######## design 1 ########
Fig. 1: design 1, cell placement
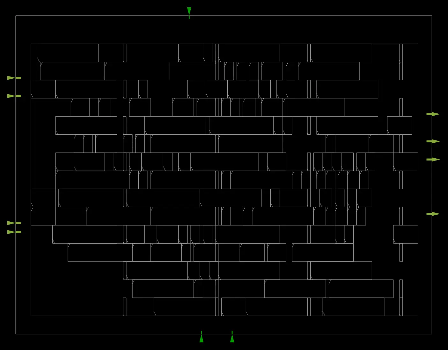

$ cat config.mk
export PLATFORM = sky130hd
export DESIGN_NAME = magnetron_cmd_fsm
export DESIGN_NICKNAME = d
export VERILOG_FILES = /design/src/rtl/magnetron_cmd_fsm.sv
export SDC_FILE = /design/constraint.sdc
export NUM_CORES = 1
export LEC_CHECK = 0
export ABC_AREA = 1
export ABC_CLOCK_PERIOD_IN_PS = 3300
export CAP_MARGIN = 20
export CORE_ASPECT_RATIO = 0.75
export CORE_MARGIN = 2
export CORE_UTILIZATION = 50
export DETAILED_ROUTE_END_ITERATION = 6
export GPL_TIMING_DRIVEN = 0
export PLACE_DENSITY = 0.78
export REMOVE_ABC_BUFFERS = 1
export SLEW_MARGIN = 5
export SYNTH_ARGS = -nofsm -noshare
export SYNTH_HDL_FRONTEND = slang
export SYNTH_SLANG_ARGS = --single-unit
$ cat constraint.sdc
create_clock -name clk -period 3.3 [get_ports clk]
set_clock_uncertainty 0.1 [all_clocks]
set_input_delay 0.33 -clock clk [delete_from_list [all_inputs] [get_ports clk]]
set_output_delay 0.33 -clock clk [all_outputs]
set_load 0.01 [all_outputs]
$ cat src/rtl/magnetron_cmd_fsm.sv
// magnetron_cmd_fsm: synchronizes and debounces the front-panel buttons,
// synchronizes the door switch and the timer-done flag, and runs the cooking
// state machine that issues one-cycle set/reset pulses to the magnetron latch.
module magnetron_cmd_fsm #(
    parameter int unsigned DB_CYCLES = 4
) (
    input  logic       clk,
    input  logic       reset,
    input  logic       startn,
    input  logic       stopn,
    input  logic       clearn,
    input  logic       door_closed,
    input  logic       timer_done,
    output logic       S,
    output logic       R,
    output logic [1:0] state
);

    localparam int unsigned NBTN  = 3;
    localparam int unsigned CNT_W = 4;
    localparam int unsigned BTN_START = 0;
    localparam int unsigned BTN_STOP  = 1;
    localparam int unsigned BTN_CLEAR = 2;

    typedef enum logic [1:0] {
        ST_IDLE  = 2'b00,
        ST_COOK  = 2'b01,
        ST_PAUSE = 2'b10
    } state_t;

    logic [NBTN-1:0]  btn_raw;
    logic [NBTN-1:0]  btn_s1;
    logic [NBTN-1:0]  btn_s2;
    logic [NBTN-1:0]  btn_db;
    logic [NBTN-1:0]  btn_db_d;
    logic [NBTN-1:0]  btn_press;
    logic [CNT_W-1:0] btn_cnt [NBTN];
    logic             door_s1;
    logic             door_s2;
    logic             timer_s1;
    logic             timer_s2;

    state_t state_q;
    state_t state_next;
    logic   s_next;
    logic   r_next;

    logic start_press;
    logic stop_press;
    logic clear_press;
    logic can_start;

    assign btn_raw = {clearn, stopn, startn};

    // Two-flop synchronizers; reset to the idle level of each input.
    always_ff @(posedge clk or posedge reset) begin
        if (reset) begin
            btn_s1   <= '1;
            btn_s2   <= '1;
            door_s1  <= 1'b0;
            door_s2  <= 1'b0;
            timer_s1 <= 1'b0;
            timer_s2 <= 1'b0;
        end else begin
            btn_s1   <= btn_raw;
            btn_s2   <= btn_s1;
            door_s1  <= door_closed;
            door_s2  <= door_s1;
            timer_s1 <= timer_done;
            timer_s2 <= timer_s1;
        end
    end

    // Debounce: accept a new level after DB_CYCLES consecutive differing samples.
    always_ff @(posedge clk or posedge reset) begin
        if (reset) begin
            btn_db <= '1;
            for (int i = 0; i < NBTN; i++) begin
                btn_cnt[i] <= '0;
            end
        end else begin
            for (int i = 0; i < NBTN; i++) begin
                if (btn_s2[i] != btn_db[i]) begin
                    if (btn_cnt[i] == CNT_W'(DB_CYCLES - 1)) begin
                        btn_db[i]  <= btn_s2[i];
                        btn_cnt[i] <= '0;
                    end else begin
                        btn_cnt[i] <= btn_cnt[i] + CNT_W'(1);
                    end
                end else begin
                    btn_cnt[i] <= '0;
                end
            end
        end
    end

    // One-cycle press pulse on a debounced 1->0 transition.
    always_ff @(posedge clk or posedge reset) begin
        if (reset) begin
            btn_db_d  <= '1;
            btn_press <= '0;
        end else begin
            btn_db_d  <= btn_db;
            btn_press <= btn_db_d & ~btn_db;
        end
    end

    assign start_press = btn_press[BTN_START];
    assign stop_press  = btn_press[BTN_STOP];
    assign clear_press = btn_press[BTN_CLEAR];
    assign can_start   = start_press & door_s2 & ~timer_s2;

    // State and latch-drive registers; R is held high through reset.
    always_ff @(posedge clk or posedge reset) begin
        if (reset) begin
            state_q <= ST_IDLE;
            S       <= 1'b0;
            R       <= 1'b1;
        end else begin
            state_q <= state_next;
            S       <= s_next;
            R       <= r_next;
        end
    end

    // Next-state and pulse decode, first matching condition wins.
    always_comb begin
        state_next = state_q;
        s_next     = 1'b0;
        r_next     = 1'b0;
        unique case (state_q)
            ST_IDLE: begin
                if (stop_press) begin
                    state_next = ST_IDLE;
                end else if (can_start) begin
                    state_next = ST_COOK;
                    s_next     = 1'b1;
                end
            end
            ST_COOK: begin
                if (!door_s2) begin
                    state_next = ST_PAUSE;
                    r_next     = 1'b1;
                end else if (timer_s2) begin
                    state_next = ST_IDLE;
                    r_next     = 1'b1;
                end else if (stop_press) begin
                    state_next = ST_PAUSE;
                    r_next     = 1'b1;
                end
            end
            ST_PAUSE: begin
                if (clear_press) begin
                    state_next = ST_IDLE;
                end else if (can_start) begin
                    state_next = ST_COOK;
                    s_next     = 1'b1;
                end
            end
            default: begin
                state_next = ST_IDLE;
            end
        endcase
    end

    assign state = state_q;

endmodule

######## design 2 ########
### config.mk
export PLATFORM = sky130hd
export DESIGN_NAME = wb_master_bridge
export DESIGN_NICKNAME = d
export VERILOG_FILES = /design/src/rtl/wb_master_pkg.sv /design/src/rtl/wb_retry_timer.sv /design/src/rtl/wb_master_bridge.sv
export SDC_FILE = /design/constraint.sdc
export NUM_CORES = 1
export LEC_CHECK = 0
export CAP_MARGIN = 20
export CORE_ASPECT_RATIO = 1.75
export CORE_MARGIN = 4
export CORE_UTILIZATION = 42
export DETAILED_ROUTE_END_ITERATION = 16
export GPL_TIMING_DRIVEN = 1
export HOLD_SLACK_MARGIN = 0.03
export MAX_ROUTING_LAYER = met4
export PLACE_DENSITY = 0.81
export SLEW_MARGIN = 20
export SYNTH_ARGS = -nofsm -noshare
export SYNTH_HDL_FRONTEND = slang
export SYNTH_HIERARCHICAL = 1
export SYNTH_SLANG_ARGS = --single-unit
### constraint.sdc
create_clock -name clk_i -period 2.67 [get_ports clk_i]
set_input_delay 0.267 -clock clk_i [delete_from_list [all_inputs] [get_ports clk_i]]
set_output_delay 0.267 -clock clk_i [all_outputs]
set_load 0.02 [all_outputs]
### src/rtl/wb_master_pkg.sv
// Shared state/status encodings and counter sizing for the Wishbone classic-cycle master bridge.
// Width fallbacks below mirror the shared parameter headers when those are not part of the compile.
`ifndef ADDR_WIDTH
`define ADDR_WIDTH 32
`endif
`ifndef DATA_WIDTH
`define DATA_WIDTH 32
`endif
`ifndef TGDI_WIDTH
`define TGDI_WIDTH 4
`endif
`ifndef TGDO_WIDTH
`define TGDO_WIDTH 4
`endif
`ifndef TGA_WIDTH
`define TGA_WIDTH 4
`endif
`ifndef TGC_WIDTH
`define TGC_WIDTH 4
`endif
`ifndef SEL_WIDTH
`define SEL_WIDTH 4
`endif

package wb_master_pkg;

  typedef enum logic [1:0] {
    ST_IDLE       = 2'd0,
    ST_BUS        = 2'd1,
    ST_RETRY_WAIT = 2'd2,
    ST_RESP       = 2'd3
  } wb_state_e;

  localparam logic [1:0] WB_ST_OK  = 2'b00;
  localparam logic [1:0] WB_ST_ERR = 2'b01;
  localparam logic [1:0] WB_ST_RTY = 2'b10;
  localparam logic [1:0] WB_ST_TMO = 2'b11;

  // Bits needed to count 0..max_val, never less than one.
  function automatic int cnt_width(input int max_val);
    return (max_val < 1) ? 1 : $clog2(max_val + 1);
  endfunction

endpackage

### src/rtl/wb_retry_timer.sv
// Retry and saturating timeout counters for one bus request; limit flags are combinational.
// tmo_expire_o is high in the bus cycle whose increment would reach TIMEOUT.
module wb_retry_timer
  import wb_master_pkg::*;
#(
  parameter int MAX_RETRY = 3,
  parameter int TIMEOUT   = 255
) (
  input  logic clk_i,
  input  logic rst_i,
  input  logic clr_i,
  input  logic tmo_clr_i,
  input  logic rty_inc_i,
  input  logic tmo_inc_i,
  output logic rty_limit_o,
  output logic tmo_expire_o
);

  localparam int RW = cnt_width(MAX_RETRY);
  localparam int TW = cnt_width(TIMEOUT);
  localparam logic [RW-1:0] RTY_MAX  = RW'(MAX_RETRY);
  localparam logic [TW-1:0] TMO_MAX  = TW'(TIMEOUT);
  localparam logic [TW-1:0] TMO_LAST = TW'(TIMEOUT - 1);

  logic [RW-1:0] rty_cnt_d, rty_cnt_q;
  logic [TW-1:0] tmo_cnt_d, tmo_cnt_q;

  always_comb begin
    rty_cnt_d = rty_cnt_q;
    tmo_cnt_d = tmo_cnt_q;
    if (clr_i) begin
      rty_cnt_d = '0;
    end else if (rty_inc_i && (rty_cnt_q != RTY_MAX)) begin
      rty_cnt_d = rty_cnt_q + 1'b1;
    end
    if (clr_i || tmo_clr_i) begin
      tmo_cnt_d = '0;
    end else if (tmo_inc_i && (tmo_cnt_q != TMO_MAX)) begin
      tmo_cnt_d = tmo_cnt_q + 1'b1;
    end
  end

  always_ff @(posedge clk_i) begin
    if (!rst_i) begin
      rty_cnt_q <= '0;
      tmo_cnt_q <= '0;
    end else begin
      rty_cnt_q <= rty_cnt_d;
      tmo_cnt_q <= tmo_cnt_d;
    end
  end

  assign rty_limit_o  = (rty_cnt_q == RTY_MAX);
  assign tmo_expire_o = (tmo_cnt_q >= TMO_LAST);

endmodule

### src/rtl/wb_master_bridge.sv
// Single-beat request -> Wishbone B4 classic cycle master with retry, timeout and tagged status response.
// Min latency 2 (accept edge to resp_valid_o); one request in flight, req_ready_o low until response is taken.
module wb_master_bridge
  import wb_master_pkg::*;
#(
  parameter int ADDR_WIDTH = `ADDR_WIDTH,
  parameter int DATA_WIDTH = `DATA_WIDTH,
  parameter int TGDI_WIDTH = `TGDI_WIDTH,
  parameter int TGDO_WIDTH = `TGDO_WIDTH,
  parameter int TGA_WIDTH  = `TGA_WIDTH,
  parameter int TGC_WIDTH  = `TGC_WIDTH,
  parameter int SEL_WIDTH  = `SEL_WIDTH,
  parameter int MAX_RETRY  = 3,
  parameter int TIMEOUT    = 255
) (
  input  logic                  clk_i,
  input  logic                  rst_i,
  input  logic                  req_valid_i,
  output logic                  req_ready_o,
  input  logic                  req_we_i,
  input  logic                  req_lock_i,
  input  logic [ADDR_WIDTH-1:0] req_adr_i,
  input  logic [DATA_WIDTH-1:0] req_dat_i,
  input  logic [SEL_WIDTH-1:0]  req_sel_i,
  input  logic [TGA_WIDTH-1:0]  req_tga_i,
  input  logic [TGC_WIDTH-1:0]  req_tgc_i,
  input  logic [TGDO_WIDTH-1:0] req_tgd_i,
  output logic                  resp_valid_o,
  input  logic                  resp_ready_i,
  output logic [DATA_WIDTH-1:0] resp_dat_o,
  output logic [TGDI_WIDTH-1:0] resp_tgd_o,
  output logic [1:0]            resp_status_o,
  output logic [ADDR_WIDTH-1:0] adr_o,
  output logic [DATA_WIDTH-1:0] dat_o,
  output logic [SEL_WIDTH-1:0]  sel_o,
  output logic                  we_o,
  output logic                  cyc_o,
  output logic                  stb_o,
  output logic                  lock_o,
  output logic [TGA_WIDTH-1:0]  tga_o,
  output logic [TGC_WIDTH-1:0]  tgc_o,
  output logic [TGDO_WIDTH-1:0] tgd_o,
  input  logic [DATA_WIDTH-1:0] dat_i,
  input  logic [TGDI_WIDTH-1:0] tgd_i,
  input  logic                  ack_i,
  input  logic                  err_i,
  input  logic                  rty_i
);

  wb_state_e state_d, state_q;

  logic                  we_d, we_q;
  logic                  lock_d, lock_q;
  logic [ADDR_WIDTH-1:0] adr_d, adr_q;
  logic [DATA_WIDTH-1:0] dat_d, dat_q;
  logic [SEL_WIDTH-1:0]  sel_d, sel_q;
  logic [TGA_WIDTH-1:0]  tga_d, tga_q;
  logic [TGC_WIDTH-1:0]  tgc_d, tgc_q;
  logic [TGDO_WIDTH-1:0] tgd_d, tgd_q;

  logic [DATA_WIDTH-1:0] resp_dat_d, resp_dat_q;
  logic [TGDI_WIDTH-1:0] resp_tgd_d, resp_tgd_q;
  logic [1:0]            resp_status_d, resp_status_q;

  logic cnt_clr, tmo_clr, rty_inc, tmo_inc;
  logic rty_limit, tmo_expire;

  wb_retry_timer #(
    .MAX_RETRY (MAX_RETRY),
    .TIMEOUT   (TIMEOUT)
  ) u_timer (
    .clk_i        (clk_i),
    .rst_i        (rst_i),
    .clr_i        (cnt_clr),
    .tmo_clr_i    (tmo_clr),
    .rty_inc_i    (rty_inc),
    .tmo_inc_i    (tmo_inc),
    .rty_limit_o  (rty_limit),
    .tmo_expire_o (tmo_expire)
  );

  always_comb begin
    state_d       = state_q;
    we_d          = we_q;
    lock_d        = lock_q;
    adr_d         = adr_q;
    dat_d         = dat_q;
    sel_d         = sel_q;
    tga_d         = tga_q;
    tgc_d         = tgc_q;
    tgd_d         = tgd_q;
    resp_dat_d    = resp_dat_q;
    resp_tgd_d    = resp_tgd_q;
    resp_status_d = resp_status_q;
    cnt_clr       = 1'b0;
    tmo_clr       = 1'b0;
    rty_inc       = 1'b0;
    tmo_inc       = 1'b0;

    case (state_q)
      ST_IDLE: begin
        if (req_valid_i) begin
          we_d          = req_we_i;
          lock_d        = req_lock_i;
          adr_d         = req_adr_i;
          dat_d         = req_dat_i;
          sel_d         = req_sel_i;
          tga_d         = req_tga_i;
          tgc_d         = req_tgc_i;
          tgd_d         = req_tgd_i;
          resp_dat_d    = '0;
          resp_tgd_d    = '0;
          resp_status_d = WB_ST_OK;
          cnt_clr       = 1'b1;
          state_d       = ST_BUS;
        end
      end
      ST_BUS: begin
        if (err_i) begin
          resp_status_d = WB_ST_ERR;
          state_d       = ST_RESP;
        end else if (ack_i) begin
          resp_dat_d    = we_q ? '0 : dat_i;
          resp_tgd_d    = tgd_i;
          resp_status_d = WB_ST_OK;
          state_d       = ST_RESP;
        end else if (rty_i) begin
          if (rty_limit) begin
            resp_status_d = WB_ST_RTY;
            state_d       = ST_RESP;
          end else begin
            rty_inc = 1'b1;
            state_d = ST_RETRY_WAIT;
          end
        end else begin
          tmo_inc = 1'b1;
          if (tmo_expire) begin
            resp_status_d = WB_ST_TMO;
            state_d       = ST_RESP;
          end
        end
      end
      ST_RETRY_WAIT: begin
        // Each new attempt gets a full timeout window.
        tmo_clr = 1'b1;
        state_d = ST_BUS;
      end
      ST_RESP: begin
        if (resp_ready_i) begin
          state_d = ST_IDLE;
        end
      end
      default: state_d = ST_IDLE;
    endcase
  end

  always_ff @(posedge clk_i) begin
    if (!rst_i) begin
      state_q       <= ST_IDLE;
      we_q          <= 1'b0;
      lock_q        <= 1'b0;
      adr_q         <= '0;
      dat_q         <= '0;
      sel_q         <= '0;
      tga_q         <= '0;
      tgc_q         <= '0;
      tgd_q         <= '0;
      resp_dat_q    <= '0;
      resp_tgd_q    <= '0;
      resp_status_q <= WB_ST_OK;
    end else begin
      state_q       <= state_d;
      we_q          <= we_d;
      lock_q        <= lock_d;
      adr_q         <= adr_d;
      dat_q         <= dat_d;
      sel_q         <= sel_d;
      tga_q         <= tga_d;
      tgc_q         <= tgc_d;
      tgd_q         <= tgd_d;
      resp_dat_q    <= resp_dat_d;
      resp_tgd_q    <= resp_tgd_d;
      resp_status_q <= resp_status_d;
    end
  end

  assign req_ready_o   = (state_q == ST_IDLE) && rst_i;
  assign cyc_o         = (state_q == ST_BUS);
  assign stb_o         = (state_q == ST_BUS);
  // Lock spans the retry gap so a locked sequence is not broken by a retry.
  assign lock_o        = lock_q && ((state_q == ST_BUS) || (state_q == ST_RETRY_WAIT));
  assign we_o          = we_q;
  assign adr_o         = adr_q;
  assign dat_o         = dat_q;
  assign sel_o         = sel_q;
  assign tga_o         = tga_q;
  assign tgc_o         = tgc_q;
  assign tgd_o         = tgd_q;
  assign resp_valid_o  = (state_q == ST_RESP);
  assign resp_dat_o    = resp_dat_q;
  assign resp_tgd_o    = resp_tgd_q;
  assign resp_status_o = resp_status_q;

endmodule

Fig. 2: design 1, where the registers sit
Scale: 10 px per micron. Other sequential cells in the stronger grey, the rest of the logic in the fainter grey.
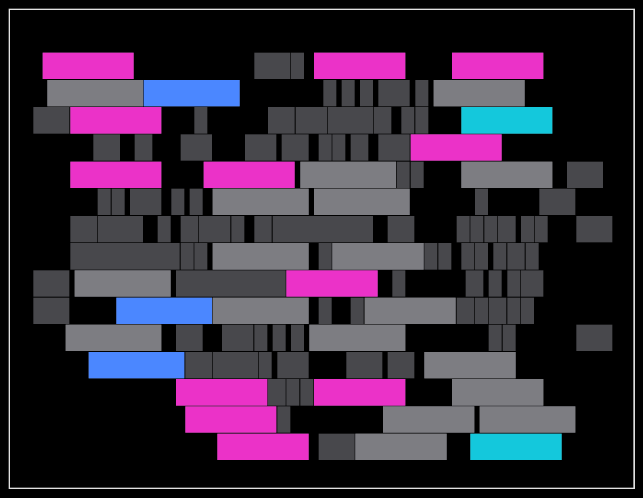
`btn_cnt`: marked magenta, placed flops 12. `state`: marked cyan, placed flops 2. `btn_s2`: marked blue, placed flops 3.
Another 18 sequential cells are not coloured.
Sequential Power: 630 uW
Layout Utilization: 65.4%
combined flip-flop and latch cell area: 892 sq um
sequential portion of the cell area: 57.6%

Fig. 3: design 1, the metal 3 layer
Scale: 6 px per micron.
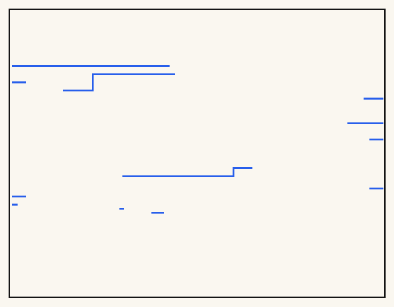
10 nets have wire on it. The layer holds 5.0% of the routed length. The longest straight run is 26.0 microns. The wires run mostly horizontal. The layer carries 89.6 microns of wire.
drt total wl: 1780 microns
number of vias in the routed layout: 746
met3 layer usage reported by global route: 5.65%

About Fig. 1:
Tap Count: 34
total number of placement rows: 15
number of inserted filler cells in the final layout: 197

==> report_table.html, design 1 <==
<p>Metrics extracted from the flow reports.</p>
<table>
<tr><th>Metric</th><th>Value</th></tr>
<tr><th colspan="2">Cells and area</th></tr>
<tr><td>Register containing the most flip-flops in the final layout</td><td>btn_cnt</td></tr>
<tr><td>Area growth syn-to-layout</td><td>21.3%</td></tr>
<tr><td>ANT cells</td><td>0</td></tr>
<tr><th colspan="2">Final timing</th></tr>
<tr><td>Fmax</td><td>551 MHz</td></tr>
<tr><td>Worst max-slew margin expressed relative to the limit</td><td>60.0%</td></tr>
<tr><td>Slew @ Worst Pin</td><td>0.599 ns</td></tr>
<tr><th colspan="2">Run status</th></tr>
<tr><td>Outcome</td><td>completed</td></tr>
<tr><th colspan="2">GRT</th></tr>
<tr><td>First-pass GRT wire length</td><td>3010 microns</td></tr>
<tr><td>GRT met2 Usage</td><td>between 20% and 30%</td></tr>
<tr><th colspan="2">Logic synthesis</th></tr>
<tr><td>AND-OR/OR-AND share of the synthesized area</td><td>less than 1%</td></tr>
<tr><td>Share of synthesized cell area in full adder, half adder and majority cells</td><td>between 2 and 3%</td></tr>
<tr><td>Cell accounting for the most synthesized area</td><td>sky130_fd_sc_hd__dfrtp_1</td></tr>
<tr><td>Post-Syn Instances</td><td>111</td></tr>
<tr><td>EDFF count, synth</td><td>0</td></tr>
<tr><td>Count of distinct cell types in the synthesized netlist</td><td>13</td></tr>
<tr><td>Simple-gate area share of the yosys netlist</td><td>16.4%</td></tr>
<tr><th colspan="2">Worst setup path</th></tr>
<tr><td>Cell class contributing the biggest share of worst-path delay</td><td>flip-flops</td></tr>
<tr><td>Crit-path slowest cell</td><td>sky130_fd_sc_hd__dfstp_2</td></tr>
<tr><td>Maximum fanout count along the critical path</td><td>1</td></tr>
<tr><th colspan="2">Route</th></tr>
<tr><td>Wire length on met2</td><td>934 microns</td></tr>
<tr><td>Drc violations</td><td>0</td></tr>
<tr><td>Count of TritonRoute iterations in the first routing pass</td><td>4</td></tr>
<tr><th colspan="2">Power and ir drop</th></tr>
<tr><td>Power in the clock group</td><td>around 370 uW</td></tr>
<tr><th colspan="2">Placed design</th></tr>
<tr><td># placed instances</td><td>156</td></tr>
</table>
Fig. 4: design 2, where the registers sit
Scale: 4 px per micron. Other sequential cells in the stronger grey, the rest of the logic in the fainter grey.
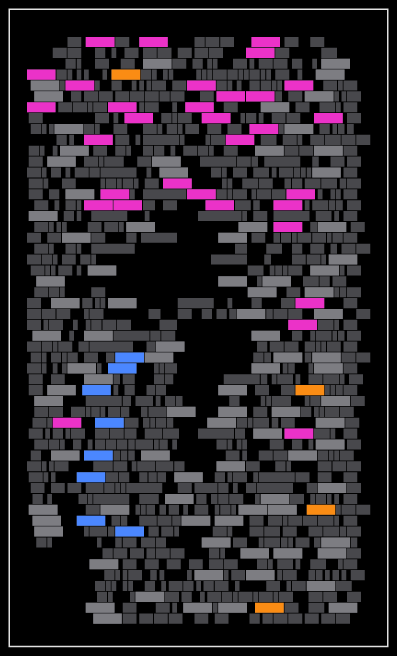
`u_timer/tmo_cnt_q`: marked blue, placed flops 8. `adr_o`: marked magenta, placed flops 32. `tgd_o`: marked orange, placed flops 4.

==> report_table.html, design 2 <==
<p>Metrics extracted from the flow reports.</p>
<table>
<tr><th>Metric</th><th>Value</th></tr>
<tr><th colspan="2">Logic synthesis</th></tr>
<tr><td>Mux share</td><td>0.984%</td></tr>
<tr><td>Cell count listed in synth_stat.txt</td><td>618</td></tr>
<tr><td>Synthesized net count</td><td>751</td></tr>
<tr><td>Post-Syn Instances</td><td>618</td></tr>
<tr><td>XOR/XNOR Fraction of Synth Area</td><td>less than 1%</td></tr>
<tr><td>Yosys-reported design area after synthesis</td><td>0.00547 sq mm</td></tr>
<tr><td>Fraction of the yosys area taken by sequential cells</td><td>48.3%</td></tr>
<tr><th colspan="2">Worst setup path</th></tr>
<tr><td>Cell class contributing the biggest share of worst-path delay</td><td>buffers and inverters</td></tr>
<tr><td>Worst flop-to-flop path startpoint</td><td>state_q[1]$_SDFFE_PN0P_</td></tr>
<tr><td>Ordered cell list for the critical path</td><td>inv_1, ha_1, and2_1, clkdlybuf4s50_1</td></tr>
<tr><th colspan="2">GRT</th></tr>
<tr><td>Pin count of the biggest net entering global routing</td><td>a little over 80</td></tr>
<tr><td>Via count of the first global-routing pass</td><td>5,244</td></tr>
<tr><td>First-pass GRT wire length</td><td>26,300 microns</td></tr>
<tr><th colspan="2">Power and ir drop</th></tr>
<tr><td>Sequential Power</td><td>between 2 and 2.5 mW</td></tr>
<tr><th colspan="2">Route</th></tr>
<tr><td>Met1 wire length</td><td>5850 microns</td></tr>
<tr><td>Final ANT Viol Nets</td><td>0</td></tr>
<tr><th colspan="2">Clocking</th></tr>
<tr><td>TritonCTS clock tree</td><td>done</td></tr>
<tr><td># H-tree levels</td><td>4</td></tr>
<tr><th colspan="2">Die</th></tr>
<tr><td>Initial cell density of the core</td><td>43.3%</td></tr>
<tr><td>Horiz. Die Dim</td><td>~94 microns</td></tr>
<tr><th colspan="2">Job</th></tr>
<tr><td>Maxcap violations</td><td>0</td></tr>
<tr><td>OpenROAD warning count</td><td>31</td></tr>
<tr><th colspan="2">Cells and area</th></tr>
<tr><td>Combined flip-flop and latch cell area</td><td>roughly 0.0026 sq mm</td></tr>
<tr><th colspan="2">Run status</th></tr>
<tr><td>Outcome</td><td>completed</td></tr>
</table>

######## design 3 ########
Fig. 5: design 3, wiring by layer
Scale: 4 px per micron. Two of the layers only.
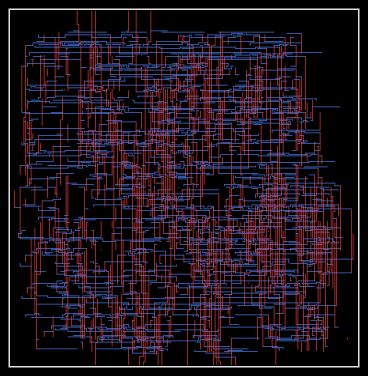

[config.mk]
export PLATFORM = sky130hd
export DESIGN_NAME = line_err_calc_flat
export DESIGN_NICKNAME = d
export VERILOG_FILES = /design/src/rtl/line_err_calc_if.sv /design/src/rtl/line_err_calc.sv /design/src/flat_wrapper.sv
export SDC_FILE = /design/constraint.sdc
export NUM_CORES = 1
export LEC_CHECK = 0
export CAP_MARGIN = 20
export CORE_AREA = 2 2 85 87
export DETAILED_ROUTE_END_ITERATION = 10
export DIE_AREA = 0 0 87 89
export DONT_BUFFER_PORTS = 1
export PLACE_DENSITY_LB_ADDON = 0.15
export RECOVER_POWER = 100
export SLEW_MARGIN = 20
export SYNTH_ARGS = -nofsm -noshare
export SYNTH_HDL_FRONTEND = slang
export SYNTH_SLANG_ARGS = --single-unit
[constraint.sdc]
create_clock -name clk -period 5.4 [get_ports clk]
set_input_delay 1.35 -clock clk [delete_from_list [all_inputs] [get_ports clk]]
set_output_delay 1.35 -clock clk [all_outputs]
set_load 0.01 [all_outputs]
[src/rtl/line_err_calc_if.sv]
// line_err_calc_if: sweep control, A2D start/complete handshake and steering-error outputs.
interface line_err_calc_if;
  logic        en;
  logic        strt_cnv;
  logic [2:0]  chnnl;
  logic        cnv_cmplt;
  logic [11:0] res;
  logic        IR_en;
  logic [15:0] error;
  logic        err_vld;
  logic        line_present;
  logic        cnv_err;
  modport master (
    input  en, cnv_cmplt, res,
    output strt_cnv, chnnl, IR_en, error, err_vld, line_present, cnv_err
  );
  modport slave (
    output en, cnv_cmplt, res,
    input  strt_cnv, chnnl, IR_en, error, err_vld, line_present, cnv_err
  );
endinterface

[src/rtl/line_err_calc.sv]
// line_err_calc: sequences 8 IR sensor conversions per sweep and forms the signed weighted line error.
// Optional macro CNV_TIMEOUT_EN adds a 255-clk conversion timeout with sticky cnv_err.
module line_err_calc #(
  parameter bit          FAST_SIM   = 1'b0,
  parameter logic [11:0] LINE_THRES = 12'h200
) (
  input logic             clk,
  input logic             rst,
  line_err_calc_if.master bus_io
);
  typedef enum logic [2:0] {IDLE, SETTLE, CONV, WAIT_CMP, DONE, GAP} state_t;
  localparam logic [12:0] SETTLE_LAST = FAST_SIM ? 13'd31 : 13'd1023;
  localparam logic [12:0] GAP_LAST    = FAST_SIM ? 13'd63 : 13'd4095;
  state_t             state_q, state_d;
  logic [12:0]        timer_q, timer_d;
  logic [2:0]         chnnl_q, chnnl_d;
  logic signed [16:0] acc_q, acc_d, acc_sum;
  logic               hit_q, hit_d, hit_now, lp_q, lp_d;
  logic [15:0]        error_q, error_d, error_sat;
  logic [1:0]         sh;
  logic [16:0]        mag;
`ifdef CNV_TIMEOUT_EN
  logic               cerr_q, cerr_d;
`endif
  // Weights are +/-2^k: ch0/ch7 shift 3, ch3/ch4 shift 0, lower half negated.
  assign sh        = chnnl_q[2] ? chnnl_q[1:0] : ~chnnl_q[1:0];
  assign mag       = {5'd0, bus_io.res} << sh;
  assign acc_sum   = acc_q + (chnnl_q[2] ? $signed(mag) : -$signed(mag));
  assign hit_now   = hit_q | (bus_io.res > LINE_THRES);
  assign error_sat = (acc_sum[16] != acc_sum[15]) ? (acc_sum[16] ? 16'h8000 : 16'h7FFF) : acc_sum[15:0];
  always_comb begin
    state_d = state_q;
    timer_d = timer_q + 13'd1;
    chnnl_d = chnnl_q;
    acc_d   = acc_q;
    hit_d   = hit_q;
    error_d = error_q;
    lp_d    = lp_q;
`ifdef CNV_TIMEOUT_EN
    cerr_d  = cerr_q;
`endif
    case (state_q)
      IDLE: begin
        timer_d = 13'd0;
        state_d = bus_io.en ? SETTLE : IDLE;
      end
      SETTLE: if (timer_q == SETTLE_LAST) begin
        state_d = CONV;
        chnnl_d = 3'd0;
        acc_d   = '0;
        hit_d   = 1'b0;
      end
      CONV: begin
        state_d = WAIT_CMP;
        timer_d = 13'd0;
      end
      WAIT_CMP: if (bus_io.cnv_cmplt) begin
        acc_d   = acc_sum;
        hit_d   = hit_now;
        chnnl_d = chnnl_q + 3'd1;
        state_d = (chnnl_q == 3'd7) ? DONE : CONV;
        // Results are registered on entry to DONE so err_vld and error line up.
        if (chnnl_q == 3'd7) begin
          lp_d    = hit_now;
          error_d = hit_now ? error_sat : error_q;
        end
      end
`ifdef CNV_TIMEOUT_EN
      else if (timer_q == 13'd254) begin
        cerr_d  = 1'b1;
        state_d = GAP;
        timer_d = 13'd0;
      end
`endif
      DONE: begin
        state_d = GAP;
        timer_d = 13'd0;
      end
      GAP: if (timer_q == GAP_LAST) begin
        state_d = SETTLE;
        timer_d = 13'd0;
      end
      default: state_d = IDLE;
    endcase
    if (!bus_io.en && state_q != IDLE) begin
      state_d = IDLE;
      timer_d = 13'd0;
      chnnl_d = 3'd0;
      acc_d   = '0;
      hit_d   = 1'b0;
      error_d = error_q;
      lp_d    = lp_q;
    end
  end
  always_ff @(posedge clk or posedge rst) begin
    if (rst) begin
      state_q <= IDLE;
      timer_q <= '0;
      chnnl_q <= '0;
      acc_q   <= '0;
      hit_q   <= 1'b0;
      error_q <= '0;
      lp_q    <= 1'b0;
    end else begin
      state_q <= state_d;
      timer_q <= timer_d;
      chnnl_q <= chnnl_d;
      acc_q   <= acc_d;
      hit_q   <= hit_d;
      error_q <= error_d;
      lp_q    <= lp_d;
    end
  end
`ifdef CNV_TIMEOUT_EN
  always_ff @(posedge clk or posedge rst) begin
    if (rst) cerr_q <= 1'b0;
    else cerr_q <= cerr_d;
  end
  assign bus_io.cnv_err = cerr_q;
`else
  assign bus_io.cnv_err = 1'b0;
`endif
  assign bus_io.strt_cnv     = state_q == CONV;
  assign bus_io.chnnl        = chnnl_q;
  assign bus_io.IR_en        = state_q == SETTLE || state_q == CONV || state_q == WAIT_CMP;
  assign bus_io.error        = error_q;
  assign bus_io.err_vld      = state_q == DONE && hit_q;
  assign bus_io.line_present = lp_q;
endmodule

[src/flat_wrapper.sv]
// flat-port wrapper written by rule: the top's interface ports become plain ports
module line_err_calc_flat 
#(
  parameter bit          FAST_SIM   = 1'b0,
  parameter logic [11:0] LINE_THRES = 12'h200
)
  (clk, rst, bus_io_en, bus_io_cnv_cmplt, bus_io_res, bus_io_strt_cnv, bus_io_chnnl, bus_io_IR_en, bus_io_error, bus_io_err_vld, bus_io_line_present, bus_io_cnv_err);
  line_err_calc_if bus_io_i ();
  input logic clk;
  input logic rst;
  input wire logic [$bits(bus_io_i.en)-1:0] bus_io_en;
  input wire logic [$bits(bus_io_i.cnv_cmplt)-1:0] bus_io_cnv_cmplt;
  input wire logic [$bits(bus_io_i.res)-1:0] bus_io_res;
  output wire logic [$bits(bus_io_i.strt_cnv)-1:0] bus_io_strt_cnv;
  output wire logic [$bits(bus_io_i.chnnl)-1:0] bus_io_chnnl;
  output wire logic [$bits(bus_io_i.IR_en)-1:0] bus_io_IR_en;
  output wire logic [$bits(bus_io_i.error)-1:0] bus_io_error;
  output wire logic [$bits(bus_io_i.err_vld)-1:0] bus_io_err_vld;
  output wire logic [$bits(bus_io_i.line_present)-1:0] bus_io_line_present;
  output wire logic [$bits(bus_io_i.cnv_err)-1:0] bus_io_cnv_err;
  assign bus_io_i.en = bus_io_en;
  assign bus_io_i.cnv_cmplt = bus_io_cnv_cmplt;
  assign bus_io_i.res = bus_io_res;
  assign bus_io_strt_cnv = bus_io_i.strt_cnv;
  assign bus_io_chnnl = bus_io_i.chnnl;
  assign bus_io_IR_en = bus_io_i.IR_en;
  assign bus_io_error = bus_io_i.error;
  assign bus_io_err_vld = bus_io_i.err_vld;
  assign bus_io_line_present = bus_io_i.line_present;
  assign bus_io_cnv_err = bus_io_i.cnv_err;
  line_err_calc #(.FAST_SIM(FAST_SIM), .LINE_THRES(LINE_THRES)) u_core (.clk(clk), .rst(rst), .bus_io(bus_io_i));
endmodule
######## design 4 ########
===== src/rtl/adc_sequencer_if.sv =====
// Result-FIFO read/control bus between the ADC sequencer (slave) and the
// Wishbone-side register logic that drains it (master).
interface adc_sequencer_if #(
  parameter int FIFO_DEPTH = 4
) ();
  logic                          rd_en;
  logic                          clear;
  logic [15:0]                   rd_data;
  logic                          rd_valid;
  logic [$clog2(FIFO_DEPTH):0]   fifo_level;
  logic                          overflow;

  modport master (
    output rd_en, clear,
    input  rd_data, rd_valid, fifo_level, overflow
  );

  modport slave (
    input  rd_en, clear,
    output rd_data, rd_valid, fifo_level, overflow
  );
endinterface


===== src/rtl/adc_sequencer.sv =====
// SAR ADC front-end: periodic/single-shot start pulse generator plus a
// resynchronised result capture into a show-ahead FIFO.
module adc_sequencer #(
  parameter int START_HIGH = 2,
  parameter int FIFO_DEPTH = 4,
  parameter int PERIOD_W   = 16
) (
  input  logic                wb_clk_i,
  input  logic                wb_rst_i,
  input  logic                enable,
  input  logic                single_shot,
  input  logic [PERIOD_W-1:0] period,
  output logic                start_conversion_out,
  input  logic                conversion_finished_in,
  input  logic [15:0]         result_in,
  output logic                busy,
  adc_sequencer_if.slave      bus
);

  localparam int AW = $clog2(FIFO_DEPTH);
  localparam int LW = AW + 1;
  localparam int HW = (START_HIGH > 1) ? $clog2(START_HIGH) : 1;
  localparam logic [PERIOD_W-1:0] MIN_PERIOD = PERIOD_W'(START_HIGH + 2);

  typedef enum logic [1:0] {IDLE, START, LOW} state_t;

  state_t              state, state_next;
  logic [PERIOD_W-1:0] cnt, cnt_next;
  logic [HW-1:0]       hi_cnt, hi_cnt_next;
  logic [PERIOD_W-1:0] period_eff;

  assign period_eff = (period < MIN_PERIOD) ? MIN_PERIOD : period;
  assign busy       = (state != IDLE);

  // NOTE: every signal assigned in always_comb gets a default first, so no
  // path through the case can leave it unassigned and infer a latch.
  always_comb begin
    state_next  = state;
    cnt_next    = cnt;
    hi_cnt_next = hi_cnt;
    unique case (state)
      IDLE: begin
        if (enable || single_shot) begin
          state_next  = START;
          cnt_next    = period_eff - PERIOD_W'(1);
          hi_cnt_next = '0;
        end
      end
      START: begin
        cnt_next = cnt - PERIOD_W'(1);
        if (hi_cnt == HW'(START_HIGH - 1)) begin
          state_next = LOW;
        end else begin
          hi_cnt_next = hi_cnt + HW'(1);
        end
      end
      LOW: begin
        if (cnt == '0) begin
          if (enable) begin
            state_next  = START;
            cnt_next    = period_eff - PERIOD_W'(1);
            hi_cnt_next = '0;
          end else begin
            state_next = IDLE;
          end
        end else begin
          cnt_next = cnt - PERIOD_W'(1);
        end
      end
      default: state_next = IDLE;
    endcase
  end

  // NOTE: sequential state uses non-blocking assignments so every flop
  // samples the pre-edge value of its peers, independent of statement order.
  always_ff @(posedge wb_clk_i) begin
    if (wb_rst_i) begin
      state                <= IDLE;
      cnt                  <= '0;
      hi_cnt               <= '0;
      start_conversion_out <= 1'b0;
    end else begin
      state                <= state_next;
      cnt                  <= cnt_next;
      hi_cnt               <= hi_cnt_next;
      start_conversion_out <= (state == START);
    end
  end

  // Synchroniser flops reset high so a flag already set at release is not an edge.
  logic s1, s2, s3, push;

  always_ff @(posedge wb_clk_i) begin
    if (wb_rst_i) begin
      s1 <= 1'b1;
      s2 <= 1'b1;
      s3 <= 1'b1;
    end else begin
      s1 <= conversion_finished_in;
      s2 <= s1;
      s3 <= s2;
    end
  end

  assign push = s2 & ~s3;

  logic [15:0]   mem [FIFO_DEPTH];
  logic [AW-1:0] wr_ptr, rd_ptr;
  logic [LW-1:0] level;
  logic          full, empty, do_push, do_pop;

  assign full    = (level == LW'(FIFO_DEPTH));
  assign empty   = (level == '0);
  assign do_pop  = bus.rd_en & ~empty;
  assign do_push = push & (~full | do_pop);

  always_ff @(posedge wb_clk_i) begin
    if (wb_rst_i || bus.clear) begin
      wr_ptr       <= '0;
      rd_ptr       <= '0;
      level        <= '0;
      bus.overflow <= 1'b0;
    end else begin
      if (do_push) wr_ptr <= wr_ptr + AW'(1);
      if (do_pop)  rd_ptr <= rd_ptr + AW'(1);
      if (do_push && !do_pop)      level <= level + LW'(1);
      else if (do_pop && !do_push) level <= level - LW'(1);
      if (push && full && !do_pop) bus.overflow <= 1'b1;
    end
  end

  // NOTE: the storage array has no reset; validity is tracked by level and
  // the pointers, so resetting the data would only cost flops.
  always_ff @(posedge wb_clk_i) begin
    if (do_push && !bus.clear && !wb_rst_i) begin
      mem[wr_ptr] <= result_in;
    end
  end

  assign bus.rd_data    = empty ? 16'h0000 : mem[rd_ptr];
  assign bus.rd_valid   = ~empty;
  assign bus.fifo_level = level;

endmodule


===== src/flat_wrapper.sv =====
// flat-port wrapper written by rule: the top's interface ports become plain ports
module adc_sequencer_flat 
#(
  parameter int START_HIGH = 2,
  parameter int FIFO_DEPTH = 4,
  parameter int PERIOD_W   = 16
)
  (wb_clk_i, wb_rst_i, enable, single_shot, period, start_conversion_out, conversion_finished_in, result_in, busy, bus_rd_en, bus_clear, bus_rd_data, bus_rd_valid, bus_fifo_level, bus_overflow);
  adc_sequencer_if #(.FIFO_DEPTH(FIFO_DEPTH)) bus_i ();
  input  logic wb_clk_i;
  input  logic wb_rst_i;
  input  logic enable;
  input  logic single_shot;
  input  logic [PERIOD_W-1:0] period;
  output logic start_conversion_out;
  input  logic conversion_finished_in;
  input  logic [15:0] result_in;
  output logic busy;
  input wire logic [$bits(bus_i.rd_en)-1:0] bus_rd_en;
  input wire logic [$bits(bus_i.clear)-1:0] bus_clear;
  output wire logic [$bits(bus_i.rd_data)-1:0] bus_rd_data;
  output wire logic [$bits(bus_i.rd_valid)-1:0] bus_rd_valid;
  output wire logic [$bits(bus_i.fifo_level)-1:0] bus_fifo_level;
  output wire logic [$bits(bus_i.overflow)-1:0] bus_overflow;
  assign bus_i.rd_en = bus_rd_en;
  assign bus_i.clear = bus_clear;
  assign bus_rd_data = bus_i.rd_data;
  assign bus_rd_valid = bus_i.rd_valid;
  assign bus_fifo_level = bus_i.fifo_level;
  assign bus_overflow = bus_i.overflow;
  adc_sequencer #(.START_HIGH(START_HIGH), .FIFO_DEPTH(FIFO_DEPTH), .PERIOD_W(PERIOD_W)) u_core (.wb_clk_i(wb_clk_i), .wb_rst_i(wb_rst_i), .enable(enable), .single_shot(single_shot), .period(period), .start_conversion_out(start_conversion_out), .conversion_finished_in(conversion_finished_in), .result_in(result_in), .busy(busy), .bus(bus_i));
endmodule

===== config.mk =====
export PLATFORM = sky130hd
export DESIGN_NAME = adc_sequencer_flat
export DESIGN_NICKNAME = d
export VERILOG_FILES = /design/src/rtl/adc_sequencer_if.sv /design/src/rtl/adc_sequencer.sv /design/src/flat_wrapper.sv
export SDC_FILE = /design/constraint.sdc
export NUM_CORES = 1
export LEC_CHECK = 0
export ABC_CLOCK_PERIOD_IN_PS = 3000
export CAP_MARGIN = 10
export CORE_ASPECT_RATIO = 0.5
export CORE_MARGIN = 3
export CORE_UTILIZATION = 40
export CTS_CLUSTER_DIAMETER = 200
export DETAILED_ROUTE_END_ITERATION = 8
export GPL_TIMING_DRIVEN = 0
export PLACE_DENSITY = 0.69
export RECOVER_POWER = 50
export SLEW_MARGIN = 20
export SYNTH_ARGS = -nofsm -noshare
export SYNTH_HDL_FRONTEND = slang
export SYNTH_SLANG_ARGS = --single-unit

===== constraint.sdc =====
create_clock -name wb_clk_i -period 3 [get_ports wb_clk_i]
set_input_delay 0.75 -clock wb_clk_i [delete_from_list [all_inputs] [get_ports wb_clk_i]]
set_output_delay 0.75 -clock wb_clk_i [all_outputs]
set_load 0.02 [all_outputs]

Fig. 6: design 3, where the registers sit
Scale: 6 px per micron. Other sequential cells in the stronger grey, the rest of the logic in the fainter grey.
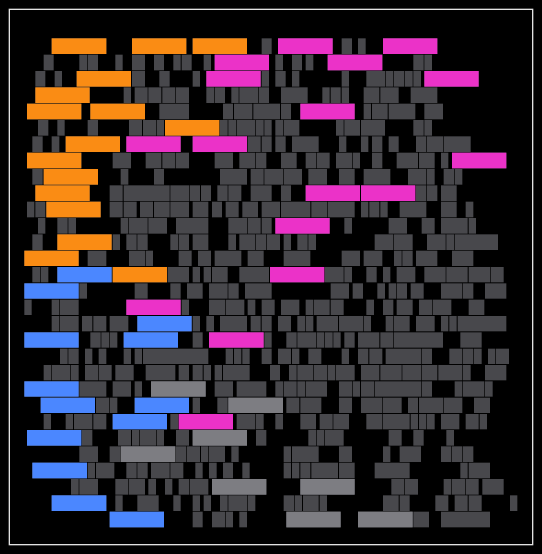
`u_core.bus_io.error`: marked orange, placed flops 16. `u_core.acc_q`: marked magenta, placed flops 17. `u_core.timer_q`: marked blue, placed flops 13.
Another 8 sequential cells are not coloured.
Layout Utilization: 66.8%
Sequential Power: 409 uW
combined flip-flop and latch cell area: 0.00135 sq mm

Fig. 7: design 3, the metal 3 layer
Scale: 4 px per micron.
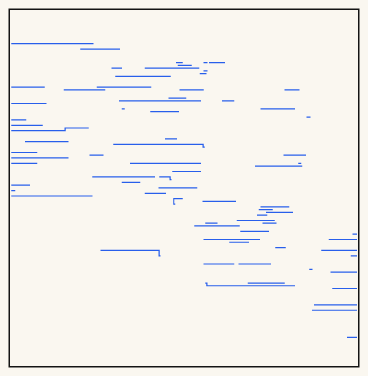
The wires run mostly horizontal. 59 nets have wire on it. The layer carries 565 microns of wire.

Notes on Fig. 5 above:
M2: marked red, wire length 4,650 microns. M1: marked blue, wire length 4,900 microns.

==> report_table.html, design 3 <==
<p>Metrics extracted from the flow reports.</p>
<table>
<tr><th>Metric</th><th>Value</th></tr>
<tr><th colspan="2">Job</th></tr>
<tr><td>Maxcap violations</td><td>2</td></tr>
<tr><th colspan="2">Cells and area</th></tr>
<tr><td>Most numerous logic cell after layout</td><td>sky130_fd_sc_hd__nand2_1</td></tr>
<tr><td>Commonest cells after routing, fill and taps aside</td><td>sky130_fd_sc_hd__nand2_1 (75), sky130_fd_sc_hd__nor2_1 (56), sky130_fd_sc_hd__dfrtp_1 (54)</td></tr>
<tr><td>Final Cell Area</td><td>0.00449 sq mm</td></tr>
<tr><td>Layout cells sized above 1</td><td>7.09%</td></tr>
<tr><th colspan="2">Worst setup path</th></tr>
<tr><td>Kind of start point of the critical path</td><td>flop</td></tr>
<tr><td>Worst flop-to-flop path startpoint</td><td>u_core.bus_io.chnnl[2]$_DFFE_PP0P_</td></tr>
<tr><td>Critical path type</td><td>reg2reg</td></tr>
<tr><td>Ordered cell list for the critical path</td><td>buf_4, xor2_2, mux2_2, a32oi_1, nor2_1, nor2_1, xor2_1, ha_1, a21o_1, or3_1, o22a_1, a221o_1, o21ai_1, nand3_1, clkbuf_2, and2_1, o31ai_1</td></tr>
<tr><th colspan="2">Route</th></tr>
<tr><td>Final ANT Viol Nets</td><td>0</td></tr>
<tr><td>Count of TritonRoute iterations in the first routing pass</td><td>5</td></tr>
<tr><td>Wire length on met2</td><td>between 4000 and 5000 microns</td></tr>
<tr><th colspan="2">Run status</th></tr>
<tr><td>Outcome</td><td>finished, violations left</td></tr>
<tr><td>Failing checks</td><td>capacitance limit, slew limit</td></tr>
<tr><th colspan="2">Final timing</th></tr>
<tr><td>Unrepaired setup endpoints after global routing</td><td>false</td></tr>
<tr><td>Final Max-Slew Violation Tally</td><td>97</td></tr>
<tr><th colspan="2">Clocking</th></tr>
<tr><td>Number of clock sinks</td><td>54</td></tr>
<tr><th colspan="2">Logic synthesis</th></tr>
<tr><td>Synthesized net count</td><td>approximately 570</td></tr>
<tr><td>Most instantiated flip-flop cell in the synthesis netlist</td><td>sky130_fd_sc_hd__dfrtp_1</td></tr>
<tr><th colspan="2">Power and ir drop</th></tr>
<tr><td>Sequential cell fraction of total power</td><td>a little over half</td></tr>
</table>
Fig. 8: design 4, wiring by layer
Scale: 3 px per micron. Two of the layers only.
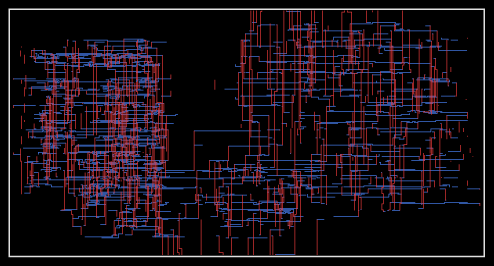
M1: marked blue, wire length 4,290 microns. M2: marked red, wire length 4,440 microns.
number of vias in the routed layout: 3,241
overall routing resource usage: 15.3%
drt total wl: 9250 microns

Fig. 9: design 4, where the registers sit
Scale: 4 px per micron. Other sequential cells in the stronger grey, the rest of the logic in the fainter grey.
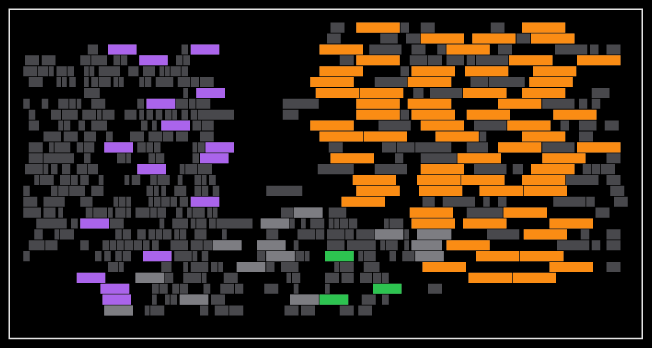
`u_core.bus.fifo_level`: marked green, placed flops 3. `u_core.cnt`: marked purple, placed flops 16. `u_core.mem`: marked orange, placed flops 64.
Sequential Power: 1.59 mW
Layout Utilization: 52.1%

==> report_table.html, design 4 <==
<p>Metrics extracted from the flow reports.</p>
<table>
<tr><th>Metric</th><th>Value</th></tr>
<tr><th colspan="2">Cells and area</th></tr>
<tr><td>Layout cells sized above 1</td><td>15.6%</td></tr>
<tr><td>Total of plain and repair buffers excluding clock buffers</td><td>80</td></tr>
<tr><th colspan="2">Worst setup path</th></tr>
<tr><td>Maximum fanout count along the critical path</td><td>10</td></tr>
<tr><td>Worst flop-to-flop path startpoint</td><td>u_core.cnt[0]$_SDFFE_PP0P_</td></tr>
<tr><th colspan="2">Clocking</th></tr>
<tr><td>TritonCTS clock tree</td><td>done</td></tr>
<tr><td>Clock Root Buffer</td><td>sky130_fd_sc_hd__clkbuf_16</td></tr>
<tr><td>Clock latency reported for the late side of the worst-skew pair</td><td>0.33 ns</td></tr>
<tr><td>Setup bufs post-CTS</td><td>4</td></tr>
<tr><th colspan="2">Logic synthesis</th></tr>
<tr><td>Async SR Flop Fraction</td><td>0%</td></tr>
<tr><td>Most instantiated flip-flop cell in the synthesis netlist</td><td>sky130_fd_sc_hd__edfxtp_1</td></tr>
<tr><td>AND-OR/OR-AND share of the synthesized area</td><td>a little under a tenth</td></tr>
<tr><td>Yosys-reported design area after synthesis</td><td>0.00461 sq mm</td></tr>
<tr><th colspan="2">Die</th></tr>
<tr><td>Tap Count</td><td>145</td></tr>
<tr><th colspan="2">Power and ir drop</th></tr>
<tr><td>Power in the clock group</td><td>1.08 mW</td></tr>
<tr><th colspan="2">Run status</th></tr>
<tr><td>Outcome</td><td>completed</td></tr>
</table>

==> gallery <==
Placed cells, one colour a class.
picture 1
Scale: 3 px per micron.
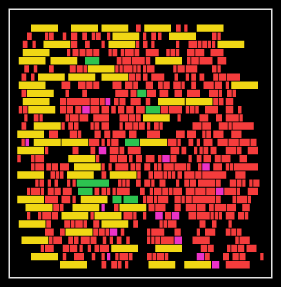
picture 2
Scale: 2 px per micron.
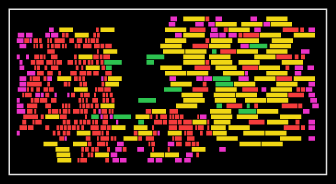
picture 1 -> design 3
picture 2 -> design 4

Key to picture 2:
clock drivers and dummy loads: marked green, cells 16. registers: marked yellow, cells 97. remaining buffers and delay cells: marked magenta, cells 80. remaining logic cells: marked red, cells 268.


######## design 5 ########
Fig. 10: design 5, the metal 3 layer
Scale: 4 px per micron.
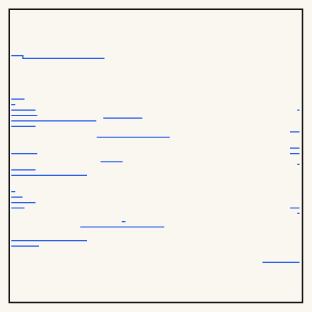

==> config.mk <==
export PLATFORM = sky130hd
export DESIGN_NAME = imem_loader_flat
export DESIGN_NICKNAME = d
export VERILOG_FILES = /design/src/rtl/risc_pkg.sv /design/src/rtl/imem_loader_if.sv /design/src/rtl/imem_loader.sv /design/src/flat_wrapper.sv
export SDC_FILE = /design/constraint.sdc
export NUM_CORES = 1
export LEC_CHECK = 0
export CAP_MARGIN = 30
export CELL_PAD_IN_SITES_DETAIL_PLACEMENT = 1
export CELL_PAD_IN_SITES_GLOBAL_PLACEMENT = 1
export CORE_MARGIN = 2
export CORE_UTILIZATION = 41
export CTS_BUF_LIST = sky130_fd_sc_hd__clkbuf_8
export CTS_CLUSTER_DIAMETER = 60
export DETAILED_ROUTE_END_ITERATION = 12
export GPL_TIMING_DRIVEN = 0
export PLACE_DENSITY_LB_ADDON = 0.1
export SYNTH_ARGS = -nofsm -noshare
export SYNTH_HDL_FRONTEND = slang
export SYNTH_SLANG_ARGS = --single-unit
==> constraint.sdc <==
create_clock -name clk -period 2.2 [get_ports clk]
set_input_delay 0.44 -clock clk [delete_from_list [all_inputs] [get_ports clk]]
set_output_delay 0.44 -clock clk [all_outputs]
set_load 0.03 [all_outputs]
==> src/rtl/risc_pkg.sv <==
// Shared instruction-memory constants and the program-loader state encoding.
// ST_GET_CHK exists only when IMEM_LOADER_CHECKSUM_EN is defined.
package risc_pkg;

   localparam int ADDR_W  = 8;
   localparam int INSTR_W = 16;
   localparam int DEPTH   = 2 ** ADDR_W;
   localparam int BYTE_W  = 8;

   localparam logic [3:0] OP_HALT = 4'b1111;

   typedef enum logic [2:0] {
      ST_IDLE    = 3'd0,
      ST_GET_LEN = 3'd1,
      ST_GET_HI  = 3'd2,
      ST_GET_LO  = 3'd3,
      ST_WRITE   = 3'd4,
`ifdef IMEM_LOADER_CHECKSUM_EN
      ST_GET_CHK = 3'd5,
`endif
      ST_DONE    = 3'd6
   } load_state_t;

   // States in which the loader consumes a stream byte.
   function automatic logic accepts_bytes(input load_state_t s);
      case (s)
         ST_GET_LEN, ST_GET_HI, ST_GET_LO: accepts_bytes = 1'b1;
`ifdef IMEM_LOADER_CHECKSUM_EN
         ST_GET_CHK:                       accepts_bytes = 1'b1;
`endif
         default:                          accepts_bytes = 1'b0;
      endcase
   endfunction

endpackage

==> src/rtl/imem_loader_if.sv <==
// Byte-stream handshake (source -> loader) and instruction-memory write bus
// (loader -> memory) used by imem_loader.
interface byte_stream_if;
   logic [7:0] byte_in;
   logic       byte_valid;
   logic       byte_ready;

   modport master (output byte_in, output byte_valid, input  byte_ready);
   modport slave  (input  byte_in, input  byte_valid, output byte_ready);
endinterface

interface imem_wr_if #(
   parameter int ADDR_W  = 8,
   parameter int INSTR_W = 16
);
   logic               wr_en;
   logic [ADDR_W-1:0]  wr_addr;
   logic [INSTR_W-1:0] wr_data;

   modport master (output wr_en, output wr_addr, output wr_data);
   modport slave  (input  wr_en, input  wr_addr, input  wr_data);
endinterface

==> src/rtl/imem_loader.sv <==
// Program loader: length byte N, then 2N data bytes (high first) written as
// words from address 0. IMEM_LOADER_CHECKSUM_EN adds a trailing XOR checksum byte.
import risc_pkg::*;

module imem_loader #(
   parameter int ADDR_W  = risc_pkg::ADDR_W,
   parameter int INSTR_W = risc_pkg::INSTR_W,
   parameter int DEPTH   = 2 ** ADDR_W
) (
   input  logic         clk,
   input  logic         rst_n,
   input  logic         start,
   byte_stream_if.slave bs,
   imem_wr_if.master    wr,
   output logic         cpu_hold,
   output logic         done,
   output logic         err
);

`ifdef IMEM_LOADER_CHECKSUM_EN
   localparam load_state_t ST_END = ST_GET_CHK;
`else
   localparam load_state_t ST_END = ST_DONE;
`endif

   load_state_t        state, state_nxt;
   logic [ADDR_W:0]    remaining;
   logic [ADDR_W-1:0]  addr;
   logic [INSTR_W-1:0] data;
   logic               byte_ready_q;
   logic               wr_en_q;
   logic               hold_q;
   logic               done_q;
   logic               take;
   logic               last_word;
   logic [ADDR_W:0]    len_count;

   assign take      = bs.byte_valid && byte_ready_q;
   assign last_word = (remaining == (ADDR_W+1)'(1));
   assign len_count = (bs.byte_in == 8'd0) ? (ADDR_W+1)'(DEPTH)
                                           : (ADDR_W+1)'(bs.byte_in);

   // NOTE: state_nxt gets its default before the case so every path assigns it and no latch is inferred.
   always_comb begin
      state_nxt = state;
      case (state)
         ST_IDLE, ST_DONE: if (start) state_nxt = ST_GET_LEN;
         ST_GET_LEN:       if (take)  state_nxt = ST_GET_HI;
         ST_GET_HI:        if (take)  state_nxt = ST_GET_LO;
         ST_GET_LO:        if (take)  state_nxt = ST_WRITE;
         ST_WRITE:         state_nxt = last_word ? ST_END : ST_GET_HI;
`ifdef IMEM_LOADER_CHECKSUM_EN
         ST_GET_CHK:       if (take)  state_nxt = ST_DONE;
`endif
         default:          state_nxt = ST_IDLE;
      endcase
   end

   // NOTE: sequential state uses non-blocking assignments so every register samples pre-edge values.
   always_ff @(posedge clk or negedge rst_n) begin
      if (!rst_n) begin
         state        <= ST_IDLE;
         remaining    <= '0;
         addr         <= '0;
         data         <= '0;
         byte_ready_q <= 1'b0;
         wr_en_q      <= 1'b0;
         hold_q       <= 1'b0;
         done_q       <= 1'b0;
      end else begin
         state        <= state_nxt;
         byte_ready_q <= accepts_bytes(state_nxt);
         wr_en_q      <= (state_nxt == ST_WRITE);
         case (state)
            ST_IDLE, ST_DONE: begin
               if (start) begin
                  addr   <= '0;
                  hold_q <= 1'b1;
                  done_q <= 1'b0;
               end
            end
            ST_GET_LEN: if (take) remaining <= len_count;
            ST_GET_HI:  if (take) data[INSTR_W-1:INSTR_W-8] <= bs.byte_in;
            ST_GET_LO:  if (take) data[7:0] <= bs.byte_in;
            ST_WRITE: begin
               // Address wraps mod DEPTH after the last word of a full-depth image.
               addr      <= addr + 1'b1;
               remaining <= remaining - 1'b1;
`ifndef IMEM_LOADER_CHECKSUM_EN
               if (last_word) begin
                  hold_q <= 1'b0;
                  done_q <= 1'b1;
               end
`endif
            end
`ifdef IMEM_LOADER_CHECKSUM_EN
            ST_GET_CHK: begin
               if (take) begin
                  hold_q <= 1'b0;
                  done_q <= 1'b1;
               end
            end
`endif
            default: ;
         endcase
      end
   end

`ifdef IMEM_LOADER_CHECKSUM_EN
   logic [7:0] acc;
   logic       err_q;

   // Running XOR over data bytes only; the length byte is excluded.
   always_ff @(posedge clk or negedge rst_n) begin
      if (!rst_n) begin
         acc   <= '0;
         err_q <= 1'b0;
      end else begin
         case (state)
            ST_IDLE, ST_DONE: if (start) begin
               acc   <= '0;
               err_q <= 1'b0;
            end
            ST_GET_HI, ST_GET_LO: if (take) acc <= acc ^ bs.byte_in;
            ST_GET_CHK:           if (take) err_q <= (bs.byte_in != acc);
            default: ;
         endcase
      end
   end

   assign err = err_q;
`else
   assign err = 1'b0;
`endif

   assign bs.byte_ready = byte_ready_q;
   assign wr.wr_en      = wr_en_q;
   assign wr.wr_addr    = addr;
   assign wr.wr_data    = data;
   assign cpu_hold      = hold_q;
   assign done          = done_q;

endmodule
==> src/flat_wrapper.sv <==
// flat-port wrapper written by rule: the top's interface ports become plain ports
module imem_loader_flat 
#(
   parameter int ADDR_W  = risc_pkg::ADDR_W,
   parameter int INSTR_W = risc_pkg::INSTR_W,
   parameter int DEPTH   = 2 ** ADDR_W
)
  (clk, rst_n, start, cpu_hold, done, err, bs_byte_in, bs_byte_valid, bs_byte_ready, wr_wr_en, wr_wr_addr, wr_wr_data);
  byte_stream_if bs_i ();
  imem_wr_if #(.ADDR_W(ADDR_W), .INSTR_W(INSTR_W)) wr_i ();
  input  logic clk;
  input  logic rst_n;
  input  logic start;
  output logic cpu_hold;
  output logic done;
  output logic err;
  input wire logic [$bits(bs_i.byte_in)-1:0] bs_byte_in;
  input wire logic [$bits(bs_i.byte_valid)-1:0] bs_byte_valid;
  output wire logic [$bits(bs_i.byte_ready)-1:0] bs_byte_ready;
  output wire logic [$bits(wr_i.wr_en)-1:0] wr_wr_en;
  output wire logic [$bits(wr_i.wr_addr)-1:0] wr_wr_addr;
  output wire logic [$bits(wr_i.wr_data)-1:0] wr_wr_data;
  assign bs_i.byte_in = bs_byte_in;
  assign bs_i.byte_valid = bs_byte_valid;
  assign bs_byte_ready = bs_i.byte_ready;
  assign wr_wr_en = wr_i.wr_en;
  assign wr_wr_addr = wr_i.wr_addr;
  assign wr_wr_data = wr_i.wr_data;
  imem_loader #(.ADDR_W(ADDR_W), .INSTR_W(INSTR_W), .DEPTH(DEPTH)) u_core (.clk(clk), .rst_n(rst_n), .start(start), .bs(bs_i), .wr(wr_i), .cpu_hold(cpu_hold), .done(done), .err(err));
endmodule
######## design 6 ########
[config.mk]
export PLATFORM = sky130hd
export DESIGN_NAME = dac_xy
export DESIGN_NICKNAME = d
export VERILOG_FILES = /design/src/rtl/dac_xy.sv
export SDC_FILE = /design/constraint.sdc
export NUM_CORES = 1
export LEC_CHECK = 0
export CAP_MARGIN = 20
export CORE_MARGIN = 1
export CORE_UTILIZATION = 59
export CTS_CLUSTER_SIZE = 12
export DETAILED_ROUTE_END_ITERATION = 8
export PLACE_DENSITY = 0.79
export SYNTH_ARGS = -nofsm -noshare
export SYNTH_HDL_FRONTEND = slang
export SYNTH_SLANG_ARGS = --single-unit
[constraint.sdc]
create_clock -name clk -period 3.9 [get_ports clk]
set_clock_uncertainty 0.1 [all_clocks]
set_input_delay 0.78 -clock clk [delete_from_list [all_inputs] [get_ports clk]]
set_output_delay 0.78 -clock clk [all_outputs]
set_load 0.005 [all_outputs]
[src/rtl/dac_xy.sv]
// rtl/dac_xy.sv - XY vector DAC output stage: point FIFO plus settle/hold dwell FSM.
// Define DAC_XY_BLANK_EN to blank the beam colours while the DAC settles.
module dac_xy #(
  parameter int DATA_WIDTH      = 10,
  parameter int FIFO_ADDR_WIDTH = 3,
  parameter int SETTLE_CYCLES   = 4,
  parameter int HOLD_CYCLES     = 8,
  parameter int INVERT_X        = 1
) (
  input  logic                  clk,
  input  logic                  rst_n,
  input  logic                  s_valid,
  output logic                  s_ready,
  input  logic [DATA_WIDTH-1:0] s_x,
  input  logic [DATA_WIDTH-1:0] s_y,
  input  logic                  s_red,
  input  logic                  s_grn,
  input  logic                  s_blu,
  output logic [DATA_WIDTH-1:0] dac_x_io,
  output logic [DATA_WIDTH-1:0] dac_y_io,
  output logic                  dac_red_io,
  output logic                  dac_grn_io,
  output logic                  dac_blu_io,
  output logic                  busy
);

  localparam int DEPTH   = 1 << FIFO_ADDR_WIDTH;
  localparam int ENTRY_W = 2 * DATA_WIDTH + 3;
  localparam int MAX_CYC = (SETTLE_CYCLES > HOLD_CYCLES) ? SETTLE_CYCLES : HOLD_CYCLES;
  localparam int CNT_W   = $clog2(MAX_CYC) + 1;
  localparam logic [CNT_W-1:0] SETTLE_LOAD = CNT_W'(SETTLE_CYCLES - 1);
  localparam logic [CNT_W-1:0] HOLD_LOAD   = CNT_W'(HOLD_CYCLES - 1);
  localparam logic [FIFO_ADDR_WIDTH:0] FULL_COUNT = (FIFO_ADDR_WIDTH + 1)'(DEPTH);

`ifdef DAC_XY_BLANK_EN
  localparam bit BLANK_SETTLE = 1'b1;
`else
  localparam bit BLANK_SETTLE = 1'b0;
`endif

  typedef enum logic [1:0] {IDLE, SETTLE, HOLD} state_t;

  logic [ENTRY_W-1:0]         mem_q [DEPTH];
  logic [FIFO_ADDR_WIDTH-1:0] wr_ptr_q, rd_ptr_q;
  logic [FIFO_ADDR_WIDTH:0]   count_q, count_d;
  logic                       s_ready_q;
  logic                       push, pop, empty;

  state_t                     state_q, state_d;
  logic [CNT_W-1:0]           cnt_q, cnt_d;
  logic [DATA_WIDTH-1:0]      x_q, x_d, y_q, y_d;
  logic [2:0]                 rgb_q, rgb_d, pt_rgb_q, pt_rgb_d;

  logic [ENTRY_W-1:0]         head;
  logic [DATA_WIDTH-1:0]      head_x, head_y, head_x_pin;
  logic [2:0]                 head_rgb;

  assign push  = s_valid && s_ready_q;
  assign empty = (count_q == '0);

  assign head       = mem_q[rd_ptr_q];
  assign head_x     = head[ENTRY_W-1 -: DATA_WIDTH];
  assign head_y     = head[3 +: DATA_WIDTH];
  assign head_rgb   = head[2:0];
  assign head_x_pin = (INVERT_X != 0) ? ~head_x : head_x;

  always_ff @(posedge clk) begin
    if (push) mem_q[wr_ptr_q] <= {s_x, s_y, s_red, s_grn, s_blu};
  end

  always_comb begin
    count_d = count_q;
    case ({push, pop})
      2'b10:   count_d = count_q + 1'b1;
      2'b01:   count_d = count_q - 1'b1;
      default: count_d = count_q;
    endcase
  end

  // Ready looks ahead at the post-edge count so it drops exactly when the FIFO fills.
  always_ff @(posedge clk or negedge rst_n) begin
    if (!rst_n) begin
      wr_ptr_q  <= '0;
      rd_ptr_q  <= '0;
      count_q   <= '0;
      s_ready_q <= 1'b0;
    end else begin
      if (push) wr_ptr_q <= wr_ptr_q + 1'b1;
      if (pop)  rd_ptr_q <= rd_ptr_q + 1'b1;
      count_q   <= count_d;
      s_ready_q <= (count_d != FULL_COUNT);
    end
  end

  always_comb begin
    state_d  = state_q;
    cnt_d    = cnt_q;
    x_d      = x_q;
    y_d      = y_q;
    rgb_d    = rgb_q;
    pt_rgb_d = pt_rgb_q;
    pop      = 1'b0;
    case (state_q)
      IDLE: begin
        if (!empty) begin
          pop      = 1'b1;
          x_d      = head_x_pin;
          y_d      = head_y;
          pt_rgb_d = head_rgb;
          rgb_d    = BLANK_SETTLE ? 3'b000 : head_rgb;
          cnt_d    = SETTLE_LOAD;
          state_d  = SETTLE;
        end
      end
      SETTLE: begin
        if (cnt_q == '0) begin
          cnt_d   = HOLD_LOAD;
          rgb_d   = pt_rgb_q;
          state_d = HOLD;
        end else begin
          cnt_d = cnt_q - 1'b1;
        end
      end
      HOLD: begin
        if (cnt_q == '0) begin
          if (!empty) begin
            pop      = 1'b1;
            x_d      = head_x_pin;
            y_d      = head_y;
            pt_rgb_d = head_rgb;
            rgb_d    = BLANK_SETTLE ? 3'b000 : head_rgb;
            cnt_d    = SETTLE_LOAD;
            state_d  = SETTLE;
          end else begin
            rgb_d   = 3'b000;
            state_d = IDLE;
          end
        end else begin
          cnt_d = cnt_q - 1'b1;
        end
      end
      default: state_d = IDLE;
    endcase
  end

  always_ff @(posedge clk or negedge rst_n) begin
    if (!rst_n) begin
      state_q  <= IDLE;
      cnt_q    <= '0;
      x_q      <= '0;
      y_q      <= '0;
      rgb_q    <= '0;
      pt_rgb_q <= '0;
    end else begin
      state_q  <= state_d;
      cnt_q    <= cnt_d;
      x_q      <= x_d;
      y_q      <= y_d;
      rgb_q    <= rgb_d;
      pt_rgb_q <= pt_rgb_d;
    end
  end

  assign s_ready    = s_ready_q;
  assign dac_x_io   = x_q;
  assign dac_y_io   = y_q;
  assign dac_red_io = rgb_q[2];
  assign dac_grn_io = rgb_q[1];
  assign dac_blu_io = rgb_q[0];
  assign busy       = (state_q != IDLE) || !empty;

endmodule
Fig. 11: design 5, cell placement
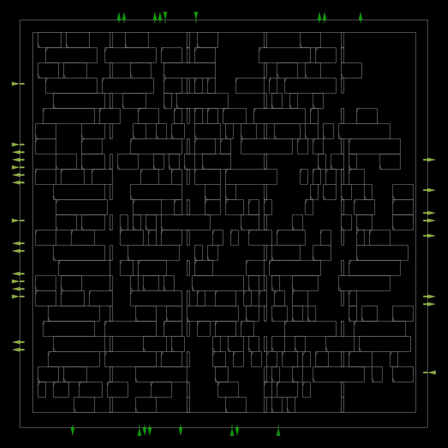
final std cells w/o fill: 281
num sequential: 40

Fig. 12: design 5, where the registers sit
Scale: 8 px per micron. Other sequential cells in the stronger grey, the rest of the logic in the fainter grey.
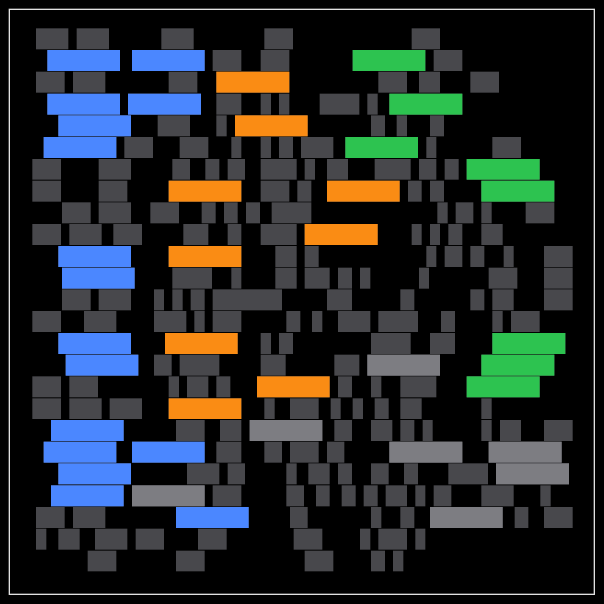
`u_core.remaining`: marked orange, placed flops 9. `u_core.wr.wr_addr`: marked green, placed flops 8. `u_core.wr.wr_data`: marked blue, placed flops 16.
Another 7 sequential cells are not coloured.

Notes on Fig. 10 above:
The wires run mostly horizontal. The layer holds 4.3% of the routed length. The layer carries 206 microns of wire. 27 nets have wire on it.
drt total wl: 4760 microns
number of vias in the routed layout: 1,584

==> report_table.html, design 5 <==
<p>Metrics extracted from the flow reports.</p>
<table>
<tr><th>Metric</th><th>Value</th></tr>
<tr><th colspan="2">Run status</th></tr>
<tr><td>Outcome</td><td>completed</td></tr>
<tr><th colspan="2">Cells and area</th></tr>
<tr><td>Biggest cell category by area in the final layout</td><td>flip-flops and latches</td></tr>
<tr><td>Layout Utilization</td><td>53.6%</td></tr>
<tr><td>Sequential portion of the cell area</td><td>about two fifths</td></tr>
<tr><th colspan="2">Placed design</th></tr>
<tr><td>Final GP Congestion</td><td>roughly 0.80</td></tr>
<tr><td># placed instances</td><td>273</td></tr>
<tr><th colspan="2">Logic synthesis</th></tr>
<tr><td>Yosys warnings</td><td>0</td></tr>
<tr><td>Fraction of the yosys area taken by sequential cells</td><td>about 50%</td></tr>
<tr><td>Mux share</td><td>between 10% and 20%</td></tr>
<tr><th colspan="2">Power and ir drop</th></tr>
<tr><td>Power in the clock group</td><td>495 uW</td></tr>
<tr><td>Sequential cell fraction of total power</td><td>36.4%</td></tr>
<tr><th colspan="2">Die</th></tr>
<tr><td>Die H</td><td>73.0 microns</td></tr>
<tr><td>Placeable core area</td><td>about 0.0047 sq mm</td></tr>
<tr><td>Total die size</td><td>0.00532 sq mm</td></tr>
<tr><td>Total number of placement rows</td><td>25</td></tr>
<tr><th colspan="2">Worst setup path</th></tr>
<tr><td>Cell class contributing the biggest share of worst-path delay</td><td>simple AND/OR/NAND/NOR gates</td></tr>
<tr><td>Critical Path Stages</td><td>5</td></tr>
<tr><td>Ordered cell list for the critical path</td><td>clkdlybuf4s50_1, and2_1, nand2_1, nor3_2, mux2_2</td></tr>
<tr><td>Reg2Reg Setup Slack</td><td>0.30 ns</td></tr>
<tr><th colspan="2">Job</th></tr>
<tr><td>OpenROAD warning count</td><td>27</td></tr>
<tr><th colspan="2">GRT</th></tr>
<tr><td>Antenna violations before repair</td><td>0</td></tr>
<tr><th colspan="2">Route</th></tr>
<tr><td>Final ANT Viol Nets</td><td>0</td></tr>
</table>
Fig. 13: design 6, placed cells, one colour a class
Scale: 2 px per micron.
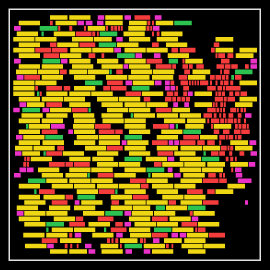
registers: marked yellow, cells 227. remaining buffers and delay cells: marked magenta, cells 66. remaining logic cells: marked red, cells 222. clock drivers and dummy loads: marked green, cells 41.
sequential portion of the cell area: 63.6%
placeable core area: 0.0146 sq mm
Layout Utilization: 70.9%
Final Cell Area: 0.0104 sq mm

==> report_table.html, design 6 <==
<p>Metrics extracted from the flow reports.</p>
<table>
<tr><th>Metric</th><th>Value</th></tr>
<tr><th colspan="2">Run status</th></tr>
<tr><td>Outcome</td><td>finished, violations left</td></tr>
<tr><td>Failing checks</td><td>DRC</td></tr>
<tr><th colspan="2">Cells and area</th></tr>
<tr><td>Number of inserted filler cells in the final layout</td><td>870</td></tr>
<tr><td>Non-clock buffer area fraction after layout</td><td>6.17%</td></tr>
<tr><td>Most numerous logic cell after layout</td><td>sky130_fd_sc_hd__edfxtp_1</td></tr>
<tr><td>Max reg flops</td><td>184</td></tr>
<tr><th colspan="2">Logic synthesis</th></tr>
<tr><td>AND-OR/OR-AND share of the synthesized area</td><td>3.42%</td></tr>
<tr><td>Fraction of the yosys area taken by sequential cells</td><td>between 70 and 80%</td></tr>
<tr><td>Simple-gate area share of the yosys netlist</td><td>3.91%</td></tr>
<tr><td>Cell accounting for the most synthesized area</td><td>sky130_fd_sc_hd__edfxtp_1</td></tr>
<tr><td>Yosys-reported design area after synthesis</td><td>0.00890 sq mm</td></tr>
<tr><td>Share of Yosys cell area claimed by the top area cell type</td><td>62.1%</td></tr>
<tr><th colspan="2">Worst setup path</th></tr>
<tr><td>Worst setup path end</td><td>s_ready$_DFF_PN0_</td></tr>
<tr><td>Critical path buffer and inverter count</td><td>1</td></tr>
<tr><td>Startpoint of the worst setup timing path</td><td>state_q[0]$_DFFE_PN0P_</td></tr>
<tr><td>Cell class contributing the biggest share of worst-path delay</td><td>simple AND/OR/NAND/NOR gates</td></tr>
<tr><th colspan="2">Power and ir drop</th></tr>
<tr><td>Part of the power in combinational logic</td><td>between 30% and 40%</td></tr>
<tr><td>Post-layout power</td><td>8.10 mW</td></tr>
<tr><th colspan="2">Final timing</th></tr>
<tr><td>Unrepaired setup endpoints after global routing</td><td>false</td></tr>
<tr><th colspan="2">Route</th></tr>
<tr><td>Count of TritonRoute iterations in the first routing pass</td><td>7</td></tr>
<tr><td>Final ANT Viol Nets</td><td>0</td></tr>
<tr><td>Drc violations</td><td>6</td></tr>
<tr><th colspan="2">Clocking</th></tr>
<tr><td>TritonCTS clock tree</td><td>done</td></tr>
<tr><th colspan="2">Placed design</th></tr>
<tr><td>Worst setup slack before clock tree synthesis</td><td>0.358 ns</td></tr>
<tr><th colspan="2">Die</th></tr>
<tr><td>Tap Count</td><td>184</td></tr>
<tr><th colspan="2">GRT</th></tr>
<tr><td>Overall routing resource usage</td><td>23.2%</td></tr>
</table>

######## design 7 ########
Fig. 14: design 7, the metal 3 layer
Scale: 4 px per micron.
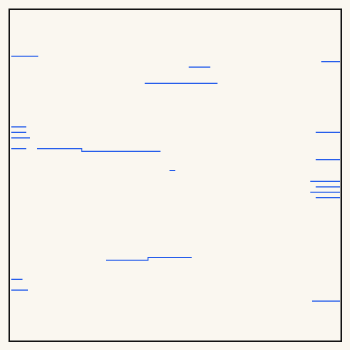

$ cat config.mk
export PLATFORM = sky130hd
export DESIGN_NAME = bin_to_bcd_seq_flat
export DESIGN_NICKNAME = d
export VERILOG_FILES = /design/src/rtl/bin_to_bcd_seq_if.sv /design/src/rtl/bin_to_bcd_seq.sv /design/src/flat_wrapper.sv
export SDC_FILE = /design/constraint.sdc
export NUM_CORES = 1
export LEC_CHECK = 0
export ABC_AREA = 1
export CELL_PAD_IN_SITES_DETAIL_PLACEMENT = 1
export CELL_PAD_IN_SITES_GLOBAL_PLACEMENT = 2
export CORE_MARGIN = 2
export CORE_UTILIZATION = 30
export CTS_BUF_LIST = sky130_fd_sc_hd__clkbuf_8
export DETAILED_ROUTE_END_ITERATION = 6
export PLACE_DENSITY_LB_ADDON = 0.1
export RECOVER_POWER = 100
export SLEW_MARGIN = 10
export SYNTH_ARGS = -nofsm -noshare
export SYNTH_HDL_FRONTEND = slang
export SYNTH_SLANG_ARGS = --single-unit
$ cat constraint.sdc
create_clock -name clk_i -period 1.3 [get_ports clk_i]
set_input_delay 0.39 -clock clk_i [delete_from_list [all_inputs] [get_ports clk_i]]
set_output_delay 0.39 -clock clk_i [all_outputs]
set_load 0.01 [all_outputs]
$ cat src/rtl/bin_to_bcd_seq_if.sv
// Operand/result handshake bundle for the sequential binary-to-BCD converter.
// The master drives operands and consumes results; the slave is the converter.
interface bin_to_bcd_seq_if #(
  parameter int IN_W   = 8,
  parameter int DIGITS = 3
);
  logic [IN_W-1:0]     bin_i;
  logic                valid_i;
  logic                ready_o;
  logic [4*DIGITS-1:0] bcd_o;
  logic                valid_o;
  logic                ready_i;

  modport master (
    output bin_i, valid_i, ready_i,
    input  ready_o, bcd_o, valid_o
  );

  modport slave (
    input  bin_i, valid_i, ready_i,
    output ready_o, bcd_o, valid_o
  );
endinterface

$ cat src/rtl/bin_to_bcd_seq.sv
// Sequential double-dabble converter: one operand bit per SHIFT cycle, result
// held in a registered output until the downstream consumer takes it.
module bin_to_bcd_seq #(
  parameter int IN_W   = 8,
  parameter int DIGITS = 3
) (
  input  logic              clk_i,
  input  logic              rst_ni,
  bin_to_bcd_seq_if.slave   io
);
  localparam int SCR_W = 4 * DIGITS;
  localparam int CNT_W = $clog2(IN_W + 1);

  typedef enum logic [1:0] {IDLE, SHIFT, DONE} state_e;

  state_e            state_q, state_d;
  logic [IN_W-1:0]   shreg_q, shreg_d, shreg_shift;
  logic [SCR_W-1:0]  scr_q, scr_d, scr_adj, scr_shift;
  logic [SCR_W-1:0]  bcd_q, bcd_d;
  logic [CNT_W-1:0]  cnt_q, cnt_d;
  logic              vld_q, vld_d;

  // Per-digit add-3 correction; 4-bit arithmetic, no carry between digits.
  for (genvar g = 0; g < DIGITS; g++) begin : g_dig
    assign scr_adj[4*g +: 4] = (scr_q[4*g +: 4] >= 4'd5) ? (scr_q[4*g +: 4] + 4'd3)
                                                         : scr_q[4*g +: 4];
  end

  // The shreg MSB falls into the ones-digit LSB as the pair shifts together.
  assign {scr_shift, shreg_shift} = {scr_adj, shreg_q} << 1;

  always_comb begin
    state_d = state_q;
    shreg_d = shreg_q;
    scr_d   = scr_q;
    cnt_d   = cnt_q;
    bcd_d   = bcd_q;
    vld_d   = vld_q;
    case (state_q)
      IDLE: begin
        if (io.valid_i) begin
          shreg_d = io.bin_i;
          scr_d   = '0;
          cnt_d   = '0;
          state_d = SHIFT;
        end
      end
      SHIFT: begin
        shreg_d = shreg_shift;
        scr_d   = scr_shift;
        cnt_d   = cnt_q + CNT_W'(1);
        if (cnt_q == CNT_W'(IN_W - 1)) begin
          bcd_d   = scr_shift;
          vld_d   = 1'b1;
          state_d = DONE;
        end
      end
      DONE: begin
        if (io.ready_i) begin
          vld_d   = 1'b0;
          state_d = IDLE;
        end
      end
      default: state_d = IDLE;
    endcase
  end

  always_ff @(posedge clk_i or negedge rst_ni) begin
    if (!rst_ni) begin
      state_q <= IDLE;
      shreg_q <= '0;
      scr_q   <= '0;
      cnt_q   <= '0;
      bcd_q   <= '0;
      vld_q   <= 1'b0;
    end else begin
      state_q <= state_d;
      shreg_q <= shreg_d;
      scr_q   <= scr_d;
      cnt_q   <= cnt_d;
      bcd_q   <= bcd_d;
      vld_q   <= vld_d;
    end
  end

  assign io.ready_o = (state_q == IDLE);
  assign io.bcd_o   = bcd_q;
  assign io.valid_o = vld_q;
endmodule

$ cat src/flat_wrapper.sv
// flat-port wrapper written by rule: the top's interface ports become plain ports
module bin_to_bcd_seq_flat 
#(
  parameter int IN_W   = 8,
  parameter int DIGITS = 3
)
  (clk_i, rst_ni, io_bin_i, io_valid_i, io_ready_i, io_ready_o, io_bcd_o, io_valid_o);
  bin_to_bcd_seq_if #(.IN_W(IN_W), .DIGITS(DIGITS)) io_i ();
  input  logic clk_i;
  input  logic rst_ni;
  input wire logic [$bits(io_i.bin_i)-1:0] io_bin_i;
  input wire logic [$bits(io_i.valid_i)-1:0] io_valid_i;
  input wire logic [$bits(io_i.ready_i)-1:0] io_ready_i;
  output wire logic [$bits(io_i.ready_o)-1:0] io_ready_o;
  output wire logic [$bits(io_i.bcd_o)-1:0] io_bcd_o;
  output wire logic [$bits(io_i.valid_o)-1:0] io_valid_o;
  assign io_i.bin_i = io_bin_i;
  assign io_i.valid_i = io_valid_i;
  assign io_i.ready_i = io_ready_i;
  assign io_ready_o = io_i.ready_o;
  assign io_bcd_o = io_i.bcd_o;
  assign io_valid_o = io_i.valid_o;
  bin_to_bcd_seq #(.IN_W(IN_W), .DIGITS(DIGITS)) u_core (.clk_i(clk_i), .rst_ni(rst_ni), .io(io_i));
endmodule
######## design 8 ########
==> src/rtl/servo_move_sequencer.sv <==
// servo_move_sequencer
// APB3 slave that queues timed pan/tilt servo moves and plays them out on a
// shared PWM timebase. Each queued command drives one axis at full forward,
// full reverse or neutral for a number of PWM periods, and signed per-axis
// position counts track the completed forward/reverse periods.
//
// Ports:
//   PCLK, PRESERN          clock, asynchronous active-low reset
//   PSEL/PENABLE/PWRITE    APB3 control
//   PADDR, PWDATA          APB3 address (bits [11:0] decoded) and write data
//   PRDATA                 combinational read data
//   PREADY, PSLVERR        tied 1 / tied 0
//   x_servo_pwm            X servo PWM output (registered)
//   y_servo_pwm            Y servo PWM output (registered)
//   seq_done_irq           sticky sequence-done interrupt (SERVO_SEQ_IRQ_EN only)
//
// Build option: define SERVO_SEQ_IRQ_EN to add the irq flop and seq_done_irq port.
module servo_move_sequencer #(
  parameter int unsigned FIFO_DEPTH      = 8,
  parameter int unsigned FIFO_AW         = 3,
  parameter int unsigned PWM_PERIOD      = 2000000,
  parameter int unsigned PW_NEUTRAL      = 150000,
  parameter int unsigned PW_FULL_REVERSE = 100000,
  parameter int unsigned PW_FULL_FORWARD = 200000
) (
  input  logic        PCLK,
  input  logic        PRESERN,
  input  logic        PSEL,
  input  logic        PENABLE,
  input  logic        PWRITE,
  input  logic [31:0] PADDR,
  input  logic [31:0] PWDATA,
  output logic [31:0] PRDATA,
  output logic        PREADY,
  output logic        PSLVERR,
  output logic        x_servo_pwm,
`ifdef SERVO_SEQ_IRQ_EN
  output logic        y_servo_pwm,
  output logic        seq_done_irq
`else
  output logic        y_servo_pwm
`endif
);

  localparam int unsigned CW = $clog2(PWM_PERIOD + 1);
  localparam logic [CW-1:0] CntMax = CW'(PWM_PERIOD - 1);
  localparam logic [CW-1:0] PwNeu  = CW'(PW_NEUTRAL);
  localparam logic [CW-1:0] PwRev  = CW'(PW_FULL_REVERSE);
  localparam logic [CW-1:0] PwFwd  = CW'(PW_FULL_FORWARD);
  localparam logic [FIFO_AW:0] FifoFull = (FIFO_AW + 1)'(FIFO_DEPTH);

  localparam logic StIdle = 1'b0;
  localparam logic StRun  = 1'b1;

  // APB decode
  logic [11:0] addr;
  logic        wr_en, cmd_wr, ctrl_wr, flush, cmd_ok, push, pop, err_set, boundary, abort;
  assign addr    = PADDR[11:0];
  assign wr_en   = PSEL & PENABLE & PWRITE;
  assign cmd_wr  = wr_en && (addr == 12'h200);
  assign ctrl_wr = wr_en && (addr == 12'h204);
  assign flush   = ctrl_wr & PWDATA[1];
  assign cmd_ok  = (PWDATA[15:0] != 16'd0);

  logic unused_bits;
  assign unused_bits = ^{PADDR[31:12], PWDATA[31:19], PWDATA[3]};

  // State
  logic [CW-1:0]      cnt_q, x_pw_q, x_pw_d, y_pw_q, y_pw_d;
  logic               x_pwm_q, y_pwm_q;
  logic               state_q, state_d, axis_q, axis_d;
  logic [1:0]         dir_q, dir_d;
  logic [15:0]        rem_q, rem_d;
  logic [31:0]        xpos_q, xpos_d, ypos_q, ypos_d;
  logic               run_q, err_q, flush_pend_q, irq_set;
  logic [18:0]        mem_q [FIFO_DEPTH];
  logic [FIFO_AW-1:0] wr_ptr_q, rd_ptr_q;
  logic [FIFO_AW:0]   count_q;
  logic               fifo_empty, fifo_full;
  logic [18:0]        head;

  assign fifo_empty = (count_q == '0);
  assign fifo_full  = (count_q == FifoFull);
  assign head       = mem_q[rd_ptr_q];
  assign boundary   = (cnt_q == CntMax);

  // A flush (now or earlier in this period) ends the active command at the boundary.
  assign abort   = flush_pend_q | flush;
  // Flush wins over a same-cycle push and suppresses its error.
  assign push    = cmd_wr & cmd_ok & ~fifo_full & ~flush;
  assign err_set = cmd_wr & ~flush & (~cmd_ok | fifo_full);
  assign pop     = boundary & run_q & ~fifo_empty & ~flush &
                   ((state_q == StIdle) || (rem_q == 16'd1) || abort);

  function automatic logic [CW-1:0] pw_of(input logic [1:0] dir);
    unique case (dir)
      2'b01:   pw_of = PwFwd;
      2'b10:   pw_of = PwRev;
      default: pw_of = PwNeu;
    endcase
  endfunction

  // Sequencer next state; only evaluated at period boundaries.
  always_comb begin
    state_d = state_q;
    rem_d   = rem_q;
    axis_d  = axis_q;
    dir_d   = dir_q;
    x_pw_d  = x_pw_q;
    y_pw_d  = y_pw_q;
    xpos_d  = xpos_q;
    ypos_d  = ypos_q;
    irq_set = 1'b0;
    if (boundary) begin
      if (state_q == StRun) begin
        if (dir_q == 2'b01) begin
          if (axis_q) ypos_d = ypos_q + 32'd1;
          else        xpos_d = xpos_q + 32'd1;
        end else if (dir_q == 2'b10) begin
          if (axis_q) ypos_d = ypos_q - 32'd1;
          else        xpos_d = xpos_q - 32'd1;
        end
      end
      if ((state_q == StRun) && (rem_q > 16'd1) && !abort) begin
        rem_d = rem_q - 16'd1;
      end else if (pop) begin
        state_d = StRun;
        axis_d  = head[18];
        dir_d   = head[17:16];
        rem_d   = head[15:0];
        x_pw_d  = head[18] ? PwNeu : pw_of(head[17:16]);
        y_pw_d  = head[18] ? pw_of(head[17:16]) : PwNeu;
      end else begin
        state_d = StIdle;
        x_pw_d  = PwNeu;
        y_pw_d  = PwNeu;
        irq_set = (state_q == StRun);
      end
    end
  end

  always_ff @(posedge PCLK or negedge PRESERN) begin
    if (!PRESERN) begin
      cnt_q        <= '0;
      x_pw_q       <= PwNeu;
      y_pw_q       <= PwNeu;
      x_pwm_q      <= 1'b0;
      y_pwm_q      <= 1'b0;
      state_q      <= StIdle;
      axis_q       <= 1'b0;
      dir_q        <= 2'b00;
      rem_q        <= '0;
      xpos_q       <= '0;
      ypos_q       <= '0;
      run_q        <= 1'b0;
      err_q        <= 1'b0;
      flush_pend_q <= 1'b0;
      wr_ptr_q     <= '0;
      rd_ptr_q     <= '0;
      count_q      <= '0;
    end else begin
      cnt_q        <= boundary ? '0 : cnt_q + 1'b1;
      x_pwm_q      <= (cnt_q < x_pw_q);
      y_pwm_q      <= (cnt_q < y_pw_q);
      x_pw_q       <= x_pw_d;
      y_pw_q       <= y_pw_d;
      state_q      <= state_d;
      axis_q       <= axis_d;
      dir_q        <= dir_d;
      rem_q        <= rem_d;
      xpos_q       <= xpos_d;
      ypos_q       <= ypos_d;
      if (ctrl_wr) run_q <= PWDATA[0];
      if (err_set) err_q <= 1'b1;
      else if (ctrl_wr && PWDATA[2]) err_q <= 1'b0;
      flush_pend_q <= boundary ? 1'b0 : (flush | flush_pend_q);
      if (flush) begin
        wr_ptr_q <= '0;
        rd_ptr_q <= '0;
        count_q  <= '0;
      end else begin
        if (push) wr_ptr_q <= wr_ptr_q + 1'b1;
        if (pop)  rd_ptr_q <= rd_ptr_q + 1'b1;
        count_q <= count_q + {{FIFO_AW{1'b0}}, push} - {{FIFO_AW{1'b0}}, pop};
      end
    end
  end

  // FIFO storage needs no reset; occupancy is tracked by count_q.
  always_ff @(posedge PCLK) begin
    if (push) mem_q[wr_ptr_q] <= PWDATA[18:0];
  end

  logic irq_bit;
`ifdef SERVO_SEQ_IRQ_EN
  logic irq_q;
  always_ff @(posedge PCLK or negedge PRESERN) begin
    if (!PRESERN)                       irq_q <= 1'b0;
    else if (irq_set)                   irq_q <= 1'b1;  // set beats same-cycle clear
    else if (ctrl_wr && PWDATA[3])      irq_q <= 1'b0;
  end
  assign irq_bit      = irq_q;
  assign seq_done_irq = irq_q;
`else
  logic unused_irq;
  assign unused_irq = irq_set;
  assign irq_bit    = 1'b0;
`endif

  always_comb begin
    PRDATA = 32'd0;
    if (PSEL && !PWRITE) begin
      unique case (addr)
        12'h208: PRDATA = {23'd0, irq_bit, 4'(count_q), fifo_full, fifo_empty,
                           (state_q == StRun), err_q};
        12'h20C: PRDATA = xpos_q;
        12'h210: PRDATA = ypos_q;
        default: PRDATA = 32'd0;
      endcase
    end
  end

  assign PREADY      = 1'b1;
  assign PSLVERR     = 1'b0;
  assign x_servo_pwm = x_pwm_q;
  assign y_servo_pwm = y_pwm_q;

endmodule

==> config.mk <==
export PLATFORM = sky130hd
export DESIGN_NAME = servo_move_sequencer
export DESIGN_NICKNAME = d
export VERILOG_FILES = /design/src/rtl/servo_move_sequencer.sv
export SDC_FILE = /design/constraint.sdc
export NUM_CORES = 1
export LEC_CHECK = 0
export CORE_MARGIN = 2
export CORE_UTILIZATION = 60
export CTS_CLUSTER_DIAMETER = 100
export DETAILED_ROUTE_END_ITERATION = 10
export PLACE_DENSITY_LB_ADDON = 0.3
export RECOVER_POWER = 25
export SLEW_MARGIN = 20
export SYNTH_ARGS = -nofsm -noshare
export SYNTH_HDL_FRONTEND = slang
export SYNTH_SLANG_ARGS = --single-unit
==> constraint.sdc <==
create_clock -name PCLK -period 12.95 [get_ports PCLK]
set_clock_uncertainty 0.1 [all_clocks]
set_input_delay 1.9425 -clock PCLK [delete_from_list [all_inputs] [get_ports PCLK]]
set_output_delay 1.9425 -clock PCLK [all_outputs]
set_load 0.02 [all_outputs]
######## design 9 ########
===== src/rtl/timer_bus_if.sv =====
// Processor-side bus for the timer: word select, write strobe and data in,
// combinational read data and interrupt request out.
interface timer_bus_if;
  logic [1:0]  addr;
  logic        we;
  logic [31:0] wdata;
  logic [31:0] rdata;
  logic        irq;

  modport master (
    output addr, we, wdata,
    input  rdata, irq
  );

  modport slave (
    input  addr, we, wdata,
    output rdata, irq
  );
endinterface


===== src/rtl/timer_counter.sv =====
// Programmable down-counting timer with CTRL/PRESET/COUNT registers, one-shot
// (mode 0) or auto-reload (mode 1) operation and a maskable interrupt.
module timer_counter (
  input  logic        clk,
  input  logic        reset,
  timer_bus_if.slave  bus
);

  typedef enum logic [1:0] {
    IDLE = 2'd0,
    LOAD = 2'd1,
    CNT  = 2'd2,
    INT  = 2'd3
  } state_e;

  typedef struct packed {
    logic       im;
    logic [1:0] mode;
    logic       en;
  } ctrl_t;

  localparam logic [1:0] ADDR_CTRL   = 2'd0;
  localparam logic [1:0] ADDR_PRESET = 2'd1;
  localparam logic [1:0] ADDR_COUNT  = 2'd2;
  localparam logic [1:0] MODE_RELOAD = 2'd1;

  state_e      state_q;
  ctrl_t       ctrl_q;
  logic [31:0] preset_q;
  logic [31:0] count_q;
  logic        irq_flag_q;

  logic ctrl_we;
  logic preset_we;

  assign ctrl_we   = bus.we && (bus.addr == ADDR_CTRL);
  assign preset_we = bus.we && (bus.addr == ADDR_PRESET);

  // NOTE: every register has a reset value here; the block is small and the
  // bus must read all zeros the instant reset asserts.
  always_ff @(posedge clk or negedge reset) begin
    if (!reset) begin
      state_q    <= IDLE;
      ctrl_q     <= '0;
      preset_q   <= '0;
      count_q    <= '0;
      irq_flag_q <= 1'b0;
    end else begin
      case (state_q)
        IDLE: begin
          if (ctrl_q.en) state_q <= LOAD;
        end
        LOAD: begin
          count_q <= preset_q;
          state_q <= CNT;
        end
        CNT: begin
          if (!ctrl_q.en) begin
            state_q <= IDLE;
          end else if (count_q != 32'd0) begin
            count_q <= count_q - 32'd1;
          end else begin
            state_q    <= INT;
            irq_flag_q <= 1'b1;
          end
        end
        INT: begin
          if (ctrl_q.mode == MODE_RELOAD) begin
            state_q    <= LOAD;
            irq_flag_q <= 1'b0;
          end else begin
            ctrl_q.en <= 1'b0;
            state_q   <= IDLE;
          end
        end
        default: state_q <= IDLE;
      endcase

      // NOTE: non-blocking assignments made later in the block win, so bus
      // writes placed after the FSM override its Enable clear and irq_flag set.
      if (ctrl_we) begin
        ctrl_q     <= ctrl_t'(bus.wdata[3:0]);
        irq_flag_q <= 1'b0;
      end
      if (preset_we) begin
        preset_q   <= bus.wdata;
        irq_flag_q <= 1'b0;
      end
    end
  end

  always_comb begin
    // NOTE: default assigned first so no addr value leaves rdata unassigned,
    // which would otherwise infer a latch.
    bus.rdata = '0;
    case (bus.addr)
      ADDR_CTRL:   bus.rdata = {28'd0, ctrl_q};
      ADDR_PRESET: bus.rdata = preset_q;
      ADDR_COUNT:  bus.rdata = count_q;
      default:     bus.rdata = '0;
    endcase
  end

  assign bus.irq = irq_flag_q & ctrl_q.im;

endmodule


===== src/flat_wrapper.sv =====
// flat-port wrapper written by rule: the top's interface ports become plain ports
module timer_counter_flat 
  (clk, reset, bus_addr, bus_we, bus_wdata, bus_rdata, bus_irq);
  timer_bus_if bus_i ();
  input  logic clk;
  input  logic reset;
  input wire logic [$bits(bus_i.addr)-1:0] bus_addr;
  input wire logic [$bits(bus_i.we)-1:0] bus_we;
  input wire logic [$bits(bus_i.wdata)-1:0] bus_wdata;
  output wire logic [$bits(bus_i.rdata)-1:0] bus_rdata;
  output wire logic [$bits(bus_i.irq)-1:0] bus_irq;
  assign bus_i.addr = bus_addr;
  assign bus_i.we = bus_we;
  assign bus_i.wdata = bus_wdata;
  assign bus_rdata = bus_i.rdata;
  assign bus_irq = bus_i.irq;
  timer_counter u_core (.clk(clk), .reset(reset), .bus(bus_i));
endmodule

===== config.mk =====
export PLATFORM = sky130hd
export DESIGN_NAME = timer_counter_flat
export DESIGN_NICKNAME = d
export VERILOG_FILES = /design/src/rtl/timer_bus_if.sv /design/src/rtl/timer_counter.sv /design/src/flat_wrapper.sv
export SDC_FILE = /design/constraint.sdc
export NUM_CORES = 1
export LEC_CHECK = 0
export CAP_MARGIN = 40
export CELL_PAD_IN_SITES_DETAIL_PLACEMENT = 0
export CELL_PAD_IN_SITES_GLOBAL_PLACEMENT = 1
export CORE_AREA = 3 3 100 102
export DETAILED_ROUTE_END_ITERATION = 7
export DIE_AREA = 0 0 103 105
export PLACE_DENSITY = 0.91
export SLEW_MARGIN = 10
export SYNTH_ARGS = -nofsm -noshare
export SYNTH_HDL_FRONTEND = slang
export SYNTH_SLANG_ARGS = --single-unit

===== constraint.sdc =====
create_clock -name clk -period 3.75 [get_ports clk]
set_input_delay 0.75 -clock clk [delete_from_list [all_inputs] [get_ports clk]]
set_output_delay 0.75 -clock clk [all_outputs]
set_load 0.02 [all_outputs]

######## design 10 ########
==> src/rtl/onehot_req_arbiter_if.sv <==
// Request/grant bundle between the requesters, the arbiter and the downstream 4-to-2 encoder.
// The master side drives requests and ready. The slave side (the arbiter) drives the grant.
interface onehot_req_arbiter_if;
  logic [3:0] req_i;
  logic       ready_i;
  logic [3:0] onehot_o;
  logic       valid_o;
  logic [3:0] pending_o;
  logic       timeout_o;

  modport master (
    output req_i,
    output ready_i,
    input  onehot_o,
    input  valid_o,
    input  pending_o,
    input  timeout_o
  );

  modport slave (
    input  req_i,
    input  ready_i,
    output onehot_o,
    output valid_o,
    output pending_o,
    output timeout_o
  );
endinterface

==> src/rtl/onehot_req_arbiter.sv <==
// Round-robin arbiter: latches rising request edges as pending bits and issues one
// registered one-hot grant at a time, with valid/ready handshake and stall timeout.
module onehot_req_arbiter #(
  parameter int unsigned TIMEOUT = 15
) (
  input logic                  clk,
  input logic                  rst_n,
  onehot_req_arbiter_if.slave  bus
);

  typedef enum logic [0:0] {StIdle, StGrant} state_e;

  localparam bit         TimeoutEn   = (TIMEOUT != 0);
  localparam logic [7:0] TimeoutLast = (TIMEOUT == 0) ? 8'd0 : 8'(TIMEOUT - 1);

  state_e     state_q, state_d;
  logic [3:0] req_q;
  logic [3:0] pending_q, pending_d;
  logic [1:0] ptr_q, ptr_d;
  logic [1:0] idx_q, idx_d;
  logic [7:0] timer_q, timer_d;
  logic [3:0] onehot_q, onehot_d;
  logic       valid_q, valid_d;
  logic       timeout_q, timeout_d;

  logic [3:0] req_edge;
  logic [3:0] clr;
  logic [1:0] win_idx;
  logic [1:0] cand;

  assign req_edge = bus.req_i & ~req_q;

  // Scan from the farthest offset down so the nearest pending bit after ptr wins.
  always_comb begin
    win_idx = ptr_q;
    cand    = ptr_q;
    for (int i = 3; i >= 0; i--) begin
      cand = ptr_q + 2'(i);
      if (pending_q[cand]) win_idx = cand;
    end
  end

  always_comb begin
    state_d   = state_q;
    ptr_d     = ptr_q;
    idx_d     = idx_q;
    timer_d   = timer_q;
    onehot_d  = onehot_q;
    valid_d   = valid_q;
    timeout_d = 1'b0;
    clr       = 4'b0000;

    unique case (state_q)
      StIdle: begin
        if (pending_q != 4'b0000) begin
          onehot_d = 4'b0001 << win_idx;
          valid_d  = 1'b1;
          idx_d    = win_idx;
          timer_d  = 8'd0;
          state_d  = StGrant;
        end
      end
      StGrant: begin
        if (bus.ready_i) begin
          clr[idx_q] = 1'b1;
          onehot_d   = 4'b0000;
          valid_d    = 1'b0;
          ptr_d      = idx_q + 2'd1;
          state_d    = StIdle;
        end else if (TimeoutEn && (timer_q == TimeoutLast)) begin
          onehot_d  = 4'b0000;
          valid_d   = 1'b0;
          timeout_d = 1'b1;
          ptr_d     = idx_q + 2'd1;
          state_d   = StIdle;
        end else if (TimeoutEn) begin
          timer_d = timer_q + 8'd1;
        end
      end
      default: state_d = StIdle;
    endcase

    // A new edge on the accepted line re-arms it in the same cycle.
    pending_d = (pending_q & ~clr) | req_edge;
  end

  always_ff @(posedge clk or negedge rst_n) begin
    if (!rst_n) begin
      state_q   <= StIdle;
      req_q     <= 4'b0000;
      pending_q <= 4'b0000;
      ptr_q     <= 2'd0;
      idx_q     <= 2'd0;
      timer_q   <= 8'd0;
      onehot_q  <= 4'b0000;
      valid_q   <= 1'b0;
      timeout_q <= 1'b0;
    end else begin
      state_q   <= state_d;
      req_q     <= bus.req_i;
      pending_q <= pending_d;
      ptr_q     <= ptr_d;
      idx_q     <= idx_d;
      timer_q   <= timer_d;
      onehot_q  <= onehot_d;
      valid_q   <= valid_d;
      timeout_q <= timeout_d;
    end
  end

  assign bus.onehot_o  = onehot_q;
  assign bus.valid_o   = valid_q;
  assign bus.pending_o = pending_q;
  assign bus.timeout_o = timeout_q;

endmodule

==> src/flat_wrapper.sv <==
// flat-port wrapper written by rule: the top's interface ports become plain ports
module onehot_req_arbiter_flat 
#(
  parameter int unsigned TIMEOUT = 15
)
  (clk, rst_n, bus_req_i, bus_ready_i, bus_onehot_o, bus_valid_o, bus_pending_o, bus_timeout_o);
  onehot_req_arbiter_if bus_i ();
  input logic clk;
  input logic rst_n;
  input wire logic [$bits(bus_i.req_i)-1:0] bus_req_i;
  input wire logic [$bits(bus_i.ready_i)-1:0] bus_ready_i;
  output wire logic [$bits(bus_i.onehot_o)-1:0] bus_onehot_o;
  output wire logic [$bits(bus_i.valid_o)-1:0] bus_valid_o;
  output wire logic [$bits(bus_i.pending_o)-1:0] bus_pending_o;
  output wire logic [$bits(bus_i.timeout_o)-1:0] bus_timeout_o;
  assign bus_i.req_i = bus_req_i;
  assign bus_i.ready_i = bus_ready_i;
  assign bus_onehot_o = bus_i.onehot_o;
  assign bus_valid_o = bus_i.valid_o;
  assign bus_pending_o = bus_i.pending_o;
  assign bus_timeout_o = bus_i.timeout_o;
  onehot_req_arbiter #(.TIMEOUT(TIMEOUT)) u_core (.clk(clk), .rst_n(rst_n), .bus(bus_i));
endmodule
==> config.mk <==
export PLATFORM = sky130hd
export DESIGN_NAME = onehot_req_arbiter_flat
export DESIGN_NICKNAME = d
export VERILOG_FILES = /design/src/rtl/onehot_req_arbiter_if.sv /design/src/rtl/onehot_req_arbiter.sv /design/src/flat_wrapper.sv
export SDC_FILE = /design/constraint.sdc
export NUM_CORES = 1
export LEC_CHECK = 0
export CAP_MARGIN = 25
export CORE_UTILIZATION = 41
export DETAILED_ROUTE_END_ITERATION = 7
export MAX_ROUTING_LAYER = met4
export SKIP_CTS_REPAIR_TIMING = 1
export SLEW_MARGIN = 40
export SYNTH_ARGS = -nofsm -noshare
export SYNTH_HDL_FRONTEND = slang
export SYNTH_SLANG_ARGS = --single-unit
==> constraint.sdc <==
create_clock -name clk -period 3.7 [get_ports clk]
set_input_delay 0.74 -clock clk [delete_from_list [all_inputs] [get_ports clk]]
set_output_delay 0.74 -clock clk [all_outputs]
set_load 0.02 [all_outputs]

==> layout pictures side by side <==
Wiring by layer.
panel A
Scale: 2 px per micron. Two of the layers only.
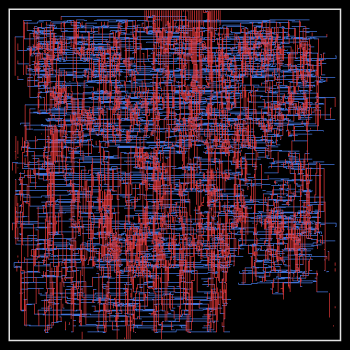
panel B
Scale: 6 px per micron. Two of the layers only.
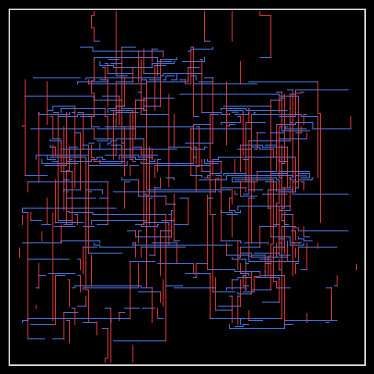
panel C
Scale: 4 px per micron. Two of the layers only.
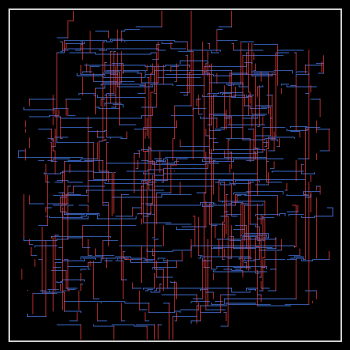
panel D
Scale: 4 px per micron. Two of the layers only.
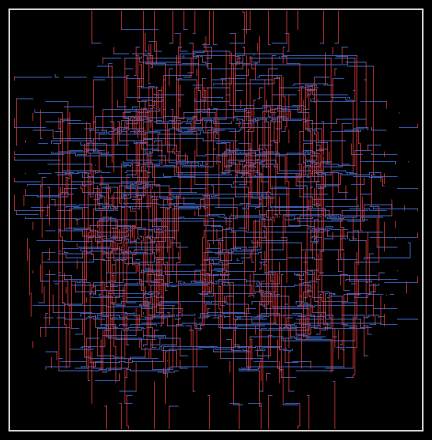
| picture | from |
|---|---|
| panel A | design 8 |
| panel B | design 10 |
| panel D | design 9 |
| panel C | design 7 |
- least wire: panel B
- most wire: panel A

Key to panel D:
M1: marked blue, wire length 4,750 microns. M2: marked red, wire length 5,260 microns.

Fig. 15: design 7, where the registers sit
Scale: 6 px per micron. Other sequential cells in the stronger grey, the rest of the logic in the fainter grey.
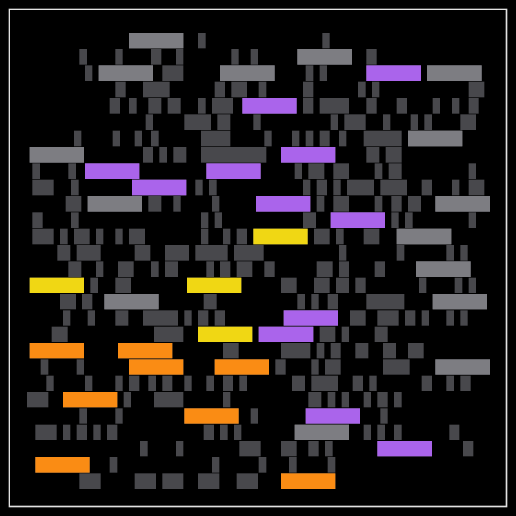
`u_core.shreg_q`: marked orange, placed flops 8. `u_core.cnt_q`: marked yellow, placed flops 4. `u_core.scr_q`: marked purple, placed flops 12.

Notes on Fig. 14 above:
The wires run mostly horizontal. The layer holds 3.3% of the routed length.

==> report_table.html, design 7 <==
<p>Metrics extracted from the flow reports.</p>
<table>
<tr><th>Metric</th><th>Value</th></tr>
<tr><th colspan="2">Clocking</th></tr>
<tr><td>Clock-pin slew reported for the worst setup and hold paths after clock tree synthesis</td><td>roughly 0.080 ns</td></tr>
<tr><td>Setup bufs post-CTS</td><td>3</td></tr>
<tr><th colspan="2">Job</th></tr>
<tr><td>OpenROAD warning count</td><td>32</td></tr>
<tr><th colspan="2">Logic synthesis</th></tr>
<tr><td>Post-synthesis area per instance</td><td>8.35 sq um</td></tr>
<tr><td>Share of synthesized cell area in full adder, half adder and majority cells</td><td>4.72%</td></tr>
<tr><td>Cell count listed in synth_stat.txt</td><td>222</td></tr>
<tr><td>Count of distinct cell types in the synthesized netlist</td><td>24</td></tr>
<tr><td>Top comb family, area</td><td>simple AND/OR/NAND/NOR gates</td></tr>
<tr><th colspan="2">Power and ir drop</th></tr>
<tr><td>Sequential cell fraction of total power</td><td>34.7%</td></tr>
<tr><td>Net switching power of the design</td><td>about 2.4 mW</td></tr>
<tr><td>Standby leakage power</td><td>1.25 nW</td></tr>
<tr><td>Power per unit of standard cell area</td><td>2420 mW/mm^2</td></tr>
<tr><th colspan="2">Worst setup path</th></tr>
<tr><td>Cell class contributing the biggest share of worst-path delay</td><td>flip-flops</td></tr>
<tr><td>Ordered cell list for the critical path</td><td>nor2_1, buf_2</td></tr>
<tr><td>Kind of start point of the critical path</td><td>flop</td></tr>
<tr><td>Maximum fanout count along the critical path</td><td>2</td></tr>
<tr><td>Worst r2r dst</td><td>u_core.scr_q[1]$_DFFE_PN0P_</td></tr>
<tr><td>Startpoint of the worst setup timing path</td><td>u_core.state_q[0]$_DFFE_PN0P_</td></tr>
<tr><th colspan="2">Route</th></tr>
<tr><td>WL per Instance</td><td>13.0 microns</td></tr>
<tr><th colspan="2">GRT</th></tr>
<tr><td>Antenna violations before repair</td><td>0</td></tr>
<tr><td>Met3 layer usage reported by global route</td><td>3.59%</td></tr>
<tr><td>First-pass GRT wire length</td><td>7650 microns</td></tr>
<tr><th colspan="2">Final timing</th></tr>
<tr><td>Final worst-path cycle share</td><td>104%</td></tr>
<tr><td>Final Max-Slew Violation Tally</td><td>0</td></tr>
<tr><td>Final-report setup violation count</td><td>1</td></tr>
<tr><td>PnR worst setup slack</td><td>-0.0487 ns</td></tr>
<tr><th colspan="2">Run status</th></tr>
<tr><td>Outcome</td><td>finished, violations left</td></tr>
<tr><td>Failing checks</td><td>setup timing</td></tr>
<tr><th colspan="2">Die</th></tr>
<tr><td>Horiz. Die Dim</td><td>82.6 microns</td></tr>
<tr><td>Top-level port count</td><td>26</td></tr>
<tr><td>Placeable core area</td><td>between 0.005 and 0.006 sq mm</td></tr>
<tr><th colspan="2">Cells and area</th></tr>
<tr><td>Combined flip-flop and latch cell area</td><td>976 sq um</td></tr>
<tr><th colspan="2">Placed design</th></tr>
<tr><td>Final GP Congestion</td><td>0.804</td></tr>
</table>
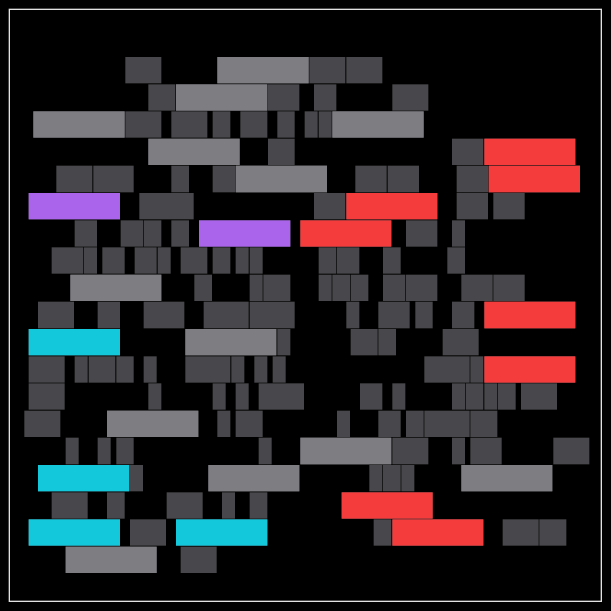
Fig. 16. Where the registers sit (design 10).
Scale: 10 px per micron. Other sequential cells in the stronger grey, the rest of the logic in the fainter grey.
`u_core.req_q`: marked cyan, placed flops 4, where bottom left. `u_core.ptr_q`: marked purple, placed flops 2. `u_core.timer_q`: marked red, placed flops 8.
Another 13 sequential cells are not coloured.
Layout Utilization: 50.8%
Sequential Power: 442 uW
sequential portion of the cell area: 43.2%
combined flip-flop and latch cell area: 676 sq um

Fig. 17: design 10, cell placement
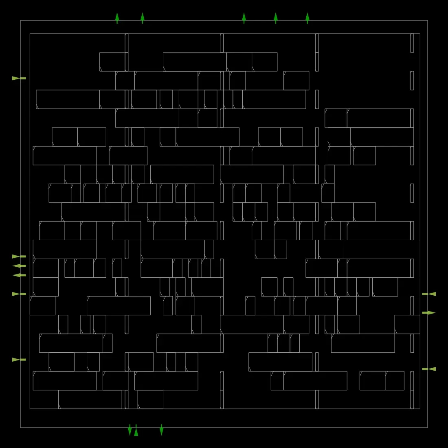
final std cells w/o fill: 193
total number of placement rows: 20
Tap Count: 44
number of inserted filler cells in the final layout: 298

==> report_table.html, design 10 <==
<p>Metrics extracted from the flow reports.</p>
<table>
<tr><th>Metric</th><th>Value</th></tr>
<tr><th colspan="2">Cells and area</th></tr>
<tr><td>Area occupied by multi-input gates</td><td>just over 600 sq um</td></tr>
<tr><td>Final Cell Area</td><td>~0.0016 sq mm</td></tr>
<tr><td>Non-clock inverters</td><td>9</td></tr>
<tr><td>Area growth syn-to-layout</td><td>17.2%</td></tr>
<tr><th colspan="2">Worst setup path</th></tr>
<tr><td>Worst r2r dst</td><td>u_core.bus.onehot_o[2]$_DFFE_PN0P_</td></tr>
<tr><td>Worst flop-to-flop path startpoint</td><td>u_core.timer_q[0]$_DFFE_PN0P_</td></tr>
<tr><td>Cell class contributing the biggest share of worst-path delay</td><td>buffers and inverters</td></tr>
<tr><th colspan="2">Die</th></tr>
<tr><td>Initial cell density of the core</td><td>between 40% and 50%</td></tr>
<tr><th colspan="2">Placed design</th></tr>
<tr><td>Worst setup slack before clock tree synthesis</td><td>around 1.3 ns</td></tr>
<tr><td>Post-DP Area</td><td>0.00154 sq mm</td></tr>
<tr><td># placed instances</td><td>189</td></tr>
<tr><th colspan="2">Clocking</th></tr>
<tr><td># H-tree levels</td><td>1</td></tr>
<tr><th colspan="2">Power and ir drop</th></tr>
<tr><td>Net switching power of the design</td><td>340 uW</td></tr>
<tr><td>Power per unit of standard cell area</td><td>approximately 580 mW/mm^2</td></tr>
<tr><th colspan="2">GRT</th></tr>
<tr><td>Remaining global-route overflow</td><td>0</td></tr>
<tr><td>GRT met2 Usage</td><td>31.0%</td></tr>
<tr><th colspan="2">Logic synthesis</th></tr>
<tr><td>Top cells by area</td><td>sky130_fd_sc_hd__dfrtp_1 (51%), sky130_fd_sc_hd__nand2_1 (5.9%), sky130_fd_sc_hd__ha_1 (5.6%)</td></tr>
<tr><td>Mux share</td><td>roughly 1.1%</td></tr>
<tr><th colspan="2">Run status</th></tr>
<tr><td>Outcome</td><td>completed</td></tr>
<tr><th colspan="2">Route</th></tr>
<tr><td>Drc violations</td><td>0</td></tr>
<tr><th colspan="2">Min path</th></tr>
<tr><td>Hold EP</td><td>u_core.bus.pending_o[3]$_DFF_PN0_</td></tr>
</table>
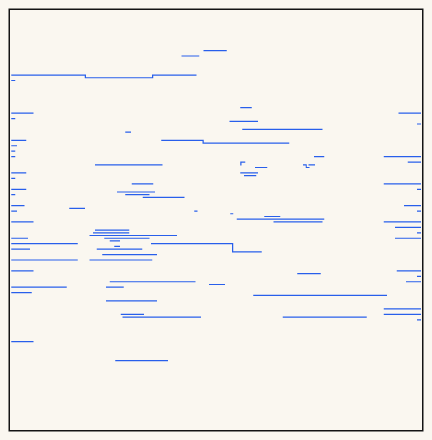
Fig. 18. The metal 3 layer (design 9).
Scale: 4 px per micron.
The longest straight run is 33.1 microns. 70 nets have wire on it.
met3 layer usage reported by global route: 4.81%
number of vias in the routed layout: 3,643
drt total wl: 10,800 microns

==> report_table.html, design 9 <==
<p>Metrics extracted from the flow reports.</p>
<table>
<tr><th>Metric</th><th>Value</th></tr>
<tr><th colspan="2">Run status</th></tr>
<tr><td>Outcome</td><td>completed</td></tr>
<tr><th colspan="2">Clocking</th></tr>
<tr><td>Clock buffer depth</td><td>2</td></tr>
<tr><td>Clock Root Buffer</td><td>sky130_fd_sc_hd__clkbuf_8</td></tr>
<tr><th colspan="2">Logic synthesis</th></tr>
<tr><td>Most instantiated flip-flop cell in the synthesis netlist</td><td>sky130_fd_sc_hd__dfrtp_1</td></tr>
<tr><td>Top cells by area</td><td>sky130_fd_sc_hd__dfrtp_1 (44%), sky130_fd_sc_hd__mux2_2 (9.7%), sky130_fd_sc_hd__a22o_1 (6.3%)</td></tr>
<tr><td>Share of Yosys cell area claimed by the top area cell type</td><td>43.9%</td></tr>
<tr><td>Post-synthesis area per instance</td><td>9.64 sq um</td></tr>
<tr><td>Most frequent cell after synthesis</td><td>sky130_fd_sc_hd__dfrtp_1</td></tr>
<tr><th colspan="2">Power and ir drop</th></tr>
<tr><td>Sequential Power</td><td>1.37 mW</td></tr>
<tr><td>Switching Share</td><td>44.5%</td></tr>
<tr><td>Post-layout power</td><td>between 3 and 4 mW</td></tr>
<tr><th colspan="2">Cells and area</th></tr>
<tr><td>Total of plain and repair buffers excluding clock buffers</td><td>89</td></tr>
<tr><td>Combined flip-flop and latch cell area</td><td>0.00178 sq mm</td></tr>
<tr><td>Non-clock inverters</td><td>8</td></tr>
<tr><td>Largest registers</td><td>u_core.count_q (32), u_core.preset_q (32), u_core.ctrl_q (4)</td></tr>
<tr><td>ANT cells</td><td>0</td></tr>
<tr><th colspan="2">Final timing</th></tr>
<tr><td>Final worst-path cycle share</td><td>about 92%</td></tr>
<tr><td>Final clock skew</td><td>0.00918 ns</td></tr>
<tr><td>Unrepaired setup endpoints after global routing</td><td>false</td></tr>
<tr><th colspan="2">Worst setup path</th></tr>
<tr><td>Worst EP required</td><td>roughly 3 ns</td></tr>
<tr><td>Critical Path Stages</td><td>5</td></tr>
<tr><td>Maximum fanout count along the critical path</td><td>15</td></tr>
<tr><td>Delay contributed by the slowest stage of the critical path</td><td>0.69 ns</td></tr>
<tr><th colspan="2">Route</th></tr>
<tr><td>Highest metal used</td><td>met4</td></tr>
<tr><td>WL per Instance</td><td>between 15 and 20 microns</td></tr>
<tr><th colspan="2">GRT</th></tr>
<tr><td>First-pass GRT wire length</td><td>between 15,000 and 20,000 microns</td></tr>
<tr><th colspan="2">Placed design</th></tr>
<tr><td>Worst setup slack before clock tree synthesis</td><td>0.335 ns</td></tr>
<tr><td>Port-buffer cells</td><td>69</td></tr>
</table>
Fig. 19: design 8, placed cells, one colour a class
Scale: 1.5 px per micron.
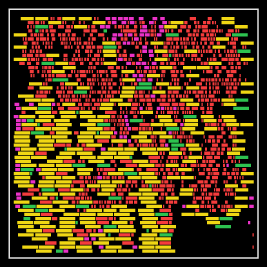
remaining logic cells: marked red, cells 1,050. registers: marked yellow, cells 282. clock drivers and dummy loads: marked green, cells 54. remaining buffers and delay cells: marked magenta, cells 90.

==> report_table.html, design 8 <==
<p>Metrics extracted from the flow reports.</p>
<table>
<tr><th>Metric</th><th>Value</th></tr>
<tr><th colspan="2">Min path</th></tr>
<tr><td>Hold wc startpoint</td><td>cnt_q[0]$_DFF_PN0_</td></tr>
<tr><td>Class of the tightest hold or removal check</td><td>reg2reg</td></tr>
<tr><th colspan="2">Final timing</th></tr>
<tr><td>Total negative slack for setup checks</td><td>0 ns</td></tr>
<tr><td>Final Max-Slew Violation Tally</td><td>60</td></tr>
<tr><td>Final-report setup violation count</td><td>0</td></tr>
<tr><td>Slew @ Worst Pin</td><td>3.15 ns</td></tr>
<tr><th colspan="2">Run status</th></tr>
<tr><td>Outcome</td><td>finished, violations left</td></tr>
<tr><td>Failing checks</td><td>capacitance limit, slew limit</td></tr>
<tr><th colspan="2">Die</th></tr>
<tr><td>Total number of placement rows</td><td>about 58</td></tr>
<tr><td>Horiz. Die Dim</td><td>165 microns</td></tr>
<tr><td>Initial cell density of the core</td><td>61.3%</td></tr>
<tr><th colspan="2">Clocking</th></tr>
<tr><td>Number of clock sinks</td><td>roughly 280</td></tr>
<tr><td>Clock buffer depth</td><td>3</td></tr>
<tr><th colspan="2">Cells and area</th></tr>
<tr><td>Clock buffers and inverters, area share</td><td>5.94%</td></tr>
<tr><td>Num sequential</td><td>282</td></tr>
<tr><td>Layout cells sized above 1</td><td>9.96%</td></tr>
<tr><th colspan="2">GRT</th></tr>
<tr><td>Antenna violations before repair</td><td>2</td></tr>
<tr><td>Met3 layer usage reported by global route</td><td>under 10%</td></tr>
<tr><th colspan="2">Route</th></tr>
<tr><td>Highest metal used</td><td>met5</td></tr>
<tr><td>Number of vias in the routed layout</td><td>11.4k</td></tr>
<tr><th colspan="2">Worst setup path</th></tr>
<tr><td>Cell class contributing the biggest share of worst-path delay</td><td>simple AND/OR/NAND/NOR gates</td></tr>
<tr><th colspan="2">Power and ir drop</th></tr>
<tr><td>Sequential Power</td><td>951 uW</td></tr>
<tr><td>Switching Share</td><td>19.8%</td></tr>
<tr><th colspan="2">Job</th></tr>
<tr><td>Maxcap violations</td><td>1</td></tr>
<tr><td>OpenROAD warning count</td><td>63</td></tr>
</table>

######## design 11 ########
Fig. 20: design 11, the metal 3 layer
Scale: 6 px per micron.
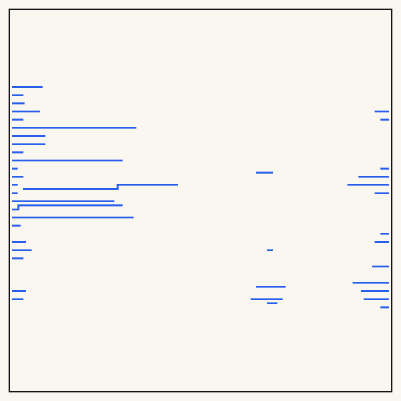
Fig. 21: design 11, wiring by layer
Scale: 6 px per micron. Two of the layers only.
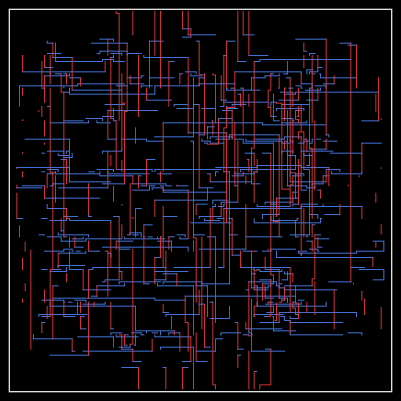
Fig. 22: design 11, placed cells, one colour a class
Scale: 4 px per micron.
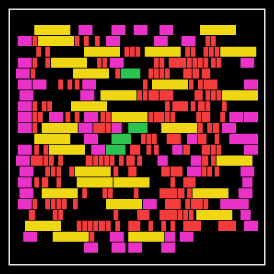
<file path="src/rtl/counter_seq_ctrl.sv">
// Job sequencer for an external up/down counter: load a start value,
// step toward a target, and report completion or cancellation.
module counter_seq_ctrl #(
  parameter int WIDTH = 8
) (
  input  logic             clk,
  input  logic             rst_n,
  input  logic             req_valid,
  output logic             req_ready,
  input  logic [WIDTH-1:0] req_start,
  input  logic [WIDTH-1:0] req_target,
  input  logic             req_dir,
  input  logic             pause,
  input  logic             abort,
  output logic             cnt_ld_en,
  output logic             cnt_updwn,
  output logic             cnt_en,
  output logic [WIDTH-1:0] cnt_datain,
  input  logic [WIDTH-1:0] cnt_dataout,
  output logic             busy,
  output logic             done,
  output logic             aborted,
  output logic [WIDTH-1:0] steps
);

  typedef enum logic [1:0] {
    S_IDLE,
    S_LOAD,
    S_COUNT,
    S_DONE
  } state_t;

  state_t           state;
  logic [WIDTH-1:0] start_q;
  logic [WIDTH-1:0] target_q;
  logic             dir_q;
  logic             hit;

  assign hit = (cnt_dataout == target_q);

  // Counter strobes stay combinational so pause/abort act in the same cycle.
  always_comb begin
    req_ready  = (state == S_IDLE);
    busy       = (state == S_LOAD) || (state == S_COUNT);
    done       = (state == S_DONE);
    cnt_ld_en  = (state == S_LOAD) && !abort;
    cnt_en     = (state == S_COUNT) && !hit && !pause && !abort;
    cnt_datain = start_q;
    cnt_updwn  = dir_q;
  end

  always_ff @(posedge clk or negedge rst_n) begin
    if (!rst_n) begin
      state    <= S_IDLE;
      start_q  <= '0;
      target_q <= '0;
      dir_q    <= 1'b0;
      aborted  <= 1'b0;
      steps    <= '0;
    end else begin
      aborted <= 1'b0;
      if (cnt_en)
        steps <= steps + 1'b1;
      unique case (state)
        S_IDLE: begin
          if (req_valid) begin
            start_q  <= req_start;
            target_q <= req_target;
            dir_q    <= req_dir;
            steps    <= '0;
            state    <= S_LOAD;
          end
        end
        S_LOAD: begin
          if (abort) begin
            aborted <= 1'b1;
            state   <= S_IDLE;
          end else begin
            state <= S_COUNT;
          end
        end
        S_COUNT: begin
          // Abort outranks the target match.
          if (abort) begin
            aborted <= 1'b1;
            state   <= S_IDLE;
          end else if (hit) begin
            state <= S_DONE;
          end
        end
        S_DONE: begin
          state <= S_IDLE;
        end
        default: state <= S_IDLE;
      endcase
    end
  end

endmodule

</file>
<file path="config.mk">
export PLATFORM = sky130hd
export DESIGN_NAME = counter_seq_ctrl
export DESIGN_NICKNAME = d
export VERILOG_FILES = /design/src/rtl/counter_seq_ctrl.sv
export SDC_FILE = /design/constraint.sdc
export NUM_CORES = 1
export LEC_CHECK = 0
export ABC_AREA = 1
export CORE_MARGIN = 1
export CORE_UTILIZATION = 40
export DETAILED_ROUTE_END_ITERATION = 12
export GPL_ROUTABILITY_DRIVEN = 0
export PLACE_DENSITY = 0.69
export SYNTH_ARGS = -nofsm -noshare
export SYNTH_HDL_FRONTEND = slang
export SYNTH_SLANG_ARGS = --single-unit
</file>
<file path="constraint.sdc">
create_clock -name clk -period 1.95 [get_ports clk]
set_input_delay 0.195 -clock clk [delete_from_list [all_inputs] [get_ports clk]]
set_output_delay 0.195 -clock clk [all_outputs]
set_load 0.05 [all_outputs]
</file>
==> report_table.html <==
<p>Metrics extracted from the flow reports.</p>
<table>
<tr><th>Metric</th><th>Value</th></tr>
<tr><th colspan="2">Cells and area</th></tr>
<tr><td>Number of multi-input combinational cells</td><td>132</td></tr>
<tr><td>Non-clock inverters</td><td>34</td></tr>
<tr><td>Num sequential</td><td>28</td></tr>
<tr><td>Final std cells w/o fill</td><td>302</td></tr>
<tr><td>Area occupied by multi-input gates</td><td>654 sq um</td></tr>
<tr><td>Number of nets in the final layout</td><td>292</td></tr>
<tr><td>Commonest cells after routing, fill and taps aside</td><td>sky130_fd_sc_hd__nand2_1 (78), sky130_fd_sc_hd__clkdlybuf4s50_1 (48), sky130_fd_sc_hd__inv_1 (33)</td></tr>
<tr><th colspan="2">Run status</th></tr>
<tr><td>Outcome</td><td>completed</td></tr>
<tr><th colspan="2">Logic synthesis</th></tr>
<tr><td>Most frequent cell after synthesis</td><td>sky130_fd_sc_hd__nand2_1</td></tr>
<tr><td>Yosys warnings</td><td>0</td></tr>
<tr><td>Fraction of the yosys area taken by sequential cells</td><td>around 46%</td></tr>
<tr><td>Share of synthesized cell area in full adder, half adder and majority cells</td><td>4.14%</td></tr>
<tr><td>XOR/XNOR Fraction of Synth Area</td><td>2.32%</td></tr>
<tr><td>Simple-gate area share of the yosys netlist</td><td>31.9%</td></tr>
<tr><td>Cell count listed in synth_stat.txt</td><td>199</td></tr>
<tr><th colspan="2">Clocking</th></tr>
<tr><td>Setup bufs post-CTS</td><td>0</td></tr>
<tr><td># H-tree levels</td><td>1</td></tr>
<tr><td>CTS Buf Count</td><td>3</td></tr>
<tr><td>TritonCTS clock tree</td><td>done</td></tr>
<tr><th colspan="2">Worst setup path</th></tr>
<tr><td>Worst setup path end</td><td>done</td></tr>
<tr><td>Ordered cell list for the critical path</td><td>ha_1, clkdlybuf4s50_1</td></tr>
<tr><th colspan="2">Job</th></tr>
<tr><td>Maxcap violations</td><td>0</td></tr>
<tr><th colspan="2">Final timing</th></tr>
<tr><td>Worst max-slew margin expressed relative to the limit</td><td>65.7%</td></tr>
<tr><th colspan="2">GRT</th></tr>
<tr><td>Peak-usage layer in the global routing report</td><td>met2</td></tr>
<tr><th colspan="2">Route</th></tr>
<tr><td>Met1 wire length</td><td>1420 microns</td></tr>
<tr><td>Count of TritonRoute iterations in the first routing pass</td><td>4</td></tr>
<tr><th colspan="2">Die</th></tr>
<tr><td>Tap Count</td><td>46</td></tr>
</table>
Notes on Fig. 20 above:
The layer holds 6.9% of the routed length. The layer carries 215 microns of wire.
number of vias in the routed layout: 1,358
drt total wl: 3140 microns
met3 layer usage reported by global route: 4.89%

Notes on Fig. 21 above:
M1: marked blue, wire length 1,420 microns. M2: marked red, wire length 1,480 microns.

Notes on Fig. 22 above:
remaining buffers and delay cells: marked magenta, cells 58. clock drivers and dummy loads: marked green, cells 4. registers: marked yellow, cells 28. remaining logic cells: marked red, cells 166.
Layout Utilization: 62.7%
Final Cell Area: 0.00218 sq mm
sequential portion of the cell area: 32.2%
total number of placement rows: 21



==> gallery <==
The metal 3 layer.
(a)
Scale: 3 px per micron.
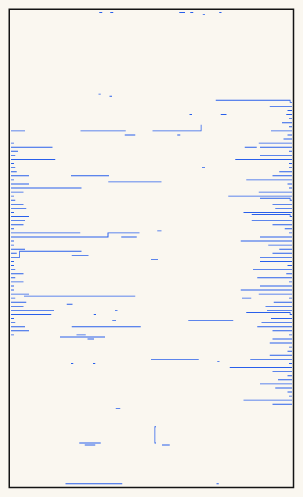
(b)
Scale: 3 px per micron.
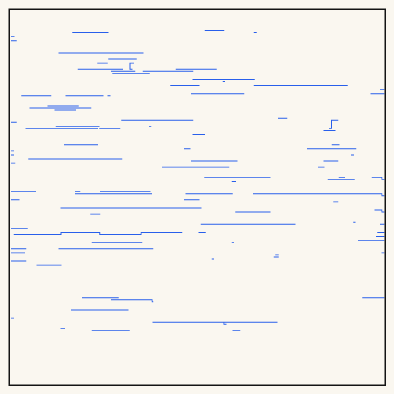
(c)
Scale: 3 px per micron.
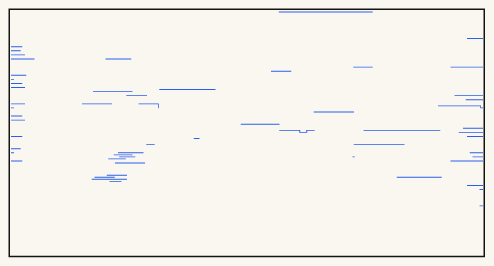
(d)
Scale: 6 px per micron.
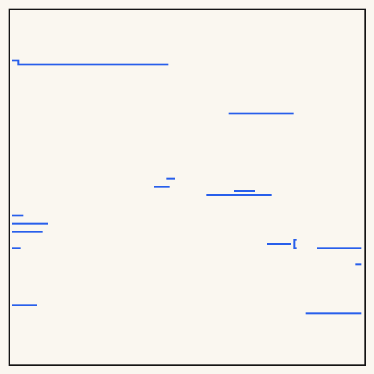
(e)
Scale: 2 px per micron.
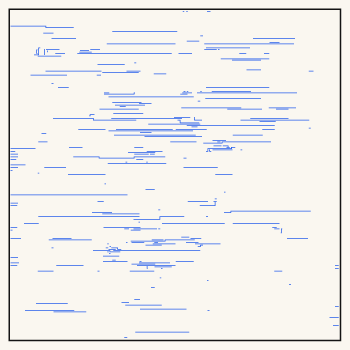
- (d) = design 10
- (b) = design 6
- (e) = design 8
- (c) = design 4
- (a) = design 2

Key to (c):
The longest straight run is 31.1 microns. The layer carries 414 microns of wire. The layer holds 4.5% of the routed length.


==> notes/layouts.md <==
Pictures saved along the way, in no particular order.

Wiring by layer.
image #1
Scale: 6 px per micron. Two of the layers only.
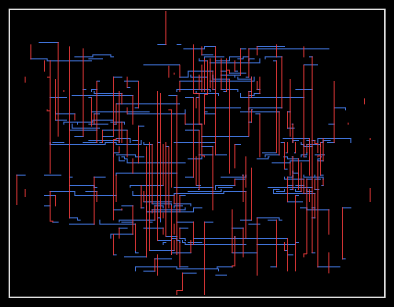
image #2
Scale: 4 px per micron. Two of the layers only.
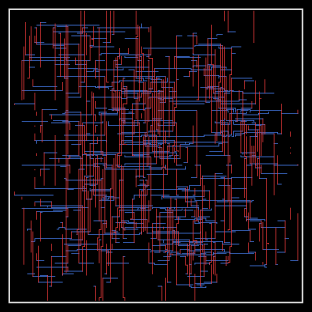
image #3
Scale: 3 px per micron. Two of the layers only.
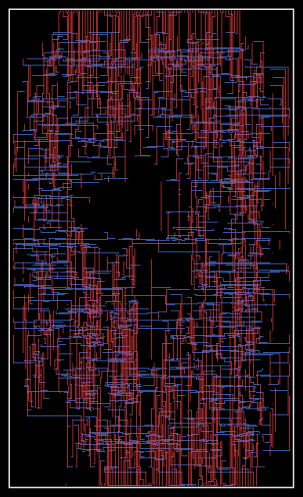
image #4
Scale: 3 px per micron. Two of the layers only.
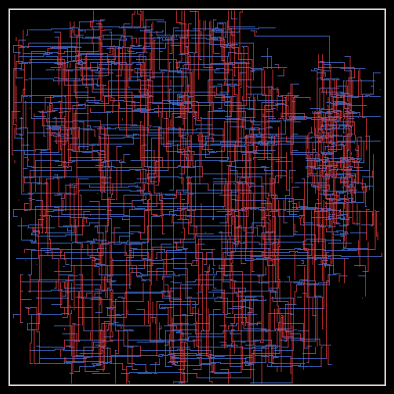
Of these, smallest die: image #1
Of these, least wire: image #1
- design 5 = image #2
- design 1 = image #1
- design 2 = image #3
- design 6 = image #4

Power and IR drop assume default switching activity.
